=== block 1 ===
block_1/port_trees.png
Drawn at 2 px/um.
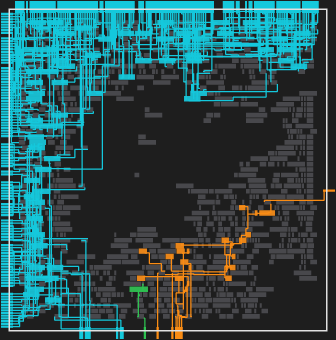

**src/rtl/io_bus_decoder.sv**
```systemverilog
// I/O bus decoder: splits the CPU I/O address into slot select and register offset,
// runs the slot handshake with a timeout, and logs failed accesses as bus errors.
module io_bus_decoder #(
    parameter int unsigned                  DEV_AW    = 3,
    parameter int unsigned                  REG_AW    = 4,
    parameter int unsigned                  DW        = 32,
    parameter logic [(2**DEV_AW)-1:0]       SLOT_MASK = 8'h0F,
    parameter int unsigned                  TIMEOUT   = 16
) (
    input  logic                            Clock,
    input  logic                            Reset,
    input  logic [DEV_AW+REG_AW-1:0]        Addr,
    input  logic                            RdEn,
    input  logic                            WrEn,
    input  logic [DW-1:0]                   WrData,
    output logic [DW-1:0]                   RdData,
    output logic                            Ready,
    output logic                            BusErr,
    output logic [(2**DEV_AW)-1:0]          SlotSel,
    output logic                            SlotWe,
    output logic [REG_AW-1:0]               SlotAddr,
    output logic [DW-1:0]                   SlotWData,
    input  logic [(2**DEV_AW)*DW-1:0]       SlotRData,
    input  logic [(2**DEV_AW)-1:0]          SlotReady,
    input  logic                            ErrClr,
    output logic                            ErrValid,
    output logic [DEV_AW+REG_AW-1:0]        ErrAddr,
    output logic [7:0]                      ErrCount
);

    localparam int unsigned NSLOT        = 2**DEV_AW;
    localparam int unsigned AW           = DEV_AW + REG_AW;
    localparam logic [7:0]  TIMEOUT_LAST = 8'(TIMEOUT - 1);

    typedef enum logic [1:0] {
        IDLE,
        ACCESS,
        RESP
    } state_t;

    state_t              state_q, state_d;
    logic [AW-1:0]       req_addr_q, req_addr_d;
    logic                req_we_q, req_we_d;
    logic                err_q, err_d;
    logic [7:0]          cnt_q, cnt_d;
    logic [DW-1:0]       rd_data_q, rd_data_d;
    logic [NSLOT-1:0]    slot_sel_q, slot_sel_d;
    logic                slot_we_q, slot_we_d;
    logic [REG_AW-1:0]   slot_addr_q, slot_addr_d;
    logic [DW-1:0]       slot_wdata_q, slot_wdata_d;
    logic                err_valid_q, err_valid_d;
    logic [AW-1:0]       err_addr_q, err_addr_d;
    logic [7:0]          err_count_q, err_count_d;

    logic                err_entry;
    logic [AW-1:0]       err_log_addr;
    logic [DEV_AW-1:0]   new_slot;
    logic [DEV_AW-1:0]   cur_slot;
    logic [DW-1:0]       slot_rdata [NSLOT];

    for (genvar s = 0; s < NSLOT; s++) begin : g_rdata
        assign slot_rdata[s] = SlotRData[s*DW +: DW];
    end

    assign new_slot = Addr[AW-1:REG_AW];
    assign cur_slot = req_addr_q[AW-1:REG_AW];

    always_comb begin
        state_d      = state_q;
        req_addr_d   = req_addr_q;
        req_we_d     = req_we_q;
        err_d        = err_q;
        cnt_d        = cnt_q;
        rd_data_d    = rd_data_q;
        slot_sel_d   = '0;
        slot_we_d    = 1'b0;
        slot_addr_d  = slot_addr_q;
        slot_wdata_d = slot_wdata_q;
        err_entry    = 1'b0;
        err_log_addr = req_addr_q;

        case (state_q)
            IDLE: begin
                if (RdEn || WrEn) begin
                    req_addr_d   = Addr;
                    req_we_d     = WrEn;
                    err_log_addr = Addr;
                    // Illegal and unmapped requests never strobe a slot.
                    if ((RdEn && WrEn) || !SLOT_MASK[new_slot]) begin
                        err_d     = 1'b1;
                        rd_data_d = '0;
                        err_entry = 1'b1;
                        state_d   = RESP;
                    end else begin
                        err_d        = 1'b0;
                        cnt_d        = '0;
                        slot_sel_d   = {{(NSLOT-1){1'b0}}, 1'b1} << new_slot;
                        slot_we_d    = WrEn;
                        slot_addr_d  = Addr[REG_AW-1:0];
                        slot_wdata_d = WrData;
                        state_d      = ACCESS;
                    end
                end
            end
            ACCESS: begin
                // Ready is checked before the timeout so it wins on the last cycle.
                if (SlotReady[cur_slot]) begin
                    rd_data_d = req_we_q ? '0 : slot_rdata[cur_slot];
                    err_d     = 1'b0;
                    state_d   = RESP;
                end else if (cnt_q == TIMEOUT_LAST) begin
                    rd_data_d = '0;
                    err_d     = 1'b1;
                    err_entry = 1'b1;
                    state_d   = RESP;
                end else begin
                    cnt_d      = cnt_q + 8'd1;
                    slot_sel_d = slot_sel_q;
                    slot_we_d  = slot_we_q;
                end
            end
            RESP: begin
                state_d = IDLE;
            end
            default: begin
                state_d = IDLE;
            end
        endcase
    end

    always_comb begin
        err_valid_d = err_valid_q;
        err_addr_d  = err_addr_q;
        err_count_d = err_count_q;

        // A clear that coincides with a new error still records that error.
        if (ErrClr) begin
            if (err_entry) begin
                err_valid_d = 1'b1;
                err_addr_d  = err_log_addr;
                err_count_d = 8'd1;
            end else begin
                err_valid_d = 1'b0;
                err_addr_d  = '0;
                err_count_d = '0;
            end
        end else if (err_entry) begin
            if (!err_valid_q) begin
                err_valid_d = 1'b1;
                err_addr_d  = err_log_addr;
            end
            if (err_count_q != 8'hFF) begin
                err_count_d = err_count_q + 8'd1;
            end
        end
    end

    always_ff @(posedge Clock or negedge Reset) begin
        if (!Reset) begin
            state_q      <= IDLE;
            req_addr_q   <= '0;
            req_we_q     <= 1'b0;
            err_q        <= 1'b0;
            cnt_q        <= '0;
            rd_data_q    <= '0;
            slot_sel_q   <= '0;
            slot_we_q    <= 1'b0;
            slot_addr_q  <= '0;
            slot_wdata_q <= '0;
            err_valid_q  <= 1'b0;
            err_addr_q   <= '0;
            err_count_q  <= '0;
        end else begin
            state_q      <= state_d;
            req_addr_q   <= req_addr_d;
            req_we_q     <= req_we_d;
            err_q        <= err_d;
            cnt_q        <= cnt_d;
            rd_data_q    <= rd_data_d;
            slot_sel_q   <= slot_sel_d;
            slot_we_q    <= slot_we_d;
            slot_addr_q  <= slot_addr_d;
            slot_wdata_q <= slot_wdata_d;
            err_valid_q  <= err_valid_d;
            err_addr_q   <= err_addr_d;
            err_count_q  <= err_count_d;
        end
    end

    assign Ready     = (state_q == RESP);
    assign BusErr    = (state_q == RESP) && err_q;
    assign RdData    = rd_data_q;
    assign SlotSel   = slot_sel_q;
    assign SlotWe    = slot_we_q;
    assign SlotAddr  = slot_addr_q;
    assign SlotWData = slot_wdata_q;
    assign ErrValid  = err_valid_q;
    assign ErrAddr   = err_addr_q;
    assign ErrCount  = err_count_q;

endmodule
```
**config.mk**
```make
export PLATFORM = sky130hd
export DESIGN_NAME = io_bus_decoder
export DESIGN_NICKNAME = d
export VERILOG_FILES = /design/src/rtl/io_bus_decoder.sv
export SDC_FILE = /design/constraint.sdc
export NUM_CORES = 1
export LEC_CHECK = 0
export CORE_AREA = 4 4 154 156
export CTS_CLUSTER_SIZE = 16
export DETAILED_ROUTE_END_ITERATION = 7
export DIE_AREA = 0 0 158 160
export PLACE_DENSITY = 0.74
export SETUP_SLACK_MARGIN = 0.1
export SLEW_MARGIN = 20
export SYNTH_ARGS = -nofsm -noshare
export SYNTH_HDL_FRONTEND = slang
export SYNTH_SLANG_ARGS = --single-unit
```
**constraint.sdc**
```tcl
create_clock -name Clock -period 4.34 [get_ports Clock]
set_input_delay 0.868 -clock Clock [delete_from_list [all_inputs] [get_ports Clock]]
set_output_delay 0.868 -clock Clock [all_outputs]
set_load 0.02 [all_outputs]
```
=== block 2 ===
<file path="src/rtl/lcd_field_writer.sv">
// Writes one fixed-length text field to a 20x4 HD44780 LCD: a DDRAM address
// command followed by FIELD_LEN filtered characters, each with a three-phase E strobe.
module lcd_field_writer #(
   parameter int unsigned TICK_CYCLES = 50000,
   parameter int unsigned FIELD_LEN   = 8,
   parameter int unsigned COL_OFFSET  = 5
) (
   input  logic                   clk,
   input  logic                   rst,
   input  logic                   start,
   input  logic [1:0]             line_sel,
   input  logic [8*FIELD_LEN-1:0] data,
   output logic                   busy,
   output logic                   done,
   output logic                   RS,
   output logic                   E,
   output logic [7:0]             DB
);

   localparam int unsigned TW = (TICK_CYCLES > 1) ? $clog2(TICK_CYCLES) : 1;
   localparam int unsigned IW = (FIELD_LEN > 1) ? $clog2(FIELD_LEN) : 1;
   localparam logic [TW-1:0] TICK_LAST = TW'(TICK_CYCLES - 1);
   localparam logic [IW-1:0] IDX_LAST  = IW'(FIELD_LEN - 1);

   localparam logic [1:0] ST_IDLE = 2'd0;
   localparam logic [1:0] ST_ADDR = 2'd1;
   localparam logic [1:0] ST_CHAR = 2'd2;

   localparam logic [1:0] PH_SETUP = 2'd0;
   localparam logic [1:0] PH_PULSE = 2'd1;
   localparam logic [1:0] PH_HOLD  = 2'd2;

   logic [1:0]    state;
   logic [1:0]    phase;
   logic [TW-1:0] tick;
   logic [IW-1:0] idx;
   logic [7:0]    chars_q [FIELD_LEN];
   logic [7:0]    line_base;
   logic [7:0]    addr_byte;

   // Non-printable characters are shown as blanks.
   function automatic logic [7:0] printable(input logic [7:0] c);
      return (c < 8'h20 || c > 8'h7E) ? 8'h20 : c;
   endfunction

   always_comb begin
      line_base = 8'hC0;
      unique case (line_sel)
         2'd0: line_base = 8'hC0;
         2'd1: line_base = 8'h80;
         2'd2: line_base = 8'h94;
         2'd3: line_base = 8'hD4;
      endcase
      addr_byte = line_base + 8'(COL_OFFSET);
   end

   always_ff @(posedge clk) begin
      if (rst) begin
         state <= ST_IDLE;
         phase <= PH_SETUP;
         tick  <= '0;
         idx   <= '0;
         busy  <= 1'b0;
         done  <= 1'b0;
         RS    <= 1'b0;
         E     <= 1'b0;
         DB    <= '0;
      end else begin
         done <= 1'b0;
         if (state == ST_IDLE) begin
            if (start) begin
               state <= ST_ADDR;
               phase <= PH_SETUP;
               tick  <= '0;
               idx   <= '0;
               busy  <= 1'b1;
               RS    <= 1'b0;
               E     <= 1'b0;
               DB    <= addr_byte;
               for (int unsigned i = 0; i < FIELD_LEN; i++)
                  chars_q[i] <= printable(data[8*i +: 8]);
            end
         end else if (tick != TICK_LAST) begin
            tick <= tick + TW'(1);
         end else begin
            tick <= '0;
            unique case (phase)
               PH_SETUP: begin
                  phase <= PH_PULSE;
                  E     <= 1'b1;
               end
               PH_PULSE: begin
                  phase <= PH_HOLD;
                  E     <= 1'b0;
               end
               default: begin
                  // End of HOLD: RS/DB change only here, so E never rises with them.
                  phase <= PH_SETUP;
                  if (state == ST_ADDR) begin
                     state <= ST_CHAR;
                     idx   <= '0;
                     RS    <= 1'b1;
                     DB    <= chars_q[0];
                  end else if (idx != IDX_LAST) begin
                     idx <= idx + IW'(1);
                     DB  <= chars_q[idx + IW'(1)];
                  end else begin
                     state <= ST_IDLE;
                     busy  <= 1'b0;
                     done  <= 1'b1;
                  end
               end
            endcase
         end
      end
   end

endmodule

</file>
<file path="config.mk">
export PLATFORM = sky130hd
export DESIGN_NAME = lcd_field_writer
export DESIGN_NICKNAME = d
export VERILOG_FILES = /design/src/rtl/lcd_field_writer.sv
export SDC_FILE = /design/constraint.sdc
export NUM_CORES = 1
export LEC_CHECK = 0
export ABC_AREA = 0
export CAP_MARGIN = 10
export CORE_AREA = 2 2 122 124
export CTS_BUF_LIST = sky130_fd_sc_hd__clkbuf_8 sky130_fd_sc_hd__clkbuf_16
export CTS_CLUSTER_SIZE = 14
export DETAILED_ROUTE_END_ITERATION = 10
export DIE_AREA = 0 0 124 126
export DONT_BUFFER_PORTS = 1
export PLACE_DENSITY = 0.53
export RECOVER_POWER = 25
export SKIP_CTS_REPAIR_TIMING = 1
export SYNTH_ARGS = -nofsm -noshare
export SYNTH_HDL_FRONTEND = slang
export SYNTH_SLANG_ARGS = --single-unit
export TNS_END_PERCENT = 30
</file>
<file path="constraint.sdc">
create_clock -name clk -period 11.1 [get_ports clk]
set_clock_uncertainty 0.15 [all_clocks]
set_input_delay 2.22 -clock clk [delete_from_list [all_inputs] [get_ports clk]]
set_output_delay 2.22 -clock clk [all_outputs]
set_load 0.005 [all_outputs]
</file>
=== block 3 ===
**config.mk**
```make
export PLATFORM = sky130hd
export DESIGN_NAME = rv_uart_bridge
export DESIGN_NICKNAME = d
export VERILOG_FILES = /design/src/rtl/rv_uart_bridge.sv
export SDC_FILE = /design/constraint.sdc
export NUM_CORES = 1
export LEC_CHECK = 0
export CAP_MARGIN = 20
export CORE_MARGIN = 2
export CORE_UTILIZATION = 35
export DETAILED_ROUTE_END_ITERATION = 8
export PLACE_DENSITY = 0.66
export SETUP_SLACK_MARGIN = 0.2
export SYNTH_ARGS = -nofsm -noshare
export SYNTH_HDL_FRONTEND = slang
export SYNTH_SLANG_ARGS = --single-unit
```
**constraint.sdc**
```tcl
create_clock -name clk -period 2.5 [get_ports clk]
set_clock_uncertainty 0.05 [all_clocks]
set_input_delay 0.375 -clock clk [delete_from_list [all_inputs] [get_ports clk]]
set_output_delay 0.375 -clock clk [all_outputs]
set_load 0.1 [all_outputs]
```
**src/rtl/rv_uart_bridge.sv**
```systemverilog
// UART (8N1) host command bridge: 'W' adr dw -> bus write + ACK, 'R' adr -> bus read + 4 data bytes.
// Response begins within 3 clocks of bus acceptance or data capture; rdy low stalls the bus phase indefinitely.
module rv_uart_bridge #(
    parameter int BR      = 868,
    parameter int TIMEOUT = 1000000
) (
    input  logic        clk,
    input  logic        xreset,
    input  logic        rxd,
    output logic        txd,
    output logic [31:0] adr,
    output logic        cs,
    input  logic        rdy,
    output logic [3:0]  we,
    output logic        re,
    output logic [31:0] dw,
    input  logic [31:0] dr,
    output logic        busy,
    output logic        err
);
    localparam int CW = $clog2(BR + 1);
    localparam int TW = $clog2(TIMEOUT + 1);
    localparam logic [CW-1:0] BIT_LAST  = CW'(BR - 1);
    localparam logic [CW-1:0] HALF_LAST = CW'(BR / 2 - 1);
    localparam logic [TW-1:0] TO_LAST   = TW'(TIMEOUT - 1);

    typedef enum logic [1:0] {R_IDLE, R_START, R_DATA, R_STOP} rx_st_t;
    typedef enum logic [1:0] {T_IDLE, T_START, T_DATA, T_STOP} tx_st_t;
    typedef enum logic [1:0] {P_IDLE, P_ARG, P_BUS, P_RESP} p_st_t;

    rx_st_t        r_rx_st, w_rx_nxt;
    logic          r_rx_s1, r_rx_s2, r_rx_d;
    logic [CW-1:0] r_rx_cnt;
    logic [2:0]    r_rx_bit;
    logic [7:0]    r_rx_sh;
    logic          w_rx_tick, w_rx_valid, w_rx_ferr;

    tx_st_t        r_tx_st, w_tx_nxt;
    logic [CW-1:0] r_tx_cnt;
    logic [2:0]    r_tx_bit;
    logic [7:0]    r_tx_sh;
    logic          r_hold_vld;
    logic [7:0]    r_hold_dat;
    logic          w_tx_tick, w_tx_load, w_hold_wr;

    p_st_t         r_p_st, w_p_nxt;
    logic          r_op_wr, r_rd_cap, r_err;
    logic [2:0]    r_idx, r_resp_cnt;
    logic [31:0]   r_adr, r_dw, r_resp;
    logic [TW-1:0] r_to_cnt;
    logic          w_cmd_ok, w_arg_last, w_timeout, w_abort, w_resp_done, w_err;

    // Receiver: counter holds the remaining clocks to the next sample point.
    assign w_rx_tick = (r_rx_cnt == '0);

    always_comb begin
        w_rx_nxt   = r_rx_st;
        w_rx_valid = 1'b0;
        w_rx_ferr  = 1'b0;
        case (r_rx_st)
            R_IDLE:  if (r_rx_d && !r_rx_s2) w_rx_nxt = R_START;
            R_START: if (w_rx_tick) w_rx_nxt = r_rx_s2 ? R_IDLE : R_DATA;
            R_DATA:  if (w_rx_tick && r_rx_bit == 3'd7) w_rx_nxt = R_STOP;
            R_STOP: begin
                if (w_rx_tick) begin
                    w_rx_nxt   = R_IDLE;
                    w_rx_valid = r_rx_s2;
                    w_rx_ferr  = !r_rx_s2;
                end
            end
            default: w_rx_nxt = R_IDLE;
        endcase
    end

    always_ff @(posedge clk or negedge xreset) begin
        if (!xreset) begin
            r_rx_s1  <= 1'b1;
            r_rx_s2  <= 1'b1;
            r_rx_d   <= 1'b1;
            r_rx_st  <= R_IDLE;
            r_rx_cnt <= HALF_LAST;
            r_rx_bit <= '0;
            r_rx_sh  <= '0;
        end else begin
            r_rx_s1 <= rxd;
            r_rx_s2 <= r_rx_s1;
            r_rx_d  <= r_rx_s2;
            r_rx_st <= w_rx_nxt;
            if (r_rx_st == R_IDLE) begin
                r_rx_cnt <= HALF_LAST;
                r_rx_bit <= '0;
            end else if (w_rx_tick) begin
                r_rx_cnt <= BIT_LAST;
                if (r_rx_st == R_DATA) begin
                    r_rx_sh  <= {r_rx_s2, r_rx_sh[7:1]};
                    r_rx_bit <= r_rx_bit + 3'd1;
                end
            end else begin
                r_rx_cnt <= r_rx_cnt - CW'(1);
            end
        end
    end

    // Transmitter: reloads straight from the holding register at the end of a stop bit.
    assign w_tx_tick = (r_tx_cnt == '0);

    always_comb begin
        w_tx_nxt  = r_tx_st;
        w_tx_load = 1'b0;
        case (r_tx_st)
            T_IDLE: begin
                if (r_hold_vld) begin
                    w_tx_nxt  = T_START;
                    w_tx_load = 1'b1;
                end
            end
            T_START: if (w_tx_tick) w_tx_nxt = T_DATA;
            T_DATA:  if (w_tx_tick && r_tx_bit == 3'd7) w_tx_nxt = T_STOP;
            T_STOP: begin
                if (w_tx_tick) begin
                    w_tx_nxt  = r_hold_vld ? T_START : T_IDLE;
                    w_tx_load = r_hold_vld;
                end
            end
            default: w_tx_nxt = T_IDLE;
        endcase
    end

    always_ff @(posedge clk or negedge xreset) begin
        if (!xreset) begin
            r_tx_st    <= T_IDLE;
            r_tx_cnt   <= '0;
            r_tx_bit   <= '0;
            r_tx_sh    <= '0;
            r_hold_vld <= 1'b0;
            r_hold_dat <= '0;
        end else begin
            r_tx_st <= w_tx_nxt;
            if (w_tx_load) begin
                r_tx_sh  <= r_hold_dat;
                r_tx_cnt <= BIT_LAST;
                r_tx_bit <= '0;
            end else if (r_tx_st != T_IDLE) begin
                if (w_tx_tick) begin
                    r_tx_cnt <= BIT_LAST;
                    if (r_tx_st == T_DATA) begin
                        r_tx_sh  <= {1'b0, r_tx_sh[7:1]};
                        r_tx_bit <= r_tx_bit + 3'd1;
                    end
                end else begin
                    r_tx_cnt <= r_tx_cnt - CW'(1);
                end
            end
            if (w_tx_load) begin
                r_hold_vld <= 1'b0;
            end else if (w_hold_wr) begin
                r_hold_vld <= 1'b1;
                r_hold_dat <= r_resp[7:0];
            end
        end
    end

    assign txd = (r_tx_st == T_START) ? 1'b0 : (r_tx_st == T_DATA) ? r_tx_sh[0] : 1'b1;

    // Parser / bus master
    assign w_cmd_ok    = (r_rx_sh == 8'h57) || (r_rx_sh == 8'h52);
    assign w_arg_last  = (r_idx == (r_op_wr ? 3'd7 : 3'd3));
    assign w_timeout   = (r_p_st == P_ARG) && !w_rx_valid && (r_to_cnt == TO_LAST);
    assign w_abort     = w_timeout || ((r_p_st == P_ARG) && w_rx_ferr);
    assign w_hold_wr   = (r_p_st == P_RESP) && !r_rd_cap && (r_resp_cnt != 3'd0) && !r_hold_vld;
    assign w_resp_done = (r_resp_cnt == 3'd0) && !r_hold_vld && (r_tx_st == T_IDLE);
    assign w_err = w_rx_ferr || w_timeout
                || ((r_p_st == P_IDLE) && w_rx_valid && !w_cmd_ok)
                || (((r_p_st == P_BUS) || (r_p_st == P_RESP)) && w_rx_valid);

    always_comb begin
        w_p_nxt = r_p_st;
        case (r_p_st)
            P_IDLE: if (w_rx_valid) w_p_nxt = w_cmd_ok ? P_ARG : P_RESP;
            P_ARG: begin
                if (w_rx_valid && w_arg_last) w_p_nxt = P_BUS;
                else if (w_abort)             w_p_nxt = P_IDLE;
            end
            P_BUS:  if (rdy) w_p_nxt = P_RESP;
            P_RESP: if (w_resp_done) w_p_nxt = P_IDLE;
            default: w_p_nxt = P_IDLE;
        endcase
    end

    always_ff @(posedge clk or negedge xreset) begin
        if (!xreset) begin
            r_p_st     <= P_IDLE;
            r_op_wr    <= 1'b0;
            r_rd_cap   <= 1'b0;
            r_err      <= 1'b0;
            r_idx      <= '0;
            r_resp_cnt <= '0;
            r_adr      <= '0;
            r_dw       <= '0;
            r_resp     <= '0;
            r_to_cnt   <= '0;
        end else begin
            r_p_st   <= w_p_nxt;
            r_err    <= w_err;
            r_to_cnt <= ((r_p_st != P_ARG) || w_rx_valid) ? '0 : r_to_cnt + TW'(1);
            case (r_p_st)
                P_IDLE: begin
                    if (w_rx_valid) begin
                        r_op_wr <= (r_rx_sh == 8'h57);
                        r_idx   <= '0;
                        if (!w_cmd_ok) begin
                            r_resp     <= 32'h15;
                            r_resp_cnt <= 3'd1;
                        end
                    end
                end
                P_ARG: begin
                    if (w_rx_valid) begin
                        r_idx <= r_idx + 3'd1;
                        if (!r_idx[2]) r_adr[{r_idx[1:0], 3'b000} +: 8] <= r_rx_sh;
                        else           r_dw[{r_idx[1:0], 3'b000} +: 8]  <= r_rx_sh;
                    end
                end
                P_BUS: begin
                    if (rdy) begin
                        r_resp_cnt <= r_op_wr ? 3'd1 : 3'd4;
                        r_resp     <= 32'h06;
                        r_rd_cap   <= !r_op_wr;
                    end
                end
                P_RESP: begin
                    if (r_rd_cap) begin
                        r_resp   <= dr;
                        r_rd_cap <= 1'b0;
                    end else if (w_hold_wr) begin
                        r_resp     <= {8'h00, r_resp[31:8]};
                        r_resp_cnt <= r_resp_cnt - 3'd1;
                    end
                end
                default: ;
            endcase
        end
    end

    assign cs   = (r_p_st == P_BUS);
    assign we   = (cs && r_op_wr) ? 4'hF : 4'h0;
    assign re   = cs && !r_op_wr;
    assign adr  = r_adr;
    assign dw   = r_dw;
    assign busy = (r_p_st != P_IDLE);
    assign err  = r_err;
endmodule

```
=== block 4 ===
File: src/rtl/alu_exec_if.sv
// alu_exec_if: request/result bus of the ALU execution unit.
//
// Handshake: a request transfers on a rising edge where in_valid && in_ready;
// a result transfers on a rising edge where out_valid && out_ready. A source
// holds its payload stable while valid is high and ready is low.
//
// Signals (master = requester/consumer, slave = execution unit):
//   in_valid, in_ready            request handshake
//   ALUOp, Funct, Opcode, a, b    request payload
//   out_valid, out_ready          result handshake
//   result, zero, ovf, illegal,   result payload
//   alu_ctrl
interface alu_exec_if #(
    parameter int WIDTH = 16
);
    logic             in_valid;
    logic             in_ready;
    logic [1:0]       ALUOp;
    logic [2:0]       Funct;
    logic [2:0]       Opcode;
    logic [WIDTH-1:0] a;
    logic [WIDTH-1:0] b;
    logic             out_valid;
    logic             out_ready;
    logic [WIDTH-1:0] result;
    logic             zero;
    logic             ovf;
    logic             illegal;
    logic [3:0]       alu_ctrl;

    modport master (
        output in_valid, ALUOp, Funct, Opcode, a, b, out_ready,
        input  in_ready, out_valid, result, zero, ovf, illegal, alu_ctrl
    );

    modport slave (
        input  in_valid, ALUOp, Funct, Opcode, a, b, out_ready,
        output in_ready, out_valid, result, zero, ovf, illegal, alu_ctrl
    );
endinterface

File: src/rtl/alu_exec_unit.sv
// alu_exec_unit: handshaked ALU with iterative unsigned divide/remainder.
//
// Ports:
//   clk          rising-edge clock
//   rst_n        asynchronous active-low reset
//   bus          alu_exec_if slave (request in, result out)
//   o_dbg_state  current FSM state (IDLE=0, DIV=1, DONE=2)
//
// Single-cycle ops are computed combinationally and captured on accept.
// DIV/REM run a restoring division, one quotient bit per cycle, MSB first.
module alu_exec_unit #(
    parameter int WIDTH = 16
) (
    input  logic       clk,
    input  logic       rst_n,
    alu_exec_if.slave  bus,
    output logic [1:0] o_dbg_state
);
    localparam int CW = $clog2(WIDTH);
    localparam int M  = WIDTH - 1;

    localparam logic [3:0] CTRL_AND  = 4'b0000;
    localparam logic [3:0] CTRL_SLT  = 4'b0001;
    localparam logic [3:0] CTRL_OR   = 4'b0010;
    localparam logic [3:0] CTRL_XOR  = 4'b0011;
    localparam logic [3:0] CTRL_ADD  = 4'b0100;
    localparam logic [3:0] CTRL_ADDI = 4'b0101;
    localparam logic [3:0] CTRL_DIV  = 4'b0111;
    localparam logic [3:0] CTRL_REM  = 4'b1000;
    localparam logic [3:0] CTRL_SUB  = 4'b1100;
    localparam logic [3:0] CTRL_ILL  = 4'b1111;

    typedef enum logic [1:0] {
        S_IDLE = 2'd0,
        S_DIV  = 2'd1,
        S_DONE = 2'd2
    } state_t;

    state_t           r_state, w_state_next;
    logic [WIDTH-1:0] r_result;
    logic             r_zero, r_ovf, r_illegal;
    logic [3:0]       r_ctrl, r_div_ctrl;
    logic [WIDTH-1:0] r_quo;      // dividend bits shift out, quotient bits shift in
    logic [WIDTH-1:0] r_divisor;
    logic [WIDTH-1:0] r_rem;
    logic [CW-1:0]    r_cnt;

    logic [3:0]       w_ctrl;
    logic             w_illegal, w_is_div, w_ovf;
    logic [WIDTH-1:0] w_res, w_sum, w_diff;
    logic             w_in_ready, w_accept;
    logic [WIDTH:0]   w_rem_shift, w_rem_sub;
    logic             w_fits;
    logic [WIDTH-1:0] w_rem_next, w_quo_next, w_div_res;

    // Decode
    always_comb begin
        w_ctrl    = CTRL_ILL;
        w_illegal = 1'b1;
        case (bus.ALUOp)
            2'b00: begin w_ctrl = CTRL_ADD; w_illegal = 1'b0; end
            2'b01: begin w_ctrl = CTRL_SUB; w_illegal = 1'b0; end
            2'b10: begin
                w_illegal = 1'b0;
                case (bus.Funct)
                    3'b000:  w_ctrl = CTRL_ADD;
                    3'b001:  w_ctrl = CTRL_SUB;
                    3'b010:  w_ctrl = CTRL_AND;
                    3'b011:  w_ctrl = CTRL_OR;
                    3'b100:  w_ctrl = CTRL_XOR;
                    3'b101:  w_ctrl = CTRL_SLT;
                    3'b110:  w_ctrl = CTRL_DIV;
                    default: w_ctrl = CTRL_REM;
                endcase
            end
            default: begin
                case (bus.Opcode)
                    3'b011:  begin w_ctrl = CTRL_ADDI; w_illegal = 1'b0; end
                    3'b001:  begin w_ctrl = CTRL_AND;  w_illegal = 1'b0; end
                    3'b010:  begin w_ctrl = CTRL_OR;   w_illegal = 1'b0; end
                    3'b100:  begin w_ctrl = CTRL_SLT;  w_illegal = 1'b0; end
                    default: begin w_ctrl = CTRL_ILL;  w_illegal = 1'b1; end
                endcase
            end
        endcase
    end

    assign w_is_div = (w_ctrl == CTRL_DIV) || (w_ctrl == CTRL_REM);
    assign w_sum    = bus.a + bus.b;
    assign w_diff   = bus.a - bus.b;

    // Single-cycle datapath; illegal falls to the default (result 0)
    always_comb begin
        w_res = '0;
        w_ovf = 1'b0;
        case (w_ctrl)
            CTRL_ADD, CTRL_ADDI: begin
                w_res = w_sum;
                w_ovf = (bus.a[M] == bus.b[M]) && (w_sum[M] != bus.a[M]);
            end
            CTRL_SUB: begin
                w_res = w_diff;
                w_ovf = (bus.a[M] != bus.b[M]) && (w_diff[M] != bus.a[M]);
            end
            CTRL_AND: w_res = bus.a & bus.b;
            CTRL_OR:  w_res = bus.a | bus.b;
            CTRL_XOR: w_res = bus.a ^ bus.b;
            CTRL_SLT: w_res = WIDTH'($signed(bus.a) < $signed(bus.b));
            default:  w_res = '0;
        endcase
    end

    // One restoring-division step. With a zero divisor every step "fits",
    // which naturally yields an all-ones quotient and remainder == a.
    assign w_rem_shift = {r_rem, r_quo[M]};
    assign w_rem_sub   = w_rem_shift - {1'b0, r_divisor};
    assign w_fits      = (w_rem_shift >= {1'b0, r_divisor});
    assign w_rem_next  = w_fits ? w_rem_sub[WIDTH-1:0] : w_rem_shift[WIDTH-1:0];
    assign w_quo_next  = {r_quo[WIDTH-2:0], w_fits};
    assign w_div_res   = (r_div_ctrl == CTRL_REM) ? w_rem_next : w_quo_next;

    assign w_in_ready = (r_state == S_IDLE) || ((r_state == S_DONE) && bus.out_ready);
    assign w_accept   = bus.in_valid && w_in_ready;

    // FSM next state
    always_comb begin
        w_state_next = r_state;
        case (r_state)
            S_IDLE, S_DONE: begin
                if (w_accept)
                    w_state_next = w_is_div ? S_DIV : S_DONE;
                else if ((r_state == S_DONE) && bus.out_ready)
                    w_state_next = S_IDLE;
            end
            S_DIV: begin
                if (r_cnt == '0)
                    w_state_next = S_DONE;
            end
            default: w_state_next = S_IDLE;
        endcase
    end

    always_ff @(posedge clk or negedge rst_n) begin
        if (!rst_n) begin
            r_state    <= S_IDLE;
            r_result   <= '0;
            r_zero     <= 1'b1;
            r_ovf      <= 1'b0;
            r_illegal  <= 1'b0;
            r_ctrl     <= 4'b0000;
            r_div_ctrl <= 4'b0000;
            r_quo      <= '0;
            r_divisor  <= '0;
            r_rem      <= '0;
            r_cnt      <= '0;
        end else begin
            r_state <= w_state_next;
            if (r_state == S_DIV) begin
                r_quo <= w_quo_next;
                r_rem <= w_rem_next;
                r_cnt <= r_cnt - CW'(1);
                if (r_cnt == '0) begin
                    r_result  <= w_div_res;
                    r_zero    <= (w_div_res == '0);
                    r_ovf     <= 1'b0;
                    r_illegal <= 1'b0;
                    r_ctrl    <= r_div_ctrl;
                end
            end else if (w_accept) begin
                if (w_is_div) begin
                    // Result registers keep the previous value until completion
                    r_quo      <= bus.a;
                    r_divisor  <= bus.b;
                    r_rem      <= '0;
                    r_cnt      <= CW'(WIDTH - 1);
                    r_div_ctrl <= w_ctrl;
                end else begin
                    r_result  <= w_res;
                    r_zero    <= (w_res == '0);
                    r_ovf     <= w_ovf;
                    r_illegal <= w_illegal;
                    r_ctrl    <= w_ctrl;
                end
            end
        end
    end

    assign bus.in_ready  = w_in_ready;
    assign bus.out_valid = (r_state == S_DONE);
    assign bus.result    = r_result;
    assign bus.zero      = r_zero;
    assign bus.ovf       = r_ovf;
    assign bus.illegal   = r_illegal;
    assign bus.alu_ctrl  = r_ctrl;
    assign o_dbg_state   = r_state;
endmodule

File: src/flat_wrapper.sv
// flat-port wrapper written by rule: the top's interface ports become plain ports
module alu_exec_unit_flat 
#(
    parameter int WIDTH = 16
)
  (clk, rst_n, o_dbg_state, bus_in_valid, bus_ALUOp, bus_Funct, bus_Opcode, bus_a, bus_b, bus_out_ready, bus_in_ready, bus_out_valid, bus_result, bus_zero, bus_ovf, bus_illegal, bus_alu_ctrl);
  alu_exec_if #(.WIDTH(WIDTH)) bus_i ();
  input  logic clk;
  input  logic rst_n;
  output logic [1:0] o_dbg_state;
  input wire logic [$bits(bus_i.in_valid)-1:0] bus_in_valid;
  input wire logic [$bits(bus_i.ALUOp)-1:0] bus_ALUOp;
  input wire logic [$bits(bus_i.Funct)-1:0] bus_Funct;
  input wire logic [$bits(bus_i.Opcode)-1:0] bus_Opcode;
  input wire logic [$bits(bus_i.a)-1:0] bus_a;
  input wire logic [$bits(bus_i.b)-1:0] bus_b;
  input wire logic [$bits(bus_i.out_ready)-1:0] bus_out_ready;
  output wire logic [$bits(bus_i.in_ready)-1:0] bus_in_ready;
  output wire logic [$bits(bus_i.out_valid)-1:0] bus_out_valid;
  output wire logic [$bits(bus_i.result)-1:0] bus_result;
  output wire logic [$bits(bus_i.zero)-1:0] bus_zero;
  output wire logic [$bits(bus_i.ovf)-1:0] bus_ovf;
  output wire logic [$bits(bus_i.illegal)-1:0] bus_illegal;
  output wire logic [$bits(bus_i.alu_ctrl)-1:0] bus_alu_ctrl;
  assign bus_i.in_valid = bus_in_valid;
  assign bus_i.ALUOp = bus_ALUOp;
  assign bus_i.Funct = bus_Funct;
  assign bus_i.Opcode = bus_Opcode;
  assign bus_i.a = bus_a;
  assign bus_i.b = bus_b;
  assign bus_i.out_ready = bus_out_ready;
  assign bus_in_ready = bus_i.in_ready;
  assign bus_out_valid = bus_i.out_valid;
  assign bus_result = bus_i.result;
  assign bus_zero = bus_i.zero;
  assign bus_ovf = bus_i.ovf;
  assign bus_illegal = bus_i.illegal;
  assign bus_alu_ctrl = bus_i.alu_ctrl;
  alu_exec_unit #(.WIDTH(WIDTH)) u_core (.clk(clk), .rst_n(rst_n), .bus(bus_i), .o_dbg_state(o_dbg_state));
endmodule
File: config.mk
export PLATFORM = sky130hd
export DESIGN_NAME = alu_exec_unit_flat
export DESIGN_NICKNAME = d
export VERILOG_FILES = /design/src/rtl/alu_exec_if.sv /design/src/rtl/alu_exec_unit.sv /design/src/flat_wrapper.sv
export SDC_FILE = /design/constraint.sdc
export NUM_CORES = 1
export LEC_CHECK = 0
export ABC_CLOCK_PERIOD_IN_PS = 2890
export CORE_MARGIN = 2
export CORE_UTILIZATION = 53
export CTS_CLUSTER_DIAMETER = 150
export DETAILED_ROUTE_END_ITERATION = 7
export PLACE_DENSITY = 0.78
export SLEW_MARGIN = 20
export SYNTH_ARGS = -nofsm -noshare
export SYNTH_HDL_FRONTEND = slang
export SYNTH_SLANG_ARGS = --single-unit
File: constraint.sdc
create_clock -name clk -period 2.89 [get_ports clk]
set_input_delay 0.867 -clock clk [delete_from_list [all_inputs] [get_ports clk]]
set_output_delay 0.867 -clock clk [all_outputs]
set_load 0.02 [all_outputs]
block_4/layers.png
Drawn at 4 px/um. Only two layers are drawn.
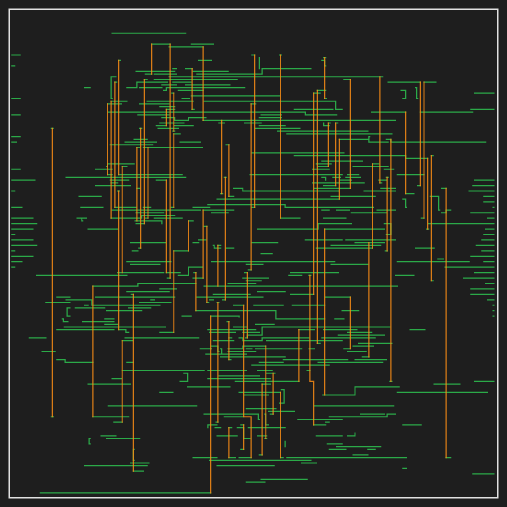
M3: marked green, wire length 3000 um. M4: marked orange, wire length 1730 um.

==> flow_metrics.tcl, block 4 <==
# collected from the flow reports
set metrics [dict create \
    setup_viol 11 \
    hold_viol_final 0 \
    slew_headroom 0.415 \
    ys_seq_elements 81 \
    track_usage 0.397 \
    wirelength_mm 31.7 \
    fin_ws_ns -0.297 \
    worstPathCellList "buf_2, buf_6, inv_12, ha_4, inv_1, a21oi_1, a311oi_4, o211ai_1, and2_4, o2111ai_4, or3_4, nor4_2, a31oi_1, nand2_1" \
    setup_tns_ns -1.25 \
    critPathMaxStageDelay_ns 0.43 \
    failed_checks "negative setup slack" \
    power_leakage_nw 5.47 \
    p_switching_mw 5.16 \
    initial_core_util 0.536 \
    peakVddDrop_uv 798 \
    layout_top_cells "298 x buf_4, 117 x nand2_1, 80 x dfrtp_1" \
    final_cells 1444 \
    antenna_cells 0 \
    area_leaders "dfrtp_1 27%, ha_1 11%, nand2_1 6.0%, inv_1 3.7%, o21ai_0 3.7%" \
    cts.path.max_buffers 2 \
    aoi_share 0.302 \
    grt_start_max_net_pins 44 \
    finalCritPeriodShare 1.10 \
    wl_per_cell_um 21.9 \
    ys_cells 897 \
    r2r_end "u_core.bus.zero" \
    grt_overflow_total 0 \
    rr_startpoint "u_core.r_divisor[10]" \
    grt.busiest_layer "met2" \
    clk_pin_slew_ns 0.07 \
    intPower_mw 6.35 \
    clkLatencyLatePin_ns 0.35 \
    dp_slack_ns -1.14 \
    post-route-util 0.870 \
    synth_cells 897 \
    syn_area_um2 7350 \
    status "finished, violations left" \
    cts_max_level 3 \
]
## block 4: metal layers
layer,vias to the layer above,wire length [um]
met5,-,0
met4,0,1730
met3,148,3000
met2,699,15000
met1,4412,11900
li1,4025,-
## block 4: power groups by stage
stage	registers (mW)	clock network (mW)	logic, mW
after CTS	2.01	1.18	7.08
after global placement	2.00	0	6.34
after detailed placement	2.02	0	6.51
after global routing	2.10	1.23	8.71
after floorplan	2.10	0	3.47
final	2.07	1.18	8.26
## block 4: logic make-up (layout without fill, tap and decap cells)
family                     count (synthesis)  in the layout
AOI/OAI and AO/OA                        310            310
xor gates and xnor gates                  22             22
adders and majority gates                 69             69
buffers and inverters                    125            492
DFF                                       81             81
muxes                                     18             18
and+or+nand+nor                          272            272
## block 4: area by class of cell
cell class	instances	area [um^2]	share of cell area
tap	180	225	0.0189
sequential	81	2030	0.170
inverter	72	299	0.0250
multi-input combinational	691	5760	0.482
clock inverter	7	78.8	0.00660
clock buffer	9	225	0.0189
timing repair buffer	404	3330	0.279
## block 4: timing repair
item	CTS	global route
endpoints found under the hold margin	0	0
hold buffers	0	0
pin swaps	78	48
setup endpoints to repair	80	77
resized	223	91
buffers inserted	37	20
gates cloned	2	0
block_1/layers.png
Drawn at 4 px/um. Only two layers are drawn.
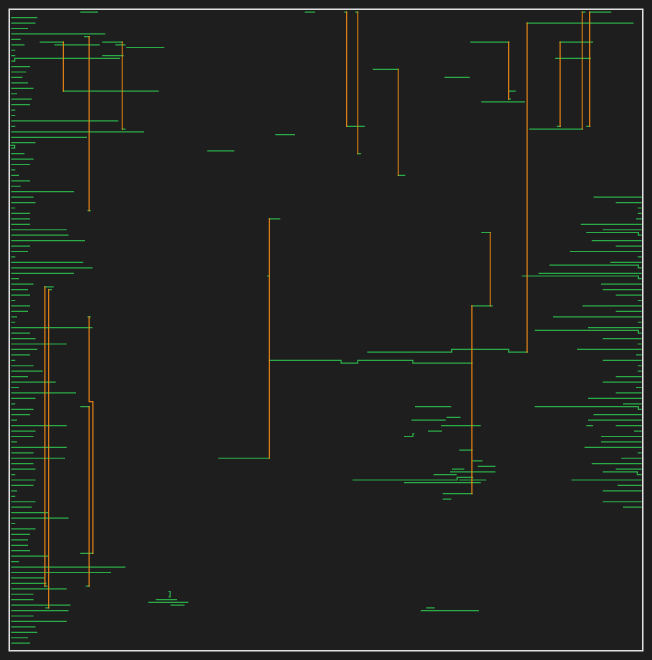
M4: marked orange, wire length 728 um. M3: marked green, wire length 1840 um.

## Picture notes: block_1/port_trees.png
`Addr`: marked orange, bits 7, direction input, end cells 22, wire 479 um. `SlotRData`: marked cyan, bits 256, direction input, end cells 64, wire 8780 um. `ErrValid`: marked green, bits 1, direction output, end cells 1, wire 28.7 um.

==> flow_metrics.tcl, block 1 <==
# collected from the flow reports
set metrics [dict create \
    r2r_end "RdData[30]" \
    first_pass_iters 4 \
    p_switching_mw 2.26 \
    layout_top_cells "401 x clkdlybuf4s50_1, 162 x nand2_1, 109 x dfrtp_1" \
    cts_root_buf "clkbuf_16" \
    grt_pass1_wl_mm 37.4 \
    status "completed" \
    synthMuxAreaShare 0.309 \
    yosysTopAreaCell "dfrtp_1" \
    clk_pin_slew_ns 0.07 \
    cts_setup_buffers 0 \
    cts_tree "built" \
    clkLatencyLatePin_ns 0.35 \
    aoi_share 0.0730 \
    critPathLaunchType "input port" \
    final_cells 1241 \
    grt_pass1_vias 6546 \
    async_reset_ff_frac 1.00 \
    critPathMaxStageDelay_ns 0.80 \
    setup_tns_ns 0 \
    vias 6209 \
    cts.path.max_buffers 2 \
    setup_viol 0 \
    ys.flop_type "dfrtp_1" \
    cts-resized-gates 0 \
    whs_ns 0.476 \
]
==> block 1: sequential cells by signal, summed over array words and instances, names as in the netlist <==
name and cells:
RdData 32, req_we_q 1, ErrAddr 7, err_q 1
cnt_q 8, ErrValid 1, state_q 2, SlotWe 1
req_addr_q 7, SlotSel 8, SlotWData 32, SlotAddr 4
ErrCount 8
==> block 1: worst max-delay path by stage <==
stage                        startpoint           to  cells after the start
after floorplan            SlotReady[7]  ErrCount[5]                      5
after global placement     SlotReady[1]   RdData[22]                      5
after detailed placement   SlotReady[1]    RdData[8]                      5
after CTS                 req_addr_q[4]   RdData[30]                      4
after global routing      req_addr_q[4]   RdData[30]                      4
final                      SlotReady[1]   RdData[30]                      5
==> block 1: power by group through the flow <==
stage | sequential (mW) | clock (mW) | combinational [mW]
2_1_floorplan | 1.96 | 0 | 1.72
3_3_place_gp | 1.71 | 0 | 3.31
3_5_place_dp | 1.73 | 0 | 3.35
4_1_cts | 1.72 | 0.927 | 3.36
5_1_grt | 1.76 | 0.968 | 3.55
6_report | 1.71 | 0.894 | 3.30
==> block 1: layer usage <==
layer  vias up  global-route usage
met1      3021               0.226
met2       281               0.342
met3        40              0.0439
li1       2867                   -
met4         0              0.0675
met5         -                   0
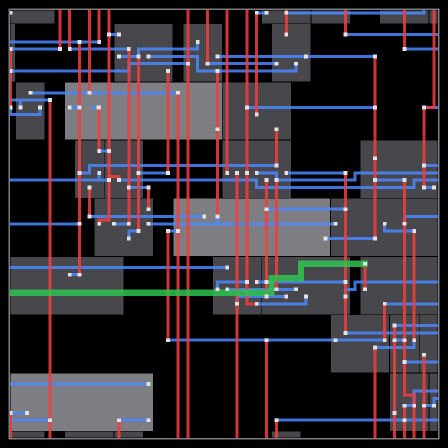
block_2/closeup.png
Window x 83 to 103, y 84 to 104 um. Cells in gray, sequential cells in the stronger gray; small squares are vias.
M3: marked green. M1: marked blue. M2: marked red.
Most frequent: nand3_1 (3), dfxtp_1 (3), nor2_1 (2). Sequential cells in the window: 3. Netlist names of flops here include `tick` (2), `phase` (1). 20 logic cells have their middle in the window.

block_2/m2.png
Drawn at 3 px/um.
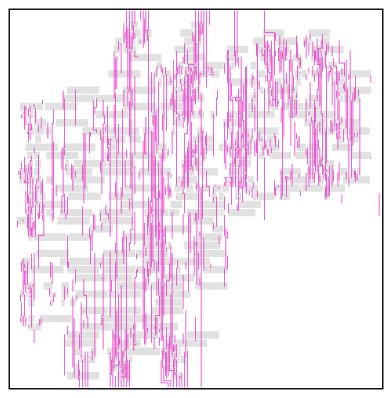
The longest straight run is 65.8 um. The layer holds 52% of the routed length. The wires run mostly vertical.

==> flow_metrics.tcl, block 2 <==
# collected from the flow reports
set metrics [dict create \
    maxCapViolCount 1 \
    fp.dieH_um 126 \
    reg2regPathDepth 4 \
    wl_per_cell_um 18.1 \
    vias_per_cell 5.46 \
    met3_usage 0.0394 \
    ios 81 \
    synth_warnings 0 \
    wirelength_mm 10.8 \
    grt_pass1_vias 3249 \
    failed_checks "max-capacitance violations, max-slew violations" \
    antenna_found_initial 0 \
    hold_viol_final 0 \
    cp.arrival_ns 3.33 \
    cts_buffers 9 \
    status "finished, violations left" \
    first_pass_iters 4 \
    drv_slew 21 \
    drive_gt1_frac 0.118 \
    layout_top_cell "edfxtp_1" \
    post-route-util 0.372 \
]
## block 2: layout make-up
cell class	count	area [um^2]
fillers	1428	8980
repair buffers	1	7.51
well taps	184	230
clock inverters	7	53.8
flip-flops and latches	99	2620
clock buffers	9	225
inverters	10	37.5
multi-input cells	288	2150
## block 2: where the power goes
| part | total, mW | internal (mW) | switching, mW |
|---|---|---|---|
| Sequential | 0.415 | 0.408 | 0.00755 |
| Combinational | 0.0455 | 0.0187 | 0.0268 |
| Clock | 0.293 | 0.154 | 0.140 |
| Total | 0.754 | 0.580 | 0.174 |
## block 2: synthesized netlist by cell type (all sizes together) (2+ instances only)
cell    instances
a211o           3
a211oi         17
a21oi          20
a22oi           2
a311oi          9
a31oi           5
a41o            2
a41oi           5
and2           42
and3            2
and4            4
buf            11
clkbuf         14
dfxtp          35
edfxtp         64
ha              6
inv            10
mux2            5
mux2i           5
mux4           16
nand2          20
nand3           6
nand4          16
nand4b          2
nor2           29
nor2b           2
nor3            6
nor3b          11
nor4            2
o2111a          2
o211ai          6
o21ai           9
o311ai          3
o31ai           3
or3b            8
or4             2
block_3/port_trees.png
Drawn at 2 px/um.
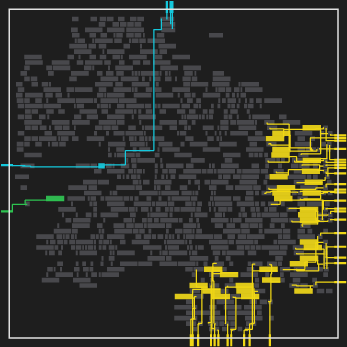
`adr`: marked yellow, bits 32, direction output, end cells 32, wire 1140 um. `we`: marked cyan, bits 4, direction output, end cells 1, wire 171 um. `err`: marked green, bits 1, direction output, end cells 1, wire 32.6 um.

block_3/layers.png
Drawn at 3 px/um. Only two layers are drawn.
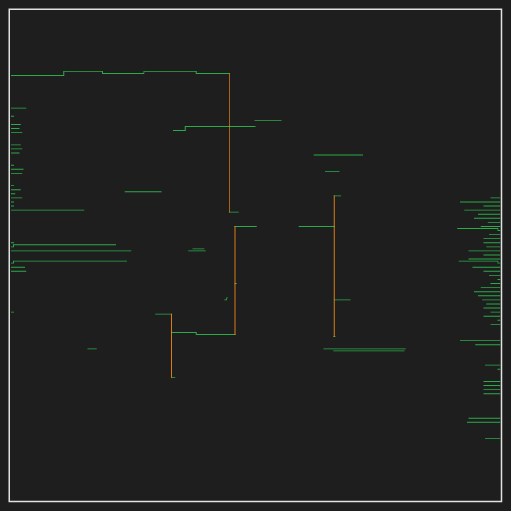
M3: marked green, wire length 735 um. M4: marked orange, wire length 150 um.

==> flow_metrics.tcl, block 3 <==
# collected from the flow reports
set metrics [dict create \
    clock_cell_area_share 0.0553 \
    clkLatencyLatePin_ns 0.43 \
    aoi_share 0.0535 \
    synthMuxAreaShare 0.192 \
    cts_setup_buffers 0 \
    antenna_found_initial 0 \
    rows 58 \
    power_mw 6.68 \
    syn_area_um2 8920 \
    wirelength_mm 18.5 \
    ys_seq_elements 185 \
    ant_nets 0 \
    crit_path_end "r_resp[1]" \
    cp.arrival_ns 2.47 \
    gp_congestion 0.798 \
    drcViolationCount 0 \
    status "completed" \
    grt_pass1_wl_mm 30.7 \
    syn_area_per_cell_um2 12.0 \
    grt_overflow_total 0 \
    tool_warnings 37 \
    hpwl_mm 13.0 \
    r2r_end "r_resp[1]" \
    clk_pin_slew_ns 0.08 \
    yosysMostFrequentCell "dfrtp_1" \
    edf_count 0 \
    core_um2 25100 \
    cts.sinks 185 \
    critPathMaxStageDelay_ns 0.55 \
    grt_start_max_net_pins 56 \
    critPathTopFamily "flip-flops" \
    maxCapViolCount 0 \
    ios 109 \
    seq-cell-share 0.417 \
    worstHoldEndpoint "r_rx_s1" \
    synth.top_cell.area_share 0.497 \
    setup_tns_ns 0 \
    buf_share 0.117 \
]
==> block 3: registers in the layout (all words and copies together), names as in the netlist, 8 cells and up, named ones only <==
signal      flops
r_rx_cnt       10
r_to_cnt       20
adr            32
r_tx_cnt       10
dw             32
r_tx_sh         8
r_rx_sh         8
r_hold_dat      8
r_resp         32
==> block 3: per-layer routing <==
| metal | track usage | vias to the layer above | wire length [um] | part of all wire |
|---|---|---|---|---|
| met1 | 0.201 | 2953 | 9220 | 0.50 |
| li1 | - | 2870 | - | - |
| met5 | 0 | - | 0 | 0 |
| met3 | 0.0317 | 12 | 734 | 0.040 |
| met2 | 0.225 | 101 | 8440 | 0.46 |
| met4 | 0.0347 | 0 | 150 | 0.0081 |
==> block 3: power breakdown <==
part | internal (mW) | switching (mW)
Sequential | 3.17 | 0.162
Combinational | 0.312 | 0.302
Clock | 1.37 | 1.37
Total | 4.85 | 1.83
==> block 3: kinds of logic after synthesis <==
family | Yosys count
AND-OR/OR-AND | 70
XOR/XNOR | 33
adder cells (fa/ha/maj) | 20
buffers and inverters | 50
flip-flops | 185
multiplexers | 145
AND/OR/NAND/NOR | 241

=== block 5 ===
block_5/m2.png
Drawn at 4 px/um.
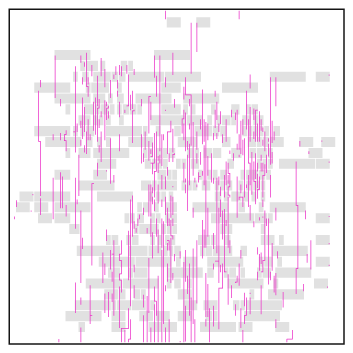

File: config.mk
export PLATFORM = sky130hd
export DESIGN_NAME = sys_ctrl_rx_decoder
export DESIGN_NICKNAME = d
export VERILOG_FILES = /design/src/rtl/sys_ctrl_rx_decoder.sv
export SDC_FILE = /design/constraint.sdc
export NUM_CORES = 1
export LEC_CHECK = 0
export ABC_AREA = 1
export CAP_MARGIN = 5
export CORE_UTILIZATION = 30
export DETAILED_ROUTE_END_ITERATION = 6
export GPL_ROUTABILITY_DRIVEN = 0
export HOLD_SLACK_MARGIN = 0.12
export SETUP_SLACK_MARGIN = 0.02
export SYNTH_ARGS = -nofsm -noshare
export SYNTH_HDL_FRONTEND = slang
export SYNTH_SLANG_ARGS = --single-unit
File: constraint.sdc
create_clock -name CLK -period 2.3 [get_ports CLK]
set_input_delay 0.345 -clock CLK [delete_from_list [all_inputs] [get_ports CLK]]
set_output_delay 0.345 -clock CLK [all_outputs]
set_load 0.01 [all_outputs]
File: src/rtl/sys_ctrl_rx_decoder.sv
// sys_ctrl_rx_decoder
//   Command-frame decoder fed by the bus synchronizer. One byte arrives per
//   RX_D_VLD strobe; multi-byte frames are parsed into register-file
//   write/read strobes and ALU start strobes. Malformed, stray and stalled
//   frames raise cmd_err.
// Ports
//   CLK, RST          clock, asynchronous active-low reset
//   RX_D, RX_D_VLD    synced byte and its 1-cycle valid strobe
//   RdData_Valid      register-file read completion
//   ALU_OUT_VLD       ALU result completion
//   Address, WrData   register-file address / write data (held between strobes)
//   WrEn, RdEn        1-cycle register-file strobes
//   ALU_EN, ALU_FUN   1-cycle ALU start strobe, function code (held)
//   CLK_EN            ALU clock-gate enable (level)
//   frame_done        1-cycle strobe, frame completed
//   cmd_err           1-cycle strobe, bad opcode / stray byte / timeout
//   busy              high whenever a frame is in progress
module sys_ctrl_rx_decoder #(
  parameter int unsigned BUS_WIDTH   = 8,
  parameter int unsigned ADDR_WIDTH  = 4,
  parameter int unsigned FUN_WIDTH   = 4,
  parameter int unsigned TIMEOUT_CYC = 255
) (
  input  logic                  CLK,
  input  logic                  RST,
  input  logic [BUS_WIDTH-1:0]  RX_D,
  input  logic                  RX_D_VLD,
  input  logic                  RdData_Valid,
  input  logic                  ALU_OUT_VLD,
  output logic [ADDR_WIDTH-1:0] Address,
  output logic                  WrEn,
  output logic                  RdEn,
  output logic [BUS_WIDTH-1:0]  WrData,
  output logic                  ALU_EN,
  output logic [FUN_WIDTH-1:0]  ALU_FUN,
  output logic                  CLK_EN,
  output logic                  frame_done,
  output logic                  cmd_err,
  output logic                  busy
);

  localparam logic [BUS_WIDTH-1:0] OP_WR      = BUS_WIDTH'(8'hAA);
  localparam logic [BUS_WIDTH-1:0] OP_RD      = BUS_WIDTH'(8'hBB);
  localparam logic [BUS_WIDTH-1:0] OP_ALU     = BUS_WIDTH'(8'hCC);
  localparam logic [BUS_WIDTH-1:0] OP_ALU_NOP = BUS_WIDTH'(8'hDD);

  localparam int unsigned       TW     = $clog2(TIMEOUT_CYC + 1);
  localparam logic [TW-1:0]     T_LAST = TW'(TIMEOUT_CYC - 1);
  localparam logic [TW-1:0]     T_MAX  = TW'(TIMEOUT_CYC);

  typedef enum logic [3:0] {
    S_IDLE,
    S_WR_ADDR,
    S_WR_DATA,
    S_RD_ADDR,
    S_RD_WAIT,
    S_OPA,
    S_OPB,
    S_FUN,
    S_ALU_WAIT
  } state_t;

  state_t                  state_q, state_d;
  logic [TW-1:0]           tcnt_q;
  logic [ADDR_WIDTH-1:0]   addr_lat_q, addr_lat_d;
  logic                    completion, timeout;

  logic                    wr_en_d, rd_en_d, alu_en_d, frame_done_d, cmd_err_d;
  logic [ADDR_WIDTH-1:0]   address_d;
  logic [BUS_WIDTH-1:0]    wr_data_d;
  logic [FUN_WIDTH-1:0]    alu_fun_d;
  logic                    is_opcode;

  assign is_opcode = (RX_D == OP_WR) || (RX_D == OP_RD) ||
                     (RX_D == OP_ALU) || (RX_D == OP_ALU_NOP);

  // State register and inter-byte idle counter
  always_ff @(posedge CLK or negedge RST) begin
    if (!RST) begin
      state_q <= S_IDLE;
      tcnt_q  <= '0;
    end else begin
      state_q <= state_d;
      if ((state_d != state_q) || RX_D_VLD || (state_q == S_IDLE))
        tcnt_q <= '0;
      else if (tcnt_q != T_MAX)
        tcnt_q <= tcnt_q + TW'(1);
    end
  end

  // Next-state logic. A completion beats a coincident stray byte; a byte
  // (stray or not) restarts the idle window, so timeout needs a quiet cycle.
  always_comb begin
    completion = ((state_q == S_RD_WAIT)  && RdData_Valid) ||
                 ((state_q == S_ALU_WAIT) && ALU_OUT_VLD);
    timeout    = (state_q != S_IDLE) && !RX_D_VLD && !completion &&
                 (tcnt_q == T_LAST);
    state_d    = state_q;
    if (timeout) begin
      state_d = S_IDLE;
    end else begin
      unique case (state_q)
        S_IDLE: begin
          if (RX_D_VLD) begin
            if (RX_D == OP_WR)           state_d = S_WR_ADDR;
            else if (RX_D == OP_RD)      state_d = S_RD_ADDR;
            else if (RX_D == OP_ALU)     state_d = S_OPA;
            else if (RX_D == OP_ALU_NOP) state_d = S_FUN;
          end
        end
        S_WR_ADDR:  if (RX_D_VLD) state_d = S_WR_DATA;
        S_WR_DATA:  if (RX_D_VLD) state_d = S_IDLE;
        S_RD_ADDR:  if (RX_D_VLD) state_d = S_RD_WAIT;
        S_RD_WAIT:  if (completion) state_d = S_IDLE;
        S_OPA:      if (RX_D_VLD) state_d = S_OPB;
        S_OPB:      if (RX_D_VLD) state_d = S_FUN;
        S_FUN:      if (RX_D_VLD) state_d = S_ALU_WAIT;
        S_ALU_WAIT: if (completion) state_d = S_IDLE;
        default:    state_d = S_IDLE;
      endcase
    end
  end

  // Next values of the registered outputs
  always_comb begin
    wr_en_d      = 1'b0;
    rd_en_d      = 1'b0;
    alu_en_d     = 1'b0;
    frame_done_d = completion;
    cmd_err_d    = timeout;
    address_d    = Address;
    wr_data_d    = WrData;
    alu_fun_d    = ALU_FUN;
    addr_lat_d   = addr_lat_q;
    unique case (state_q)
      S_IDLE: begin
        if (RX_D_VLD && !is_opcode) cmd_err_d = 1'b1;
      end
      S_WR_ADDR: begin
        if (RX_D_VLD) addr_lat_d = RX_D[ADDR_WIDTH-1:0];
      end
      S_WR_DATA: begin
        if (RX_D_VLD) begin
          wr_en_d      = 1'b1;
          address_d    = addr_lat_q;
          wr_data_d    = RX_D;
          frame_done_d = 1'b1;
        end
      end
      S_RD_ADDR: begin
        if (RX_D_VLD) begin
          rd_en_d   = 1'b1;
          address_d = RX_D[ADDR_WIDTH-1:0];
        end
      end
      S_OPA: begin
        if (RX_D_VLD) begin
          wr_en_d   = 1'b1;
          address_d = ADDR_WIDTH'(0);
          wr_data_d = RX_D;
        end
      end
      S_OPB: begin
        if (RX_D_VLD) begin
          wr_en_d   = 1'b1;
          address_d = ADDR_WIDTH'(1);
          wr_data_d = RX_D;
        end
      end
      S_FUN: begin
        if (RX_D_VLD) begin
          alu_en_d  = 1'b1;
          alu_fun_d = RX_D[FUN_WIDTH-1:0];
        end
      end
      S_RD_WAIT, S_ALU_WAIT: begin
        if (RX_D_VLD) cmd_err_d = 1'b1;
      end
      default: ;
    endcase
  end

  // Output registers; CLK_EN/busy are registered decodes of the next state
  // so they line up exactly with the state register.
  always_ff @(posedge CLK or negedge RST) begin
    if (!RST) begin
      Address    <= '0;
      WrEn       <= 1'b0;
      RdEn       <= 1'b0;
      WrData     <= '0;
      ALU_EN     <= 1'b0;
      ALU_FUN    <= '0;
      CLK_EN     <= 1'b0;
      frame_done <= 1'b0;
      cmd_err    <= 1'b0;
      busy       <= 1'b0;
      addr_lat_q <= '0;
    end else begin
      Address    <= address_d;
      WrEn       <= wr_en_d;
      RdEn       <= rd_en_d;
      WrData     <= wr_data_d;
      ALU_EN     <= alu_en_d;
      ALU_FUN    <= alu_fun_d;
      CLK_EN     <= (state_d == S_FUN) || (state_d == S_ALU_WAIT);
      frame_done <= frame_done_d;
      cmd_err    <= cmd_err_d;
      busy       <= (state_d != S_IDLE);
      addr_lat_q <= addr_lat_d;
    end
  end

endmodule

=== block 6 ===
## config.mk

```make
export PLATFORM = sky130hd
export DESIGN_NAME = scp_mmio_responder_flat
export DESIGN_NICKNAME = d
export VERILOG_FILES = /design/src/rtl/scp_mmio_pkg.sv /design/src/rtl/scp_mmio_if.sv /design/src/rtl/scp_mmio_responder.sv /design/src/flat_wrapper.sv
export SDC_FILE = /design/constraint.sdc
export NUM_CORES = 1
export LEC_CHECK = 0
export ABC_AREA = 1
export CAP_MARGIN = 5
export CORE_ASPECT_RATIO = 1.5
export CORE_MARGIN = 4
export CORE_UTILIZATION = 45
export CTS_CLUSTER_DIAMETER = 150
export DETAILED_ROUTE_END_ITERATION = 8
export GPL_ROUTABILITY_DRIVEN = 0
export PLACE_DENSITY_LB_ADDON = 0.1
export SYNTH_ARGS = -nofsm -noshare
export SYNTH_HDL_FRONTEND = slang
export SYNTH_SLANG_ARGS = --single-unit
```

## constraint.sdc

```tcl
create_clock -name clk_i -period 2.2 [get_ports clk_i]
set_clock_uncertainty 0.1 [all_clocks]
set_input_delay 0.44 -clock clk_i [delete_from_list [all_inputs] [get_ports clk_i]]
set_output_delay 0.44 -clock clk_i [all_outputs]
set_load 0.03 [all_outputs]
```

## src/rtl/scp_mmio_pkg.sv

```systemverilog
// Shared constants, FSM state type and byte-merge helper for the SCP MMIO responder.
package scp_mmio_pkg;

  localparam logic [3:0] OFF_CYCLE   = 4'h0;
  localparam logic [3:0] OFF_SCRATCH = 4'h4;
  localparam logic [3:0] OFF_GPIO    = 4'h8;
  localparam logic [3:0] OFF_HALT    = 4'hC;

  typedef enum logic [1:0] {
    IDLE = 2'd0,
    WAIT = 2'd1,
    RESP = 2'd2
  } mmio_state_e;

  function automatic logic [31:0] apply_be(input logic [31:0] old_word,
                                           input logic [31:0] new_word,
                                           input logic [3:0]  be);
    logic [31:0] res;
    res = old_word;
    for (int unsigned i = 0; i < 4; i++) begin
      if (be[i]) res[8*i +: 8] = new_word[8*i +: 8];
    end
    return res;
  endfunction

endpackage

```

## src/rtl/scp_mmio_if.sv

```systemverilog
// Request/response handshake bundle between the processor core (master) and an MMIO responder (slave).
interface scp_mmio_if;
  logic        req_valid;
  logic        req_ready;
  logic        req_we;
  logic [31:0] req_addr;
  logic [31:0] req_wdata;
  logic [3:0]  req_be;
  logic        rsp_valid;
  logic        rsp_ready;
  logic [31:0] rsp_rdata;
  logic        rsp_err;

  modport master (
    output req_valid, req_we, req_addr, req_wdata, req_be, rsp_ready,
    input  req_ready, rsp_valid, rsp_rdata, rsp_err
  );

  modport slave (
    input  req_valid, req_we, req_addr, req_wdata, req_be, rsp_ready,
    output req_ready, rsp_valid, rsp_rdata, rsp_err
  );
endinterface

```

## src/rtl/scp_mmio_responder.sv

```systemverilog
// MMIO responder: cycle counter, scratch, GPIO and sticky halt registers behind a
// valid/ready request/response bus with a fixed number of wait states.
module scp_mmio_responder
  import scp_mmio_pkg::*;
#(
  parameter logic [31:0] BASE_ADDR   = 32'h8000_0000,
  parameter int unsigned WAIT_CYCLES = 2
) (
  input  logic             clk_i,
  input  logic             rst_i,
  scp_mmio_if.slave        bus,
  output logic [7:0]       gpio_o,
  output logic             halt_o,
  output logic [31:0]      halt_code_o
);

  mmio_state_e state_q, state_d;

  logic        ready_q;
  logic [3:0]  wait_cnt_q;
  logic [31:0] cycle_q;
  logic [31:0] scratch_q;
  logic [7:0]  gpio_q;
  logic        halt_q;
  logic [31:0] halt_code_q;
  logic [31:0] rdata_q;
  logic        err_q;

  logic        lat_we;
  logic [31:0] lat_addr;
  logic [31:0] lat_wdata;
  logic [3:0]  lat_be;

  logic        accept;
  logic        enter_resp;
  logic        cur_we;
  logic [31:0] cur_addr;
  logic [31:0] cur_wdata;
  logic [3:0]  cur_be;
  logic        dec_err;
  logic [31:0] rd_word;

  // State register and all datapath state.
  always_ff @(posedge clk_i) begin
    if (rst_i) begin
      state_q     <= IDLE;
      ready_q     <= 1'b0;
      wait_cnt_q  <= '0;
      cycle_q     <= '0;
      scratch_q   <= '0;
      gpio_q      <= '0;
      halt_q      <= 1'b0;
      halt_code_q <= '0;
      rdata_q     <= '0;
      err_q       <= 1'b0;
      lat_we      <= 1'b0;
      lat_addr    <= '0;
      lat_wdata   <= '0;
      lat_be      <= '0;
    end else begin
      state_q <= state_d;
      ready_q <= (state_d == IDLE);
      cycle_q <= cycle_q + 32'd1;

      if (accept) begin
        lat_we     <= bus.req_we;
        lat_addr   <= bus.req_addr;
        lat_wdata  <= bus.req_wdata;
        lat_be     <= bus.req_be;
        wait_cnt_q <= 4'(WAIT_CYCLES - 1);
      end else if (state_q == WAIT && wait_cnt_q != 4'd0) begin
        wait_cnt_q <= wait_cnt_q - 4'd1;
      end

      if (enter_resp) begin
        rdata_q <= rd_word;
        err_q   <= dec_err;
        if (!dec_err && cur_we) begin
          case (cur_addr[3:0])
            OFF_SCRATCH: scratch_q <= apply_be(scratch_q, cur_wdata, cur_be);
            OFF_GPIO:    if (cur_be[0]) gpio_q <= cur_wdata[7:0];
            OFF_HALT: begin
              if (!halt_q) begin
                halt_q      <= 1'b1;
                halt_code_q <= cur_wdata;
              end
            end
            default: ;
          endcase
        end
      end
    end
  end

  // Next-state logic.
  always_comb begin
    state_d = state_q;
    case (state_q)
      IDLE: if (accept) state_d = (WAIT_CYCLES > 0) ? WAIT : RESP;
      WAIT: if (wait_cnt_q == 4'd0) state_d = RESP;
      RESP: if (bus.rsp_ready) state_d = IDLE;
      default: state_d = IDLE;
    endcase
  end

  // Output / control decode.
  always_comb begin
    bus.rsp_valid = (state_q == RESP);
    accept        = (state_q == IDLE) && ready_q && bus.req_valid;
    enter_resp    = (state_d == RESP) && (state_q != RESP);
  end

  // With zero wait states the commit edge is the accept edge, so the live
  // request fields are used instead of the not-yet-loaded latches.
  always_comb begin
    if (state_q == IDLE) begin
      cur_we    = bus.req_we;
      cur_addr  = bus.req_addr;
      cur_wdata = bus.req_wdata;
      cur_be    = bus.req_be;
    end else begin
      cur_we    = lat_we;
      cur_addr  = lat_addr;
      cur_wdata = lat_wdata;
      cur_be    = lat_be;
    end
  end

  always_comb begin
    dec_err = (cur_addr[31:4] != BASE_ADDR[31:4]) || (cur_addr[1:0] != 2'b00);
    rd_word = '0;
    if (!dec_err && !cur_we) begin
      case (cur_addr[3:0])
        OFF_CYCLE:   rd_word = cycle_q;
        OFF_SCRATCH: rd_word = scratch_q;
        OFF_GPIO:    rd_word = {24'h0, gpio_q};
        OFF_HALT:    rd_word = {31'h0, halt_q};
        default:     rd_word = '0;
      endcase
    end
  end

  assign bus.req_ready = ready_q;
  assign bus.rsp_rdata = rdata_q;
  assign bus.rsp_err   = err_q;
  assign gpio_o        = gpio_q;
  assign halt_o        = halt_q;
  assign halt_code_o   = halt_code_q;

endmodule

```

## src/flat_wrapper.sv

```systemverilog
// flat-port wrapper written by rule: the top's interface ports become plain ports
module scp_mmio_responder_flat import scp_mmio_pkg::*;
#(
  parameter logic [31:0] BASE_ADDR   = 32'h8000_0000,
  parameter int unsigned WAIT_CYCLES = 2
)
  (clk_i, rst_i, gpio_o, halt_o, halt_code_o, bus_req_valid, bus_req_we, bus_req_addr, bus_req_wdata, bus_req_be, bus_rsp_ready, bus_req_ready, bus_rsp_valid, bus_rsp_rdata, bus_rsp_err);
  scp_mmio_if bus_i ();
  input  logic clk_i;
  input  logic rst_i;
  output logic [7:0] gpio_o;
  output logic halt_o;
  output logic [31:0] halt_code_o;
  input wire logic [$bits(bus_i.req_valid)-1:0] bus_req_valid;
  input wire logic [$bits(bus_i.req_we)-1:0] bus_req_we;
  input wire logic [$bits(bus_i.req_addr)-1:0] bus_req_addr;
  input wire logic [$bits(bus_i.req_wdata)-1:0] bus_req_wdata;
  input wire logic [$bits(bus_i.req_be)-1:0] bus_req_be;
  input wire logic [$bits(bus_i.rsp_ready)-1:0] bus_rsp_ready;
  output wire logic [$bits(bus_i.req_ready)-1:0] bus_req_ready;
  output wire logic [$bits(bus_i.rsp_valid)-1:0] bus_rsp_valid;
  output wire logic [$bits(bus_i.rsp_rdata)-1:0] bus_rsp_rdata;
  output wire logic [$bits(bus_i.rsp_err)-1:0] bus_rsp_err;
  assign bus_i.req_valid = bus_req_valid;
  assign bus_i.req_we = bus_req_we;
  assign bus_i.req_addr = bus_req_addr;
  assign bus_i.req_wdata = bus_req_wdata;
  assign bus_i.req_be = bus_req_be;
  assign bus_i.rsp_ready = bus_rsp_ready;
  assign bus_req_ready = bus_i.req_ready;
  assign bus_rsp_valid = bus_i.rsp_valid;
  assign bus_rsp_rdata = bus_i.rsp_rdata;
  assign bus_rsp_err = bus_i.rsp_err;
  scp_mmio_responder #(.BASE_ADDR(BASE_ADDR), .WAIT_CYCLES(WAIT_CYCLES)) u_core (.clk_i(clk_i), .rst_i(rst_i), .bus(bus_i), .gpio_o(gpio_o), .halt_o(halt_o), .halt_code_o(halt_code_o));
endmodule
```

=== block 7 ===
### config.mk
export PLATFORM = sky130hd
export DESIGN_NAME = aha_sram_arbiter_flat
export DESIGN_NICKNAME = d
export VERILOG_FILES = /design/src/rtl/aha_sram_arbiter_if.sv /design/src/rtl/aha_sram_arbiter.sv /design/src/flat_wrapper.sv
export SDC_FILE = /design/constraint.sdc
export NUM_CORES = 1
export LEC_CHECK = 0
export CAP_MARGIN = 20
export CORE_AREA = 2 2 102 104
export DETAILED_ROUTE_END_ITERATION = 16
export DIE_AREA = 0 0 104 106
export DONT_BUFFER_PORTS = 1
export GPL_TIMING_DRIVEN = 0
export PLACE_DENSITY = 0.3
export SLEW_MARGIN = 25
export SYNTH_ARGS = -nofsm -noshare
export SYNTH_HDL_FRONTEND = slang
export SYNTH_SLANG_ARGS = --single-unit
### constraint.sdc
create_clock -name clk -period 3.75 [get_ports clk]
set_input_delay 0.75 -clock clk [delete_from_list [all_inputs] [get_ports clk]]
set_output_delay 0.75 -clock clk [all_outputs]
set_load 0.03 [all_outputs]
### src/rtl/aha_sram_arbiter_if.sv
// Requester-side port bundle for the SRAM arbiter. Requesters use the master
// modport; the arbiter uses the slave modport, one instance per port.
interface aha_sram_arbiter_if #(
  parameter int ADDR_WIDTH = 15,
  parameter int DATA_WIDTH = 32
);
  logic                      req;
  logic [DATA_WIDTH/8-1:0]   we;
  logic [ADDR_WIDTH-1:0]     addr;
  logic [DATA_WIDTH-1:0]     wdata;
  logic                      lock;
  logic                      gnt;
  logic                      rvalid;
  logic [DATA_WIDTH-1:0]     rdata;

  modport master (
    output req, we, addr, wdata, lock,
    input  gnt, rvalid, rdata
  );

  modport slave (
    input  req, we, addr, wdata, lock,
    output gnt, rvalid, rdata
  );
endinterface

### src/rtl/aha_sram_arbiter.sv
// Two-port round-robin arbiter in front of a single-port SRAM macro with
// active-low chip/byte enables and one-cycle read latency. A port can lock the
// SRAM for read-modify-write sequences; read data is tagged back to the issuer.
module aha_sram_arbiter #(
  parameter int ADDR_WIDTH = 15,
  parameter int DATA_WIDTH = 32
) (
  input  logic                      clk,
  input  logic                      rst,
  aha_sram_arbiter_if.slave         p0,
  aha_sram_arbiter_if.slave         p1,
  output logic                      sram_cen,
  output logic [DATA_WIDTH/8-1:0]   sram_wen,
  output logic [ADDR_WIDTH-1:0]     sram_a,
  output logic [DATA_WIDTH-1:0]     sram_d,
  input  logic [DATA_WIDTH-1:0]     sram_q
);

  logic [1:0] req;
  logic [1:0] lock;
  logic [1:0] is_rd;
  logic [1:0] gnt;

  logic       prio_q, prio_d;
  logic       owner_vld_q, owner_vld_d;
  logic       owner_q, owner_d;
  logic [1:0] rd_pend_q, rd_pend_d;

  assign req   = {p1.req, p0.req};
  assign lock  = {p1.lock, p0.lock};
  assign is_rd = {~|p1.we, ~|p0.we};

  // Combinational grant: lock owner first, then single requester, then prio.
  always_comb begin
    gnt = 2'b00;
    if (rst) begin
      gnt = 2'b00;
    end else if (owner_vld_q) begin
      gnt[owner_q] = req[owner_q];
    end else if (req == 2'b11) begin
      gnt[prio_q] = 1'b1;
    end else begin
      gnt = req;
    end
  end

  // SRAM pin drive; idle cycles park address/data on port 0 to avoid toggling.
  always_comb begin
    sram_cen = 1'b1;
    sram_wen = '1;
    sram_a   = p0.addr;
    sram_d   = p0.wdata;
    if (gnt[0]) begin
      sram_cen = 1'b0;
      sram_wen = ~p0.we;
    end else if (gnt[1]) begin
      sram_cen = 1'b0;
      sram_wen = ~p1.we;
      sram_a   = p1.addr;
      sram_d   = p1.wdata;
    end
  end

  // Next-state: round-robin pointer, lock ownership (set beats clear), read tags.
  always_comb begin
    prio_d      = prio_q;
    owner_vld_d = owner_vld_q;
    owner_d     = owner_q;
    if (gnt[0]) begin
      prio_d = 1'b1;
    end else if (gnt[1]) begin
      prio_d = 1'b0;
    end
    if (owner_vld_q && !lock[owner_q]) begin
      owner_vld_d = 1'b0;
    end
    if (gnt[0] && lock[0]) begin
      owner_vld_d = 1'b1;
      owner_d     = 1'b0;
    end else if (gnt[1] && lock[1]) begin
      owner_vld_d = 1'b1;
      owner_d     = 1'b1;
    end
    rd_pend_d = gnt & is_rd;
  end

  // State registers.
  always_ff @(posedge clk or posedge rst) begin
    if (rst) begin
      prio_q      <= 1'b0;
      owner_vld_q <= 1'b0;
      owner_q     <= 1'b0;
      rd_pend_q   <= 2'b00;
    end else begin
      prio_q      <= prio_d;
      owner_vld_q <= owner_vld_d;
      owner_q     <= owner_d;
      rd_pend_q   <= rd_pend_d;
    end
  end

  assign p0.gnt    = gnt[0];
  assign p1.gnt    = gnt[1];
  assign p0.rvalid = rd_pend_q[0];
  assign p1.rvalid = rd_pend_q[1];
  assign p0.rdata  = sram_q;
  assign p1.rdata  = sram_q;

endmodule

### src/flat_wrapper.sv
// flat-port wrapper written by rule: the top's interface ports become plain ports
module aha_sram_arbiter_flat 
#(
  parameter int ADDR_WIDTH = 15,
  parameter int DATA_WIDTH = 32
)
  (clk, rst, sram_cen, sram_wen, sram_a, sram_d, sram_q, p0_req, p0_we, p0_addr, p0_wdata, p0_lock, p0_gnt, p0_rvalid, p0_rdata, p1_req, p1_we, p1_addr, p1_wdata, p1_lock, p1_gnt, p1_rvalid, p1_rdata);
  aha_sram_arbiter_if #(.ADDR_WIDTH(ADDR_WIDTH), .DATA_WIDTH(DATA_WIDTH)) p0_i ();
  aha_sram_arbiter_if #(.ADDR_WIDTH(ADDR_WIDTH), .DATA_WIDTH(DATA_WIDTH)) p1_i ();
  input  logic clk;
  input  logic rst;
  output logic sram_cen;
  output logic [DATA_WIDTH/8-1:0] sram_wen;
  output logic [ADDR_WIDTH-1:0] sram_a;
  output logic [DATA_WIDTH-1:0] sram_d;
  input  logic [DATA_WIDTH-1:0] sram_q;
  input wire logic [$bits(p0_i.req)-1:0] p0_req;
  input wire logic [$bits(p0_i.we)-1:0] p0_we;
  input wire logic [$bits(p0_i.addr)-1:0] p0_addr;
  input wire logic [$bits(p0_i.wdata)-1:0] p0_wdata;
  input wire logic [$bits(p0_i.lock)-1:0] p0_lock;
  output wire logic [$bits(p0_i.gnt)-1:0] p0_gnt;
  output wire logic [$bits(p0_i.rvalid)-1:0] p0_rvalid;
  output wire logic [$bits(p0_i.rdata)-1:0] p0_rdata;
  input wire logic [$bits(p1_i.req)-1:0] p1_req;
  input wire logic [$bits(p1_i.we)-1:0] p1_we;
  input wire logic [$bits(p1_i.addr)-1:0] p1_addr;
  input wire logic [$bits(p1_i.wdata)-1:0] p1_wdata;
  input wire logic [$bits(p1_i.lock)-1:0] p1_lock;
  output wire logic [$bits(p1_i.gnt)-1:0] p1_gnt;
  output wire logic [$bits(p1_i.rvalid)-1:0] p1_rvalid;
  output wire logic [$bits(p1_i.rdata)-1:0] p1_rdata;
  assign p0_i.req = p0_req;
  assign p0_i.we = p0_we;
  assign p0_i.addr = p0_addr;
  assign p0_i.wdata = p0_wdata;
  assign p0_i.lock = p0_lock;
  assign p0_gnt = p0_i.gnt;
  assign p0_rvalid = p0_i.rvalid;
  assign p0_rdata = p0_i.rdata;
  assign p1_i.req = p1_req;
  assign p1_i.we = p1_we;
  assign p1_i.addr = p1_addr;
  assign p1_i.wdata = p1_wdata;
  assign p1_i.lock = p1_lock;
  assign p1_gnt = p1_i.gnt;
  assign p1_rvalid = p1_i.rvalid;
  assign p1_rdata = p1_i.rdata;
  aha_sram_arbiter #(.ADDR_WIDTH(ADDR_WIDTH), .DATA_WIDTH(DATA_WIDTH)) u_core (.clk(clk), .rst(rst), .p0(p0_i), .p1(p1_i), .sram_cen(sram_cen), .sram_wen(sram_wen), .sram_a(sram_a), .sram_d(sram_d), .sram_q(sram_q));
endmodule
block_7/layers.png
Drawn at 6 px/um. Only two layers are drawn.
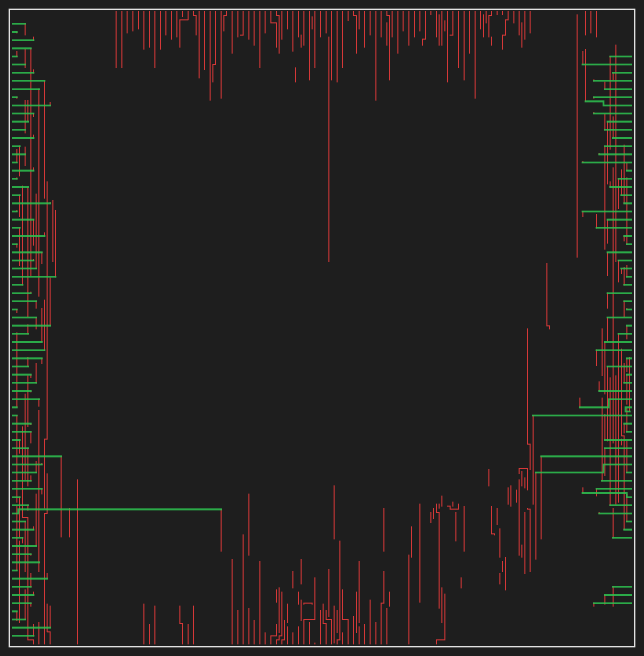
M2: marked red, wire length 2160 um. M3: marked green, wire length 532 um.

==> flow_metrics.tcl, block 7 <==
# collected from the flow reports
set metrics [dict create \
    adder_share 0 \
    synthMuxAreaShare 0.395 \
    clk_pin_slew_ns 0.04 \
    area_leaders "buf_4 35%, mux2_2 33%, dfrtp_1 9.1%, mux2_1 6.6%, buf_6 4.1%" \
    vias 1066 \
    worstMarginPinSlew_ns 0.712 \
    drive_gt1_frac 0.748 \
    peakVddDrop_uv 107 \
    synth.top_cell.area_share 0.351 \
    startpoint "rst" \
    slew_headroom 0.525 \
    drcViolationCount 0 \
    cp.arrival_ns 2.26 \
    grt_pass1_wl_mm 4.90 \
    cts-resized-gates 0 \
    core_um2 10000 \
    status "completed" \
    cts_hold_buf 0 \
    synth_cells 147 \
    fin_skew_ns 0.000761 \
    cts_max_level 1 \
    required_ns 3.00 \
    fin_ws_ns 0.743 \
    grt_use_met1 0.0584 \
    synth_cell_types 22 \
    gp_congestion 0.732 \
    critPathLaunchType "input port" \
    xor_area_frac 0 \
    ys_area_um2 1370 \
    tool_warnings 26 \
    syn_area_um2 1370 \
    power_density_nw_per_um2 442 \
    synth.yosys.seq_area_share 0.0914 \
    die_w_um 104 \
    hold_path_class "input port to async pin" \
    fp.dieH_um 106 \
    signal_buffers 70 \
    buf_share 0.341 \
    grt.busiest_layer "met2" \
    hpwl_mm 3.68 \
    clockBufferCount 4 \
    vias_per_cell 3.71 \
    yosysTopAreaCell "buf_4" \
    final_cells 287 \
    drt-initial-drc-count 26 \
]
-- block 7: critical path, cell delays in order --
cell and delay [ns]:
nand2b_1 0.19, nor3_4 0.58, buf_6 0.26, mux2_1 0.48
-- block 7: power by group --
group / internal [mW] / switching [mW] / total (mW) / leakage [nW]
registers: 0.0694 / 0.0162 / 0.0855 / 0.0646
clock network: 0.0728 / 0.0247 / 0.0975 / 0.0228
logic: 0.165 / 0.351 / 0.517 / 0.568
total: 0.308 / 0.392 / 0.700 / 0.655
-- block 7: registers in the layout, indices dropped and copies added, names as in the netlist --
register and count:
u_core.owner_vld_q 1, u_core.prio_q 1, u_core.rd_pend_q 2, u_core.owner_q 1
-- block 7: cell usage after synthesis --
library cell and count:
a221o_1 1, and4_1 1, mux2_1 8, mux2_2 40, nor2b_1 1, inv_1 2
nor3_4 1, buf_6 5, nand2_1 1, nor2_1 1, buf_4 64, o21ai_0 2
dfrtp_1 5, nand2b_1 1, a2bb2oi_1 1, a22oi_1 4, nand3b_1 1, nor3b_1 1
nor4_1 3, clkbuf_1 1, nand3_1 1, and2_1 2
block_5/clock_nets.png
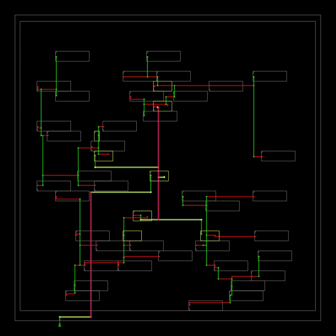
Late-Pin Clk Latency: 0.29 ns
FF+latch count: 39
total CTS buffers: 5
clk sinks: 39

block_5/port_trees.png
Drawn at 4 px/um.
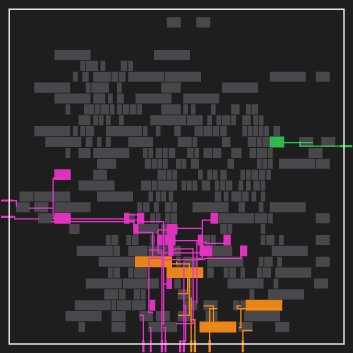
`RX_D`: marked magenta, bits 8, direction input, end cells 19, wire 347 um. `RdData_Valid`: marked green, bits 1, direction input, end cells 1, wire 20.8 um. `ALU_FUN`: marked orange, bits 4, direction output, end cells 4, wire 95.1 um.

About block_5/m2.png:
The layer carries 1920 um of wire. The layer holds 43% of the routed length.

==> flow_metrics.tcl, block 5 <==
# collected from the flow reports
set metrics [dict create \
    critPathMaxStageDelay_ns 0.43 \
    grt_pass1_vias 1598 \
    peakVddDrop_uv 384 \
    worstMarginPinSlew_ns 0.870 \
    synth.yosys.seq_area_share 0.492 \
    wl_per_cell_um 12.2 \
    finalCriticalPeriod_ns 1.92 \
    met3_length_um 187 \
    cts_max_level 2 \
    synth_cells 247 \
    tool_warnings 27 \
    met3_usage 0.0338 \
    ys.flop_type "dfrtp_1" \
    whs_ns 0.169 \
    wirelength_mm 4.46 \
    routed-wl-met2_mm 1.92 \
    place_area_um2 2410 \
    die_w_um 83.3 \
    layout_top_cell "nand2_1" \
    status "completed" \
    common_cells "56 x nand2_1, 39 x dfrtp_1, 37 x nor2_1, 28 x inv_1, 25 x nand3_1" \
    drive_gt1_frac 0.0900 \
    required_ns 2.47 \
    syn_area_per_cell_um2 8.03 \
]
[block 5: through the flow]
| stage | worst slack [ns] | std cells | power (mW) |
|---|---|---|---|
| floorplan | 0.677 | 247 | 1.42 |
| global placement | 0.151 | 358 | 1.83 |
| detailed placement | 0.159 | 358 | 1.84 |
| CTS | 0.393 | 366 | 2.35 |
| global route | 0.191 | 366 | 2.47 |
| finish | 0.377 | 366 | 2.31 |
[block 5: power groups by stage]
stage / clock, mW / combinational [mW] / sequential, mW
floorplan: 0 / 0.393 / 1.03
global placement: 0 / 0.850 / 0.977
detailed placement: 0 / 0.854 / 0.984
global route: 0.543 / 0.929 / 0.997
finish: 0.501 / 0.847 / 0.966
CTS: 0.523 / 0.858 / 0.971
[block 5: cell families after synthesis]
kind of cell | share of synthesized area
AOI/OAI and AO/OA | 0.0908
DFF | 0.492
adders and majority gates | 0.0126
and+or+nand+nor | 0.305
buffers and inverters | 0.0706
muxes | 0.0113
xor gates and xnor gates | 0.0177
[block 5: final cells by class]
class,count,area (um^2)
Multi-Input combinational cell,176,868
Inverter,28,105
Tap cell,77,96.3
Clock buffer,8,100
Timing Repair Buffer,38,368
Sequential cell,39,976
Fill cell,637,3840
block_6/port_trees.png
Drawn at 2 px/um.
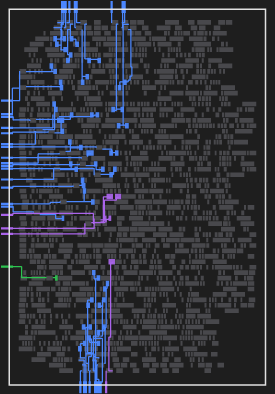
`bus_req_be`: marked purple, bits 4, direction input, end cells 8, wire 251 um. `bus_req_wdata`: marked blue, bits 32, direction input, end cells 63, wire 1270 um. `bus_rsp_ready`: marked green, bits 1, direction input, end cells 1, wire 24.9 um.

==> flow_metrics.tcl, block 6 <==
# collected from the flow reports
set metrics [dict create \
    status "completed" \
    yosysTopAreaCell "dfxtp_1" \
    logic_family "simple AND/OR/NAND/NOR gates" \
    cts_hold_buf 0 \
    reg2regPathDepth 11 \
    yosysMostFrequentCell "nor2_1" \
    hold_start "rst_i" \
    finalCritPeriodShare 0.969 \
    synth.yosys.seq_area_share 0.445 \
    slew_headroom 0.633 \
    syn_area_per_cell_um2 6.83 \
    hold_path_class "input port to flip-flop" \
    power_mw 8.57 \
    rsz0062_at_grt "no" \
    grt_start_max_net_pins 88 \
]
==> block 6: cell type report <==
| type | count | area [um^2] | area share |
|---|---|---|---|
| multi-input cells | 1009 | 4580 | 0.370 |
| flip-flops and latches | 214 | 4280 | 0.346 |
| repair buffers | 205 | 2070 | 0.167 |
| clock buffers | 32 | 639 | 0.0516 |
| inverters | 119 | 449 | 0.0363 |
| well taps | 268 | 335 | 0.0271 |
| clock inverters | 4 | 20.0 | 0.00162 |
==> block 6: metal layers <==
| metal | up-vias | part of all wire | track usage |
|---|---|---|---|
| met1 | 4199 | 0.40 | 0.243 |
| met5 | - | 0 | 0 |
| li1 | 4813 | - | - |
| met2 | 217 | 0.52 | 0.394 |
| met3 | 49 | 0.050 | 0.0411 |
| met4 | 0 | 0.031 | 0.0694 |
==> block 6: registers in the layout, indices dropped and copies added (netlist names), 2 cells and up <==
| name | count |
|---|---|
| u_core.state_q | 2 |
| u_core.lat_addr | 32 |
| u_core.bus.rsp_rdata | 32 |
| u_core.halt_code_o | 32 |
| u_core.gpio_o | 8 |
| u_core.scratch_q | 32 |
| u_core.wait_cnt_q | 4 |
| u_core.lat_wdata | 32 |
| u_core.cycle_q | 32 |
| u_core.lat_be | 4 |


==> gallery <==
A small window of the routed layout.
panel A
Window x 86 to 106, y 130 to 150 um. Cells in gray, sequential cells in the stronger gray; small squares are vias.
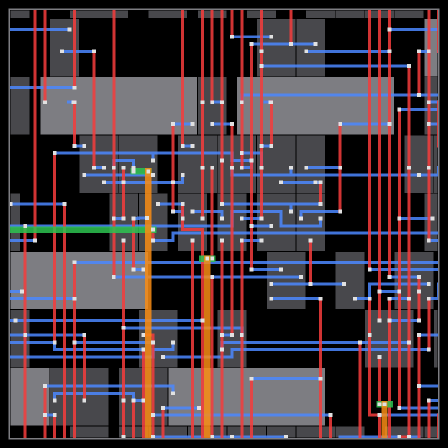
panel B
Window x 108 to 128, y 110 to 130 um. Cells in gray, sequential cells in the stronger gray; small squares are vias.
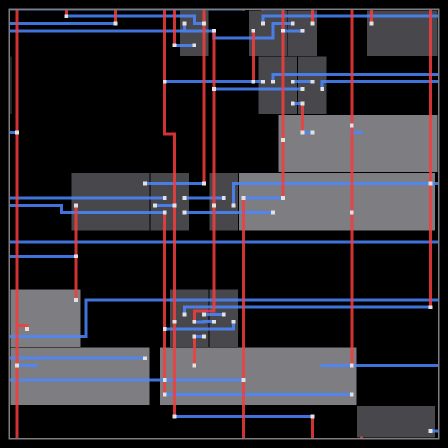
panel C
Window x 81 to 101, y 81 to 101 um. Cells in gray, sequential cells in the stronger gray; small squares are vias.
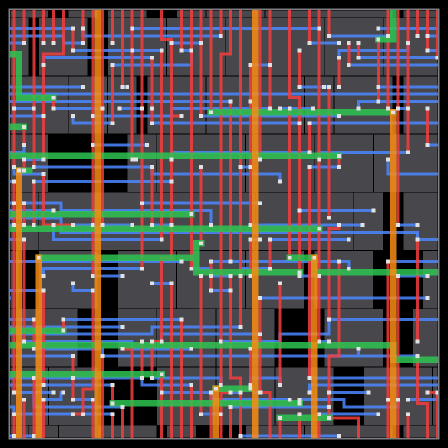
panel D
Window x 113 to 133, y 113 to 133 um. Cells in gray, sequential cells in the stronger gray; small squares are vias.
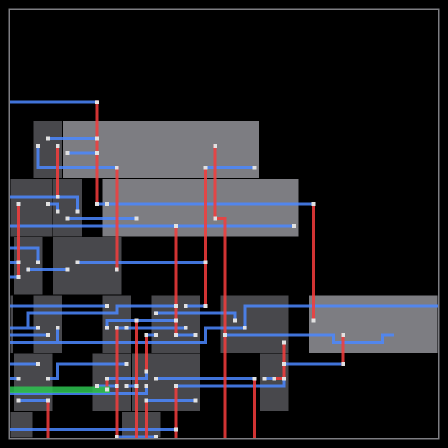
panel E
Window x 52 to 72, y 52 to 72 um. Cells in gray, sequential cells in the stronger gray; small squares are vias.
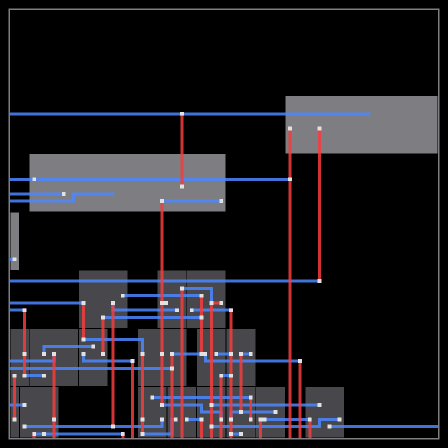
| from | picture |
|---|---|
| block 1 | panel B |
| block 4 | panel C |
| block 3 | panel D |
| block 5 | panel E |
| block 6 | panel A |


==> screenshots <==
Clock wiring as the flow saved it.
image #1
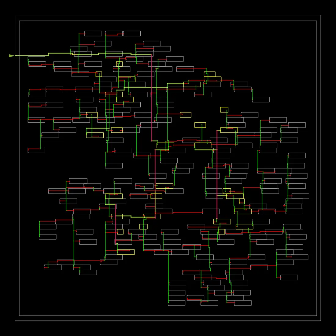
image #2
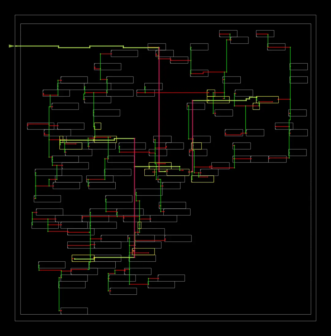
image #3
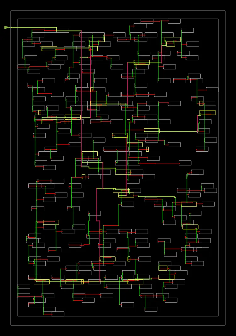
image #4
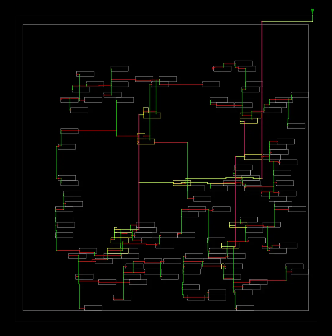
image #5
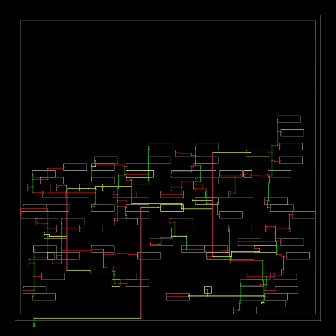
image #6
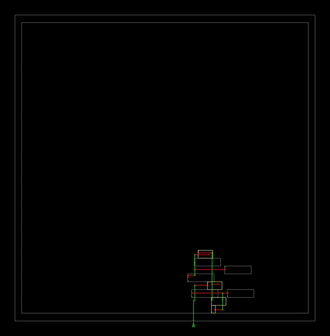
image #4 -> block 1
image #1 -> block 3
image #5 -> block 4
image #2 -> block 2
image #3 -> block 6
image #6 -> block 7

Power and IR drop assume default switching activity.
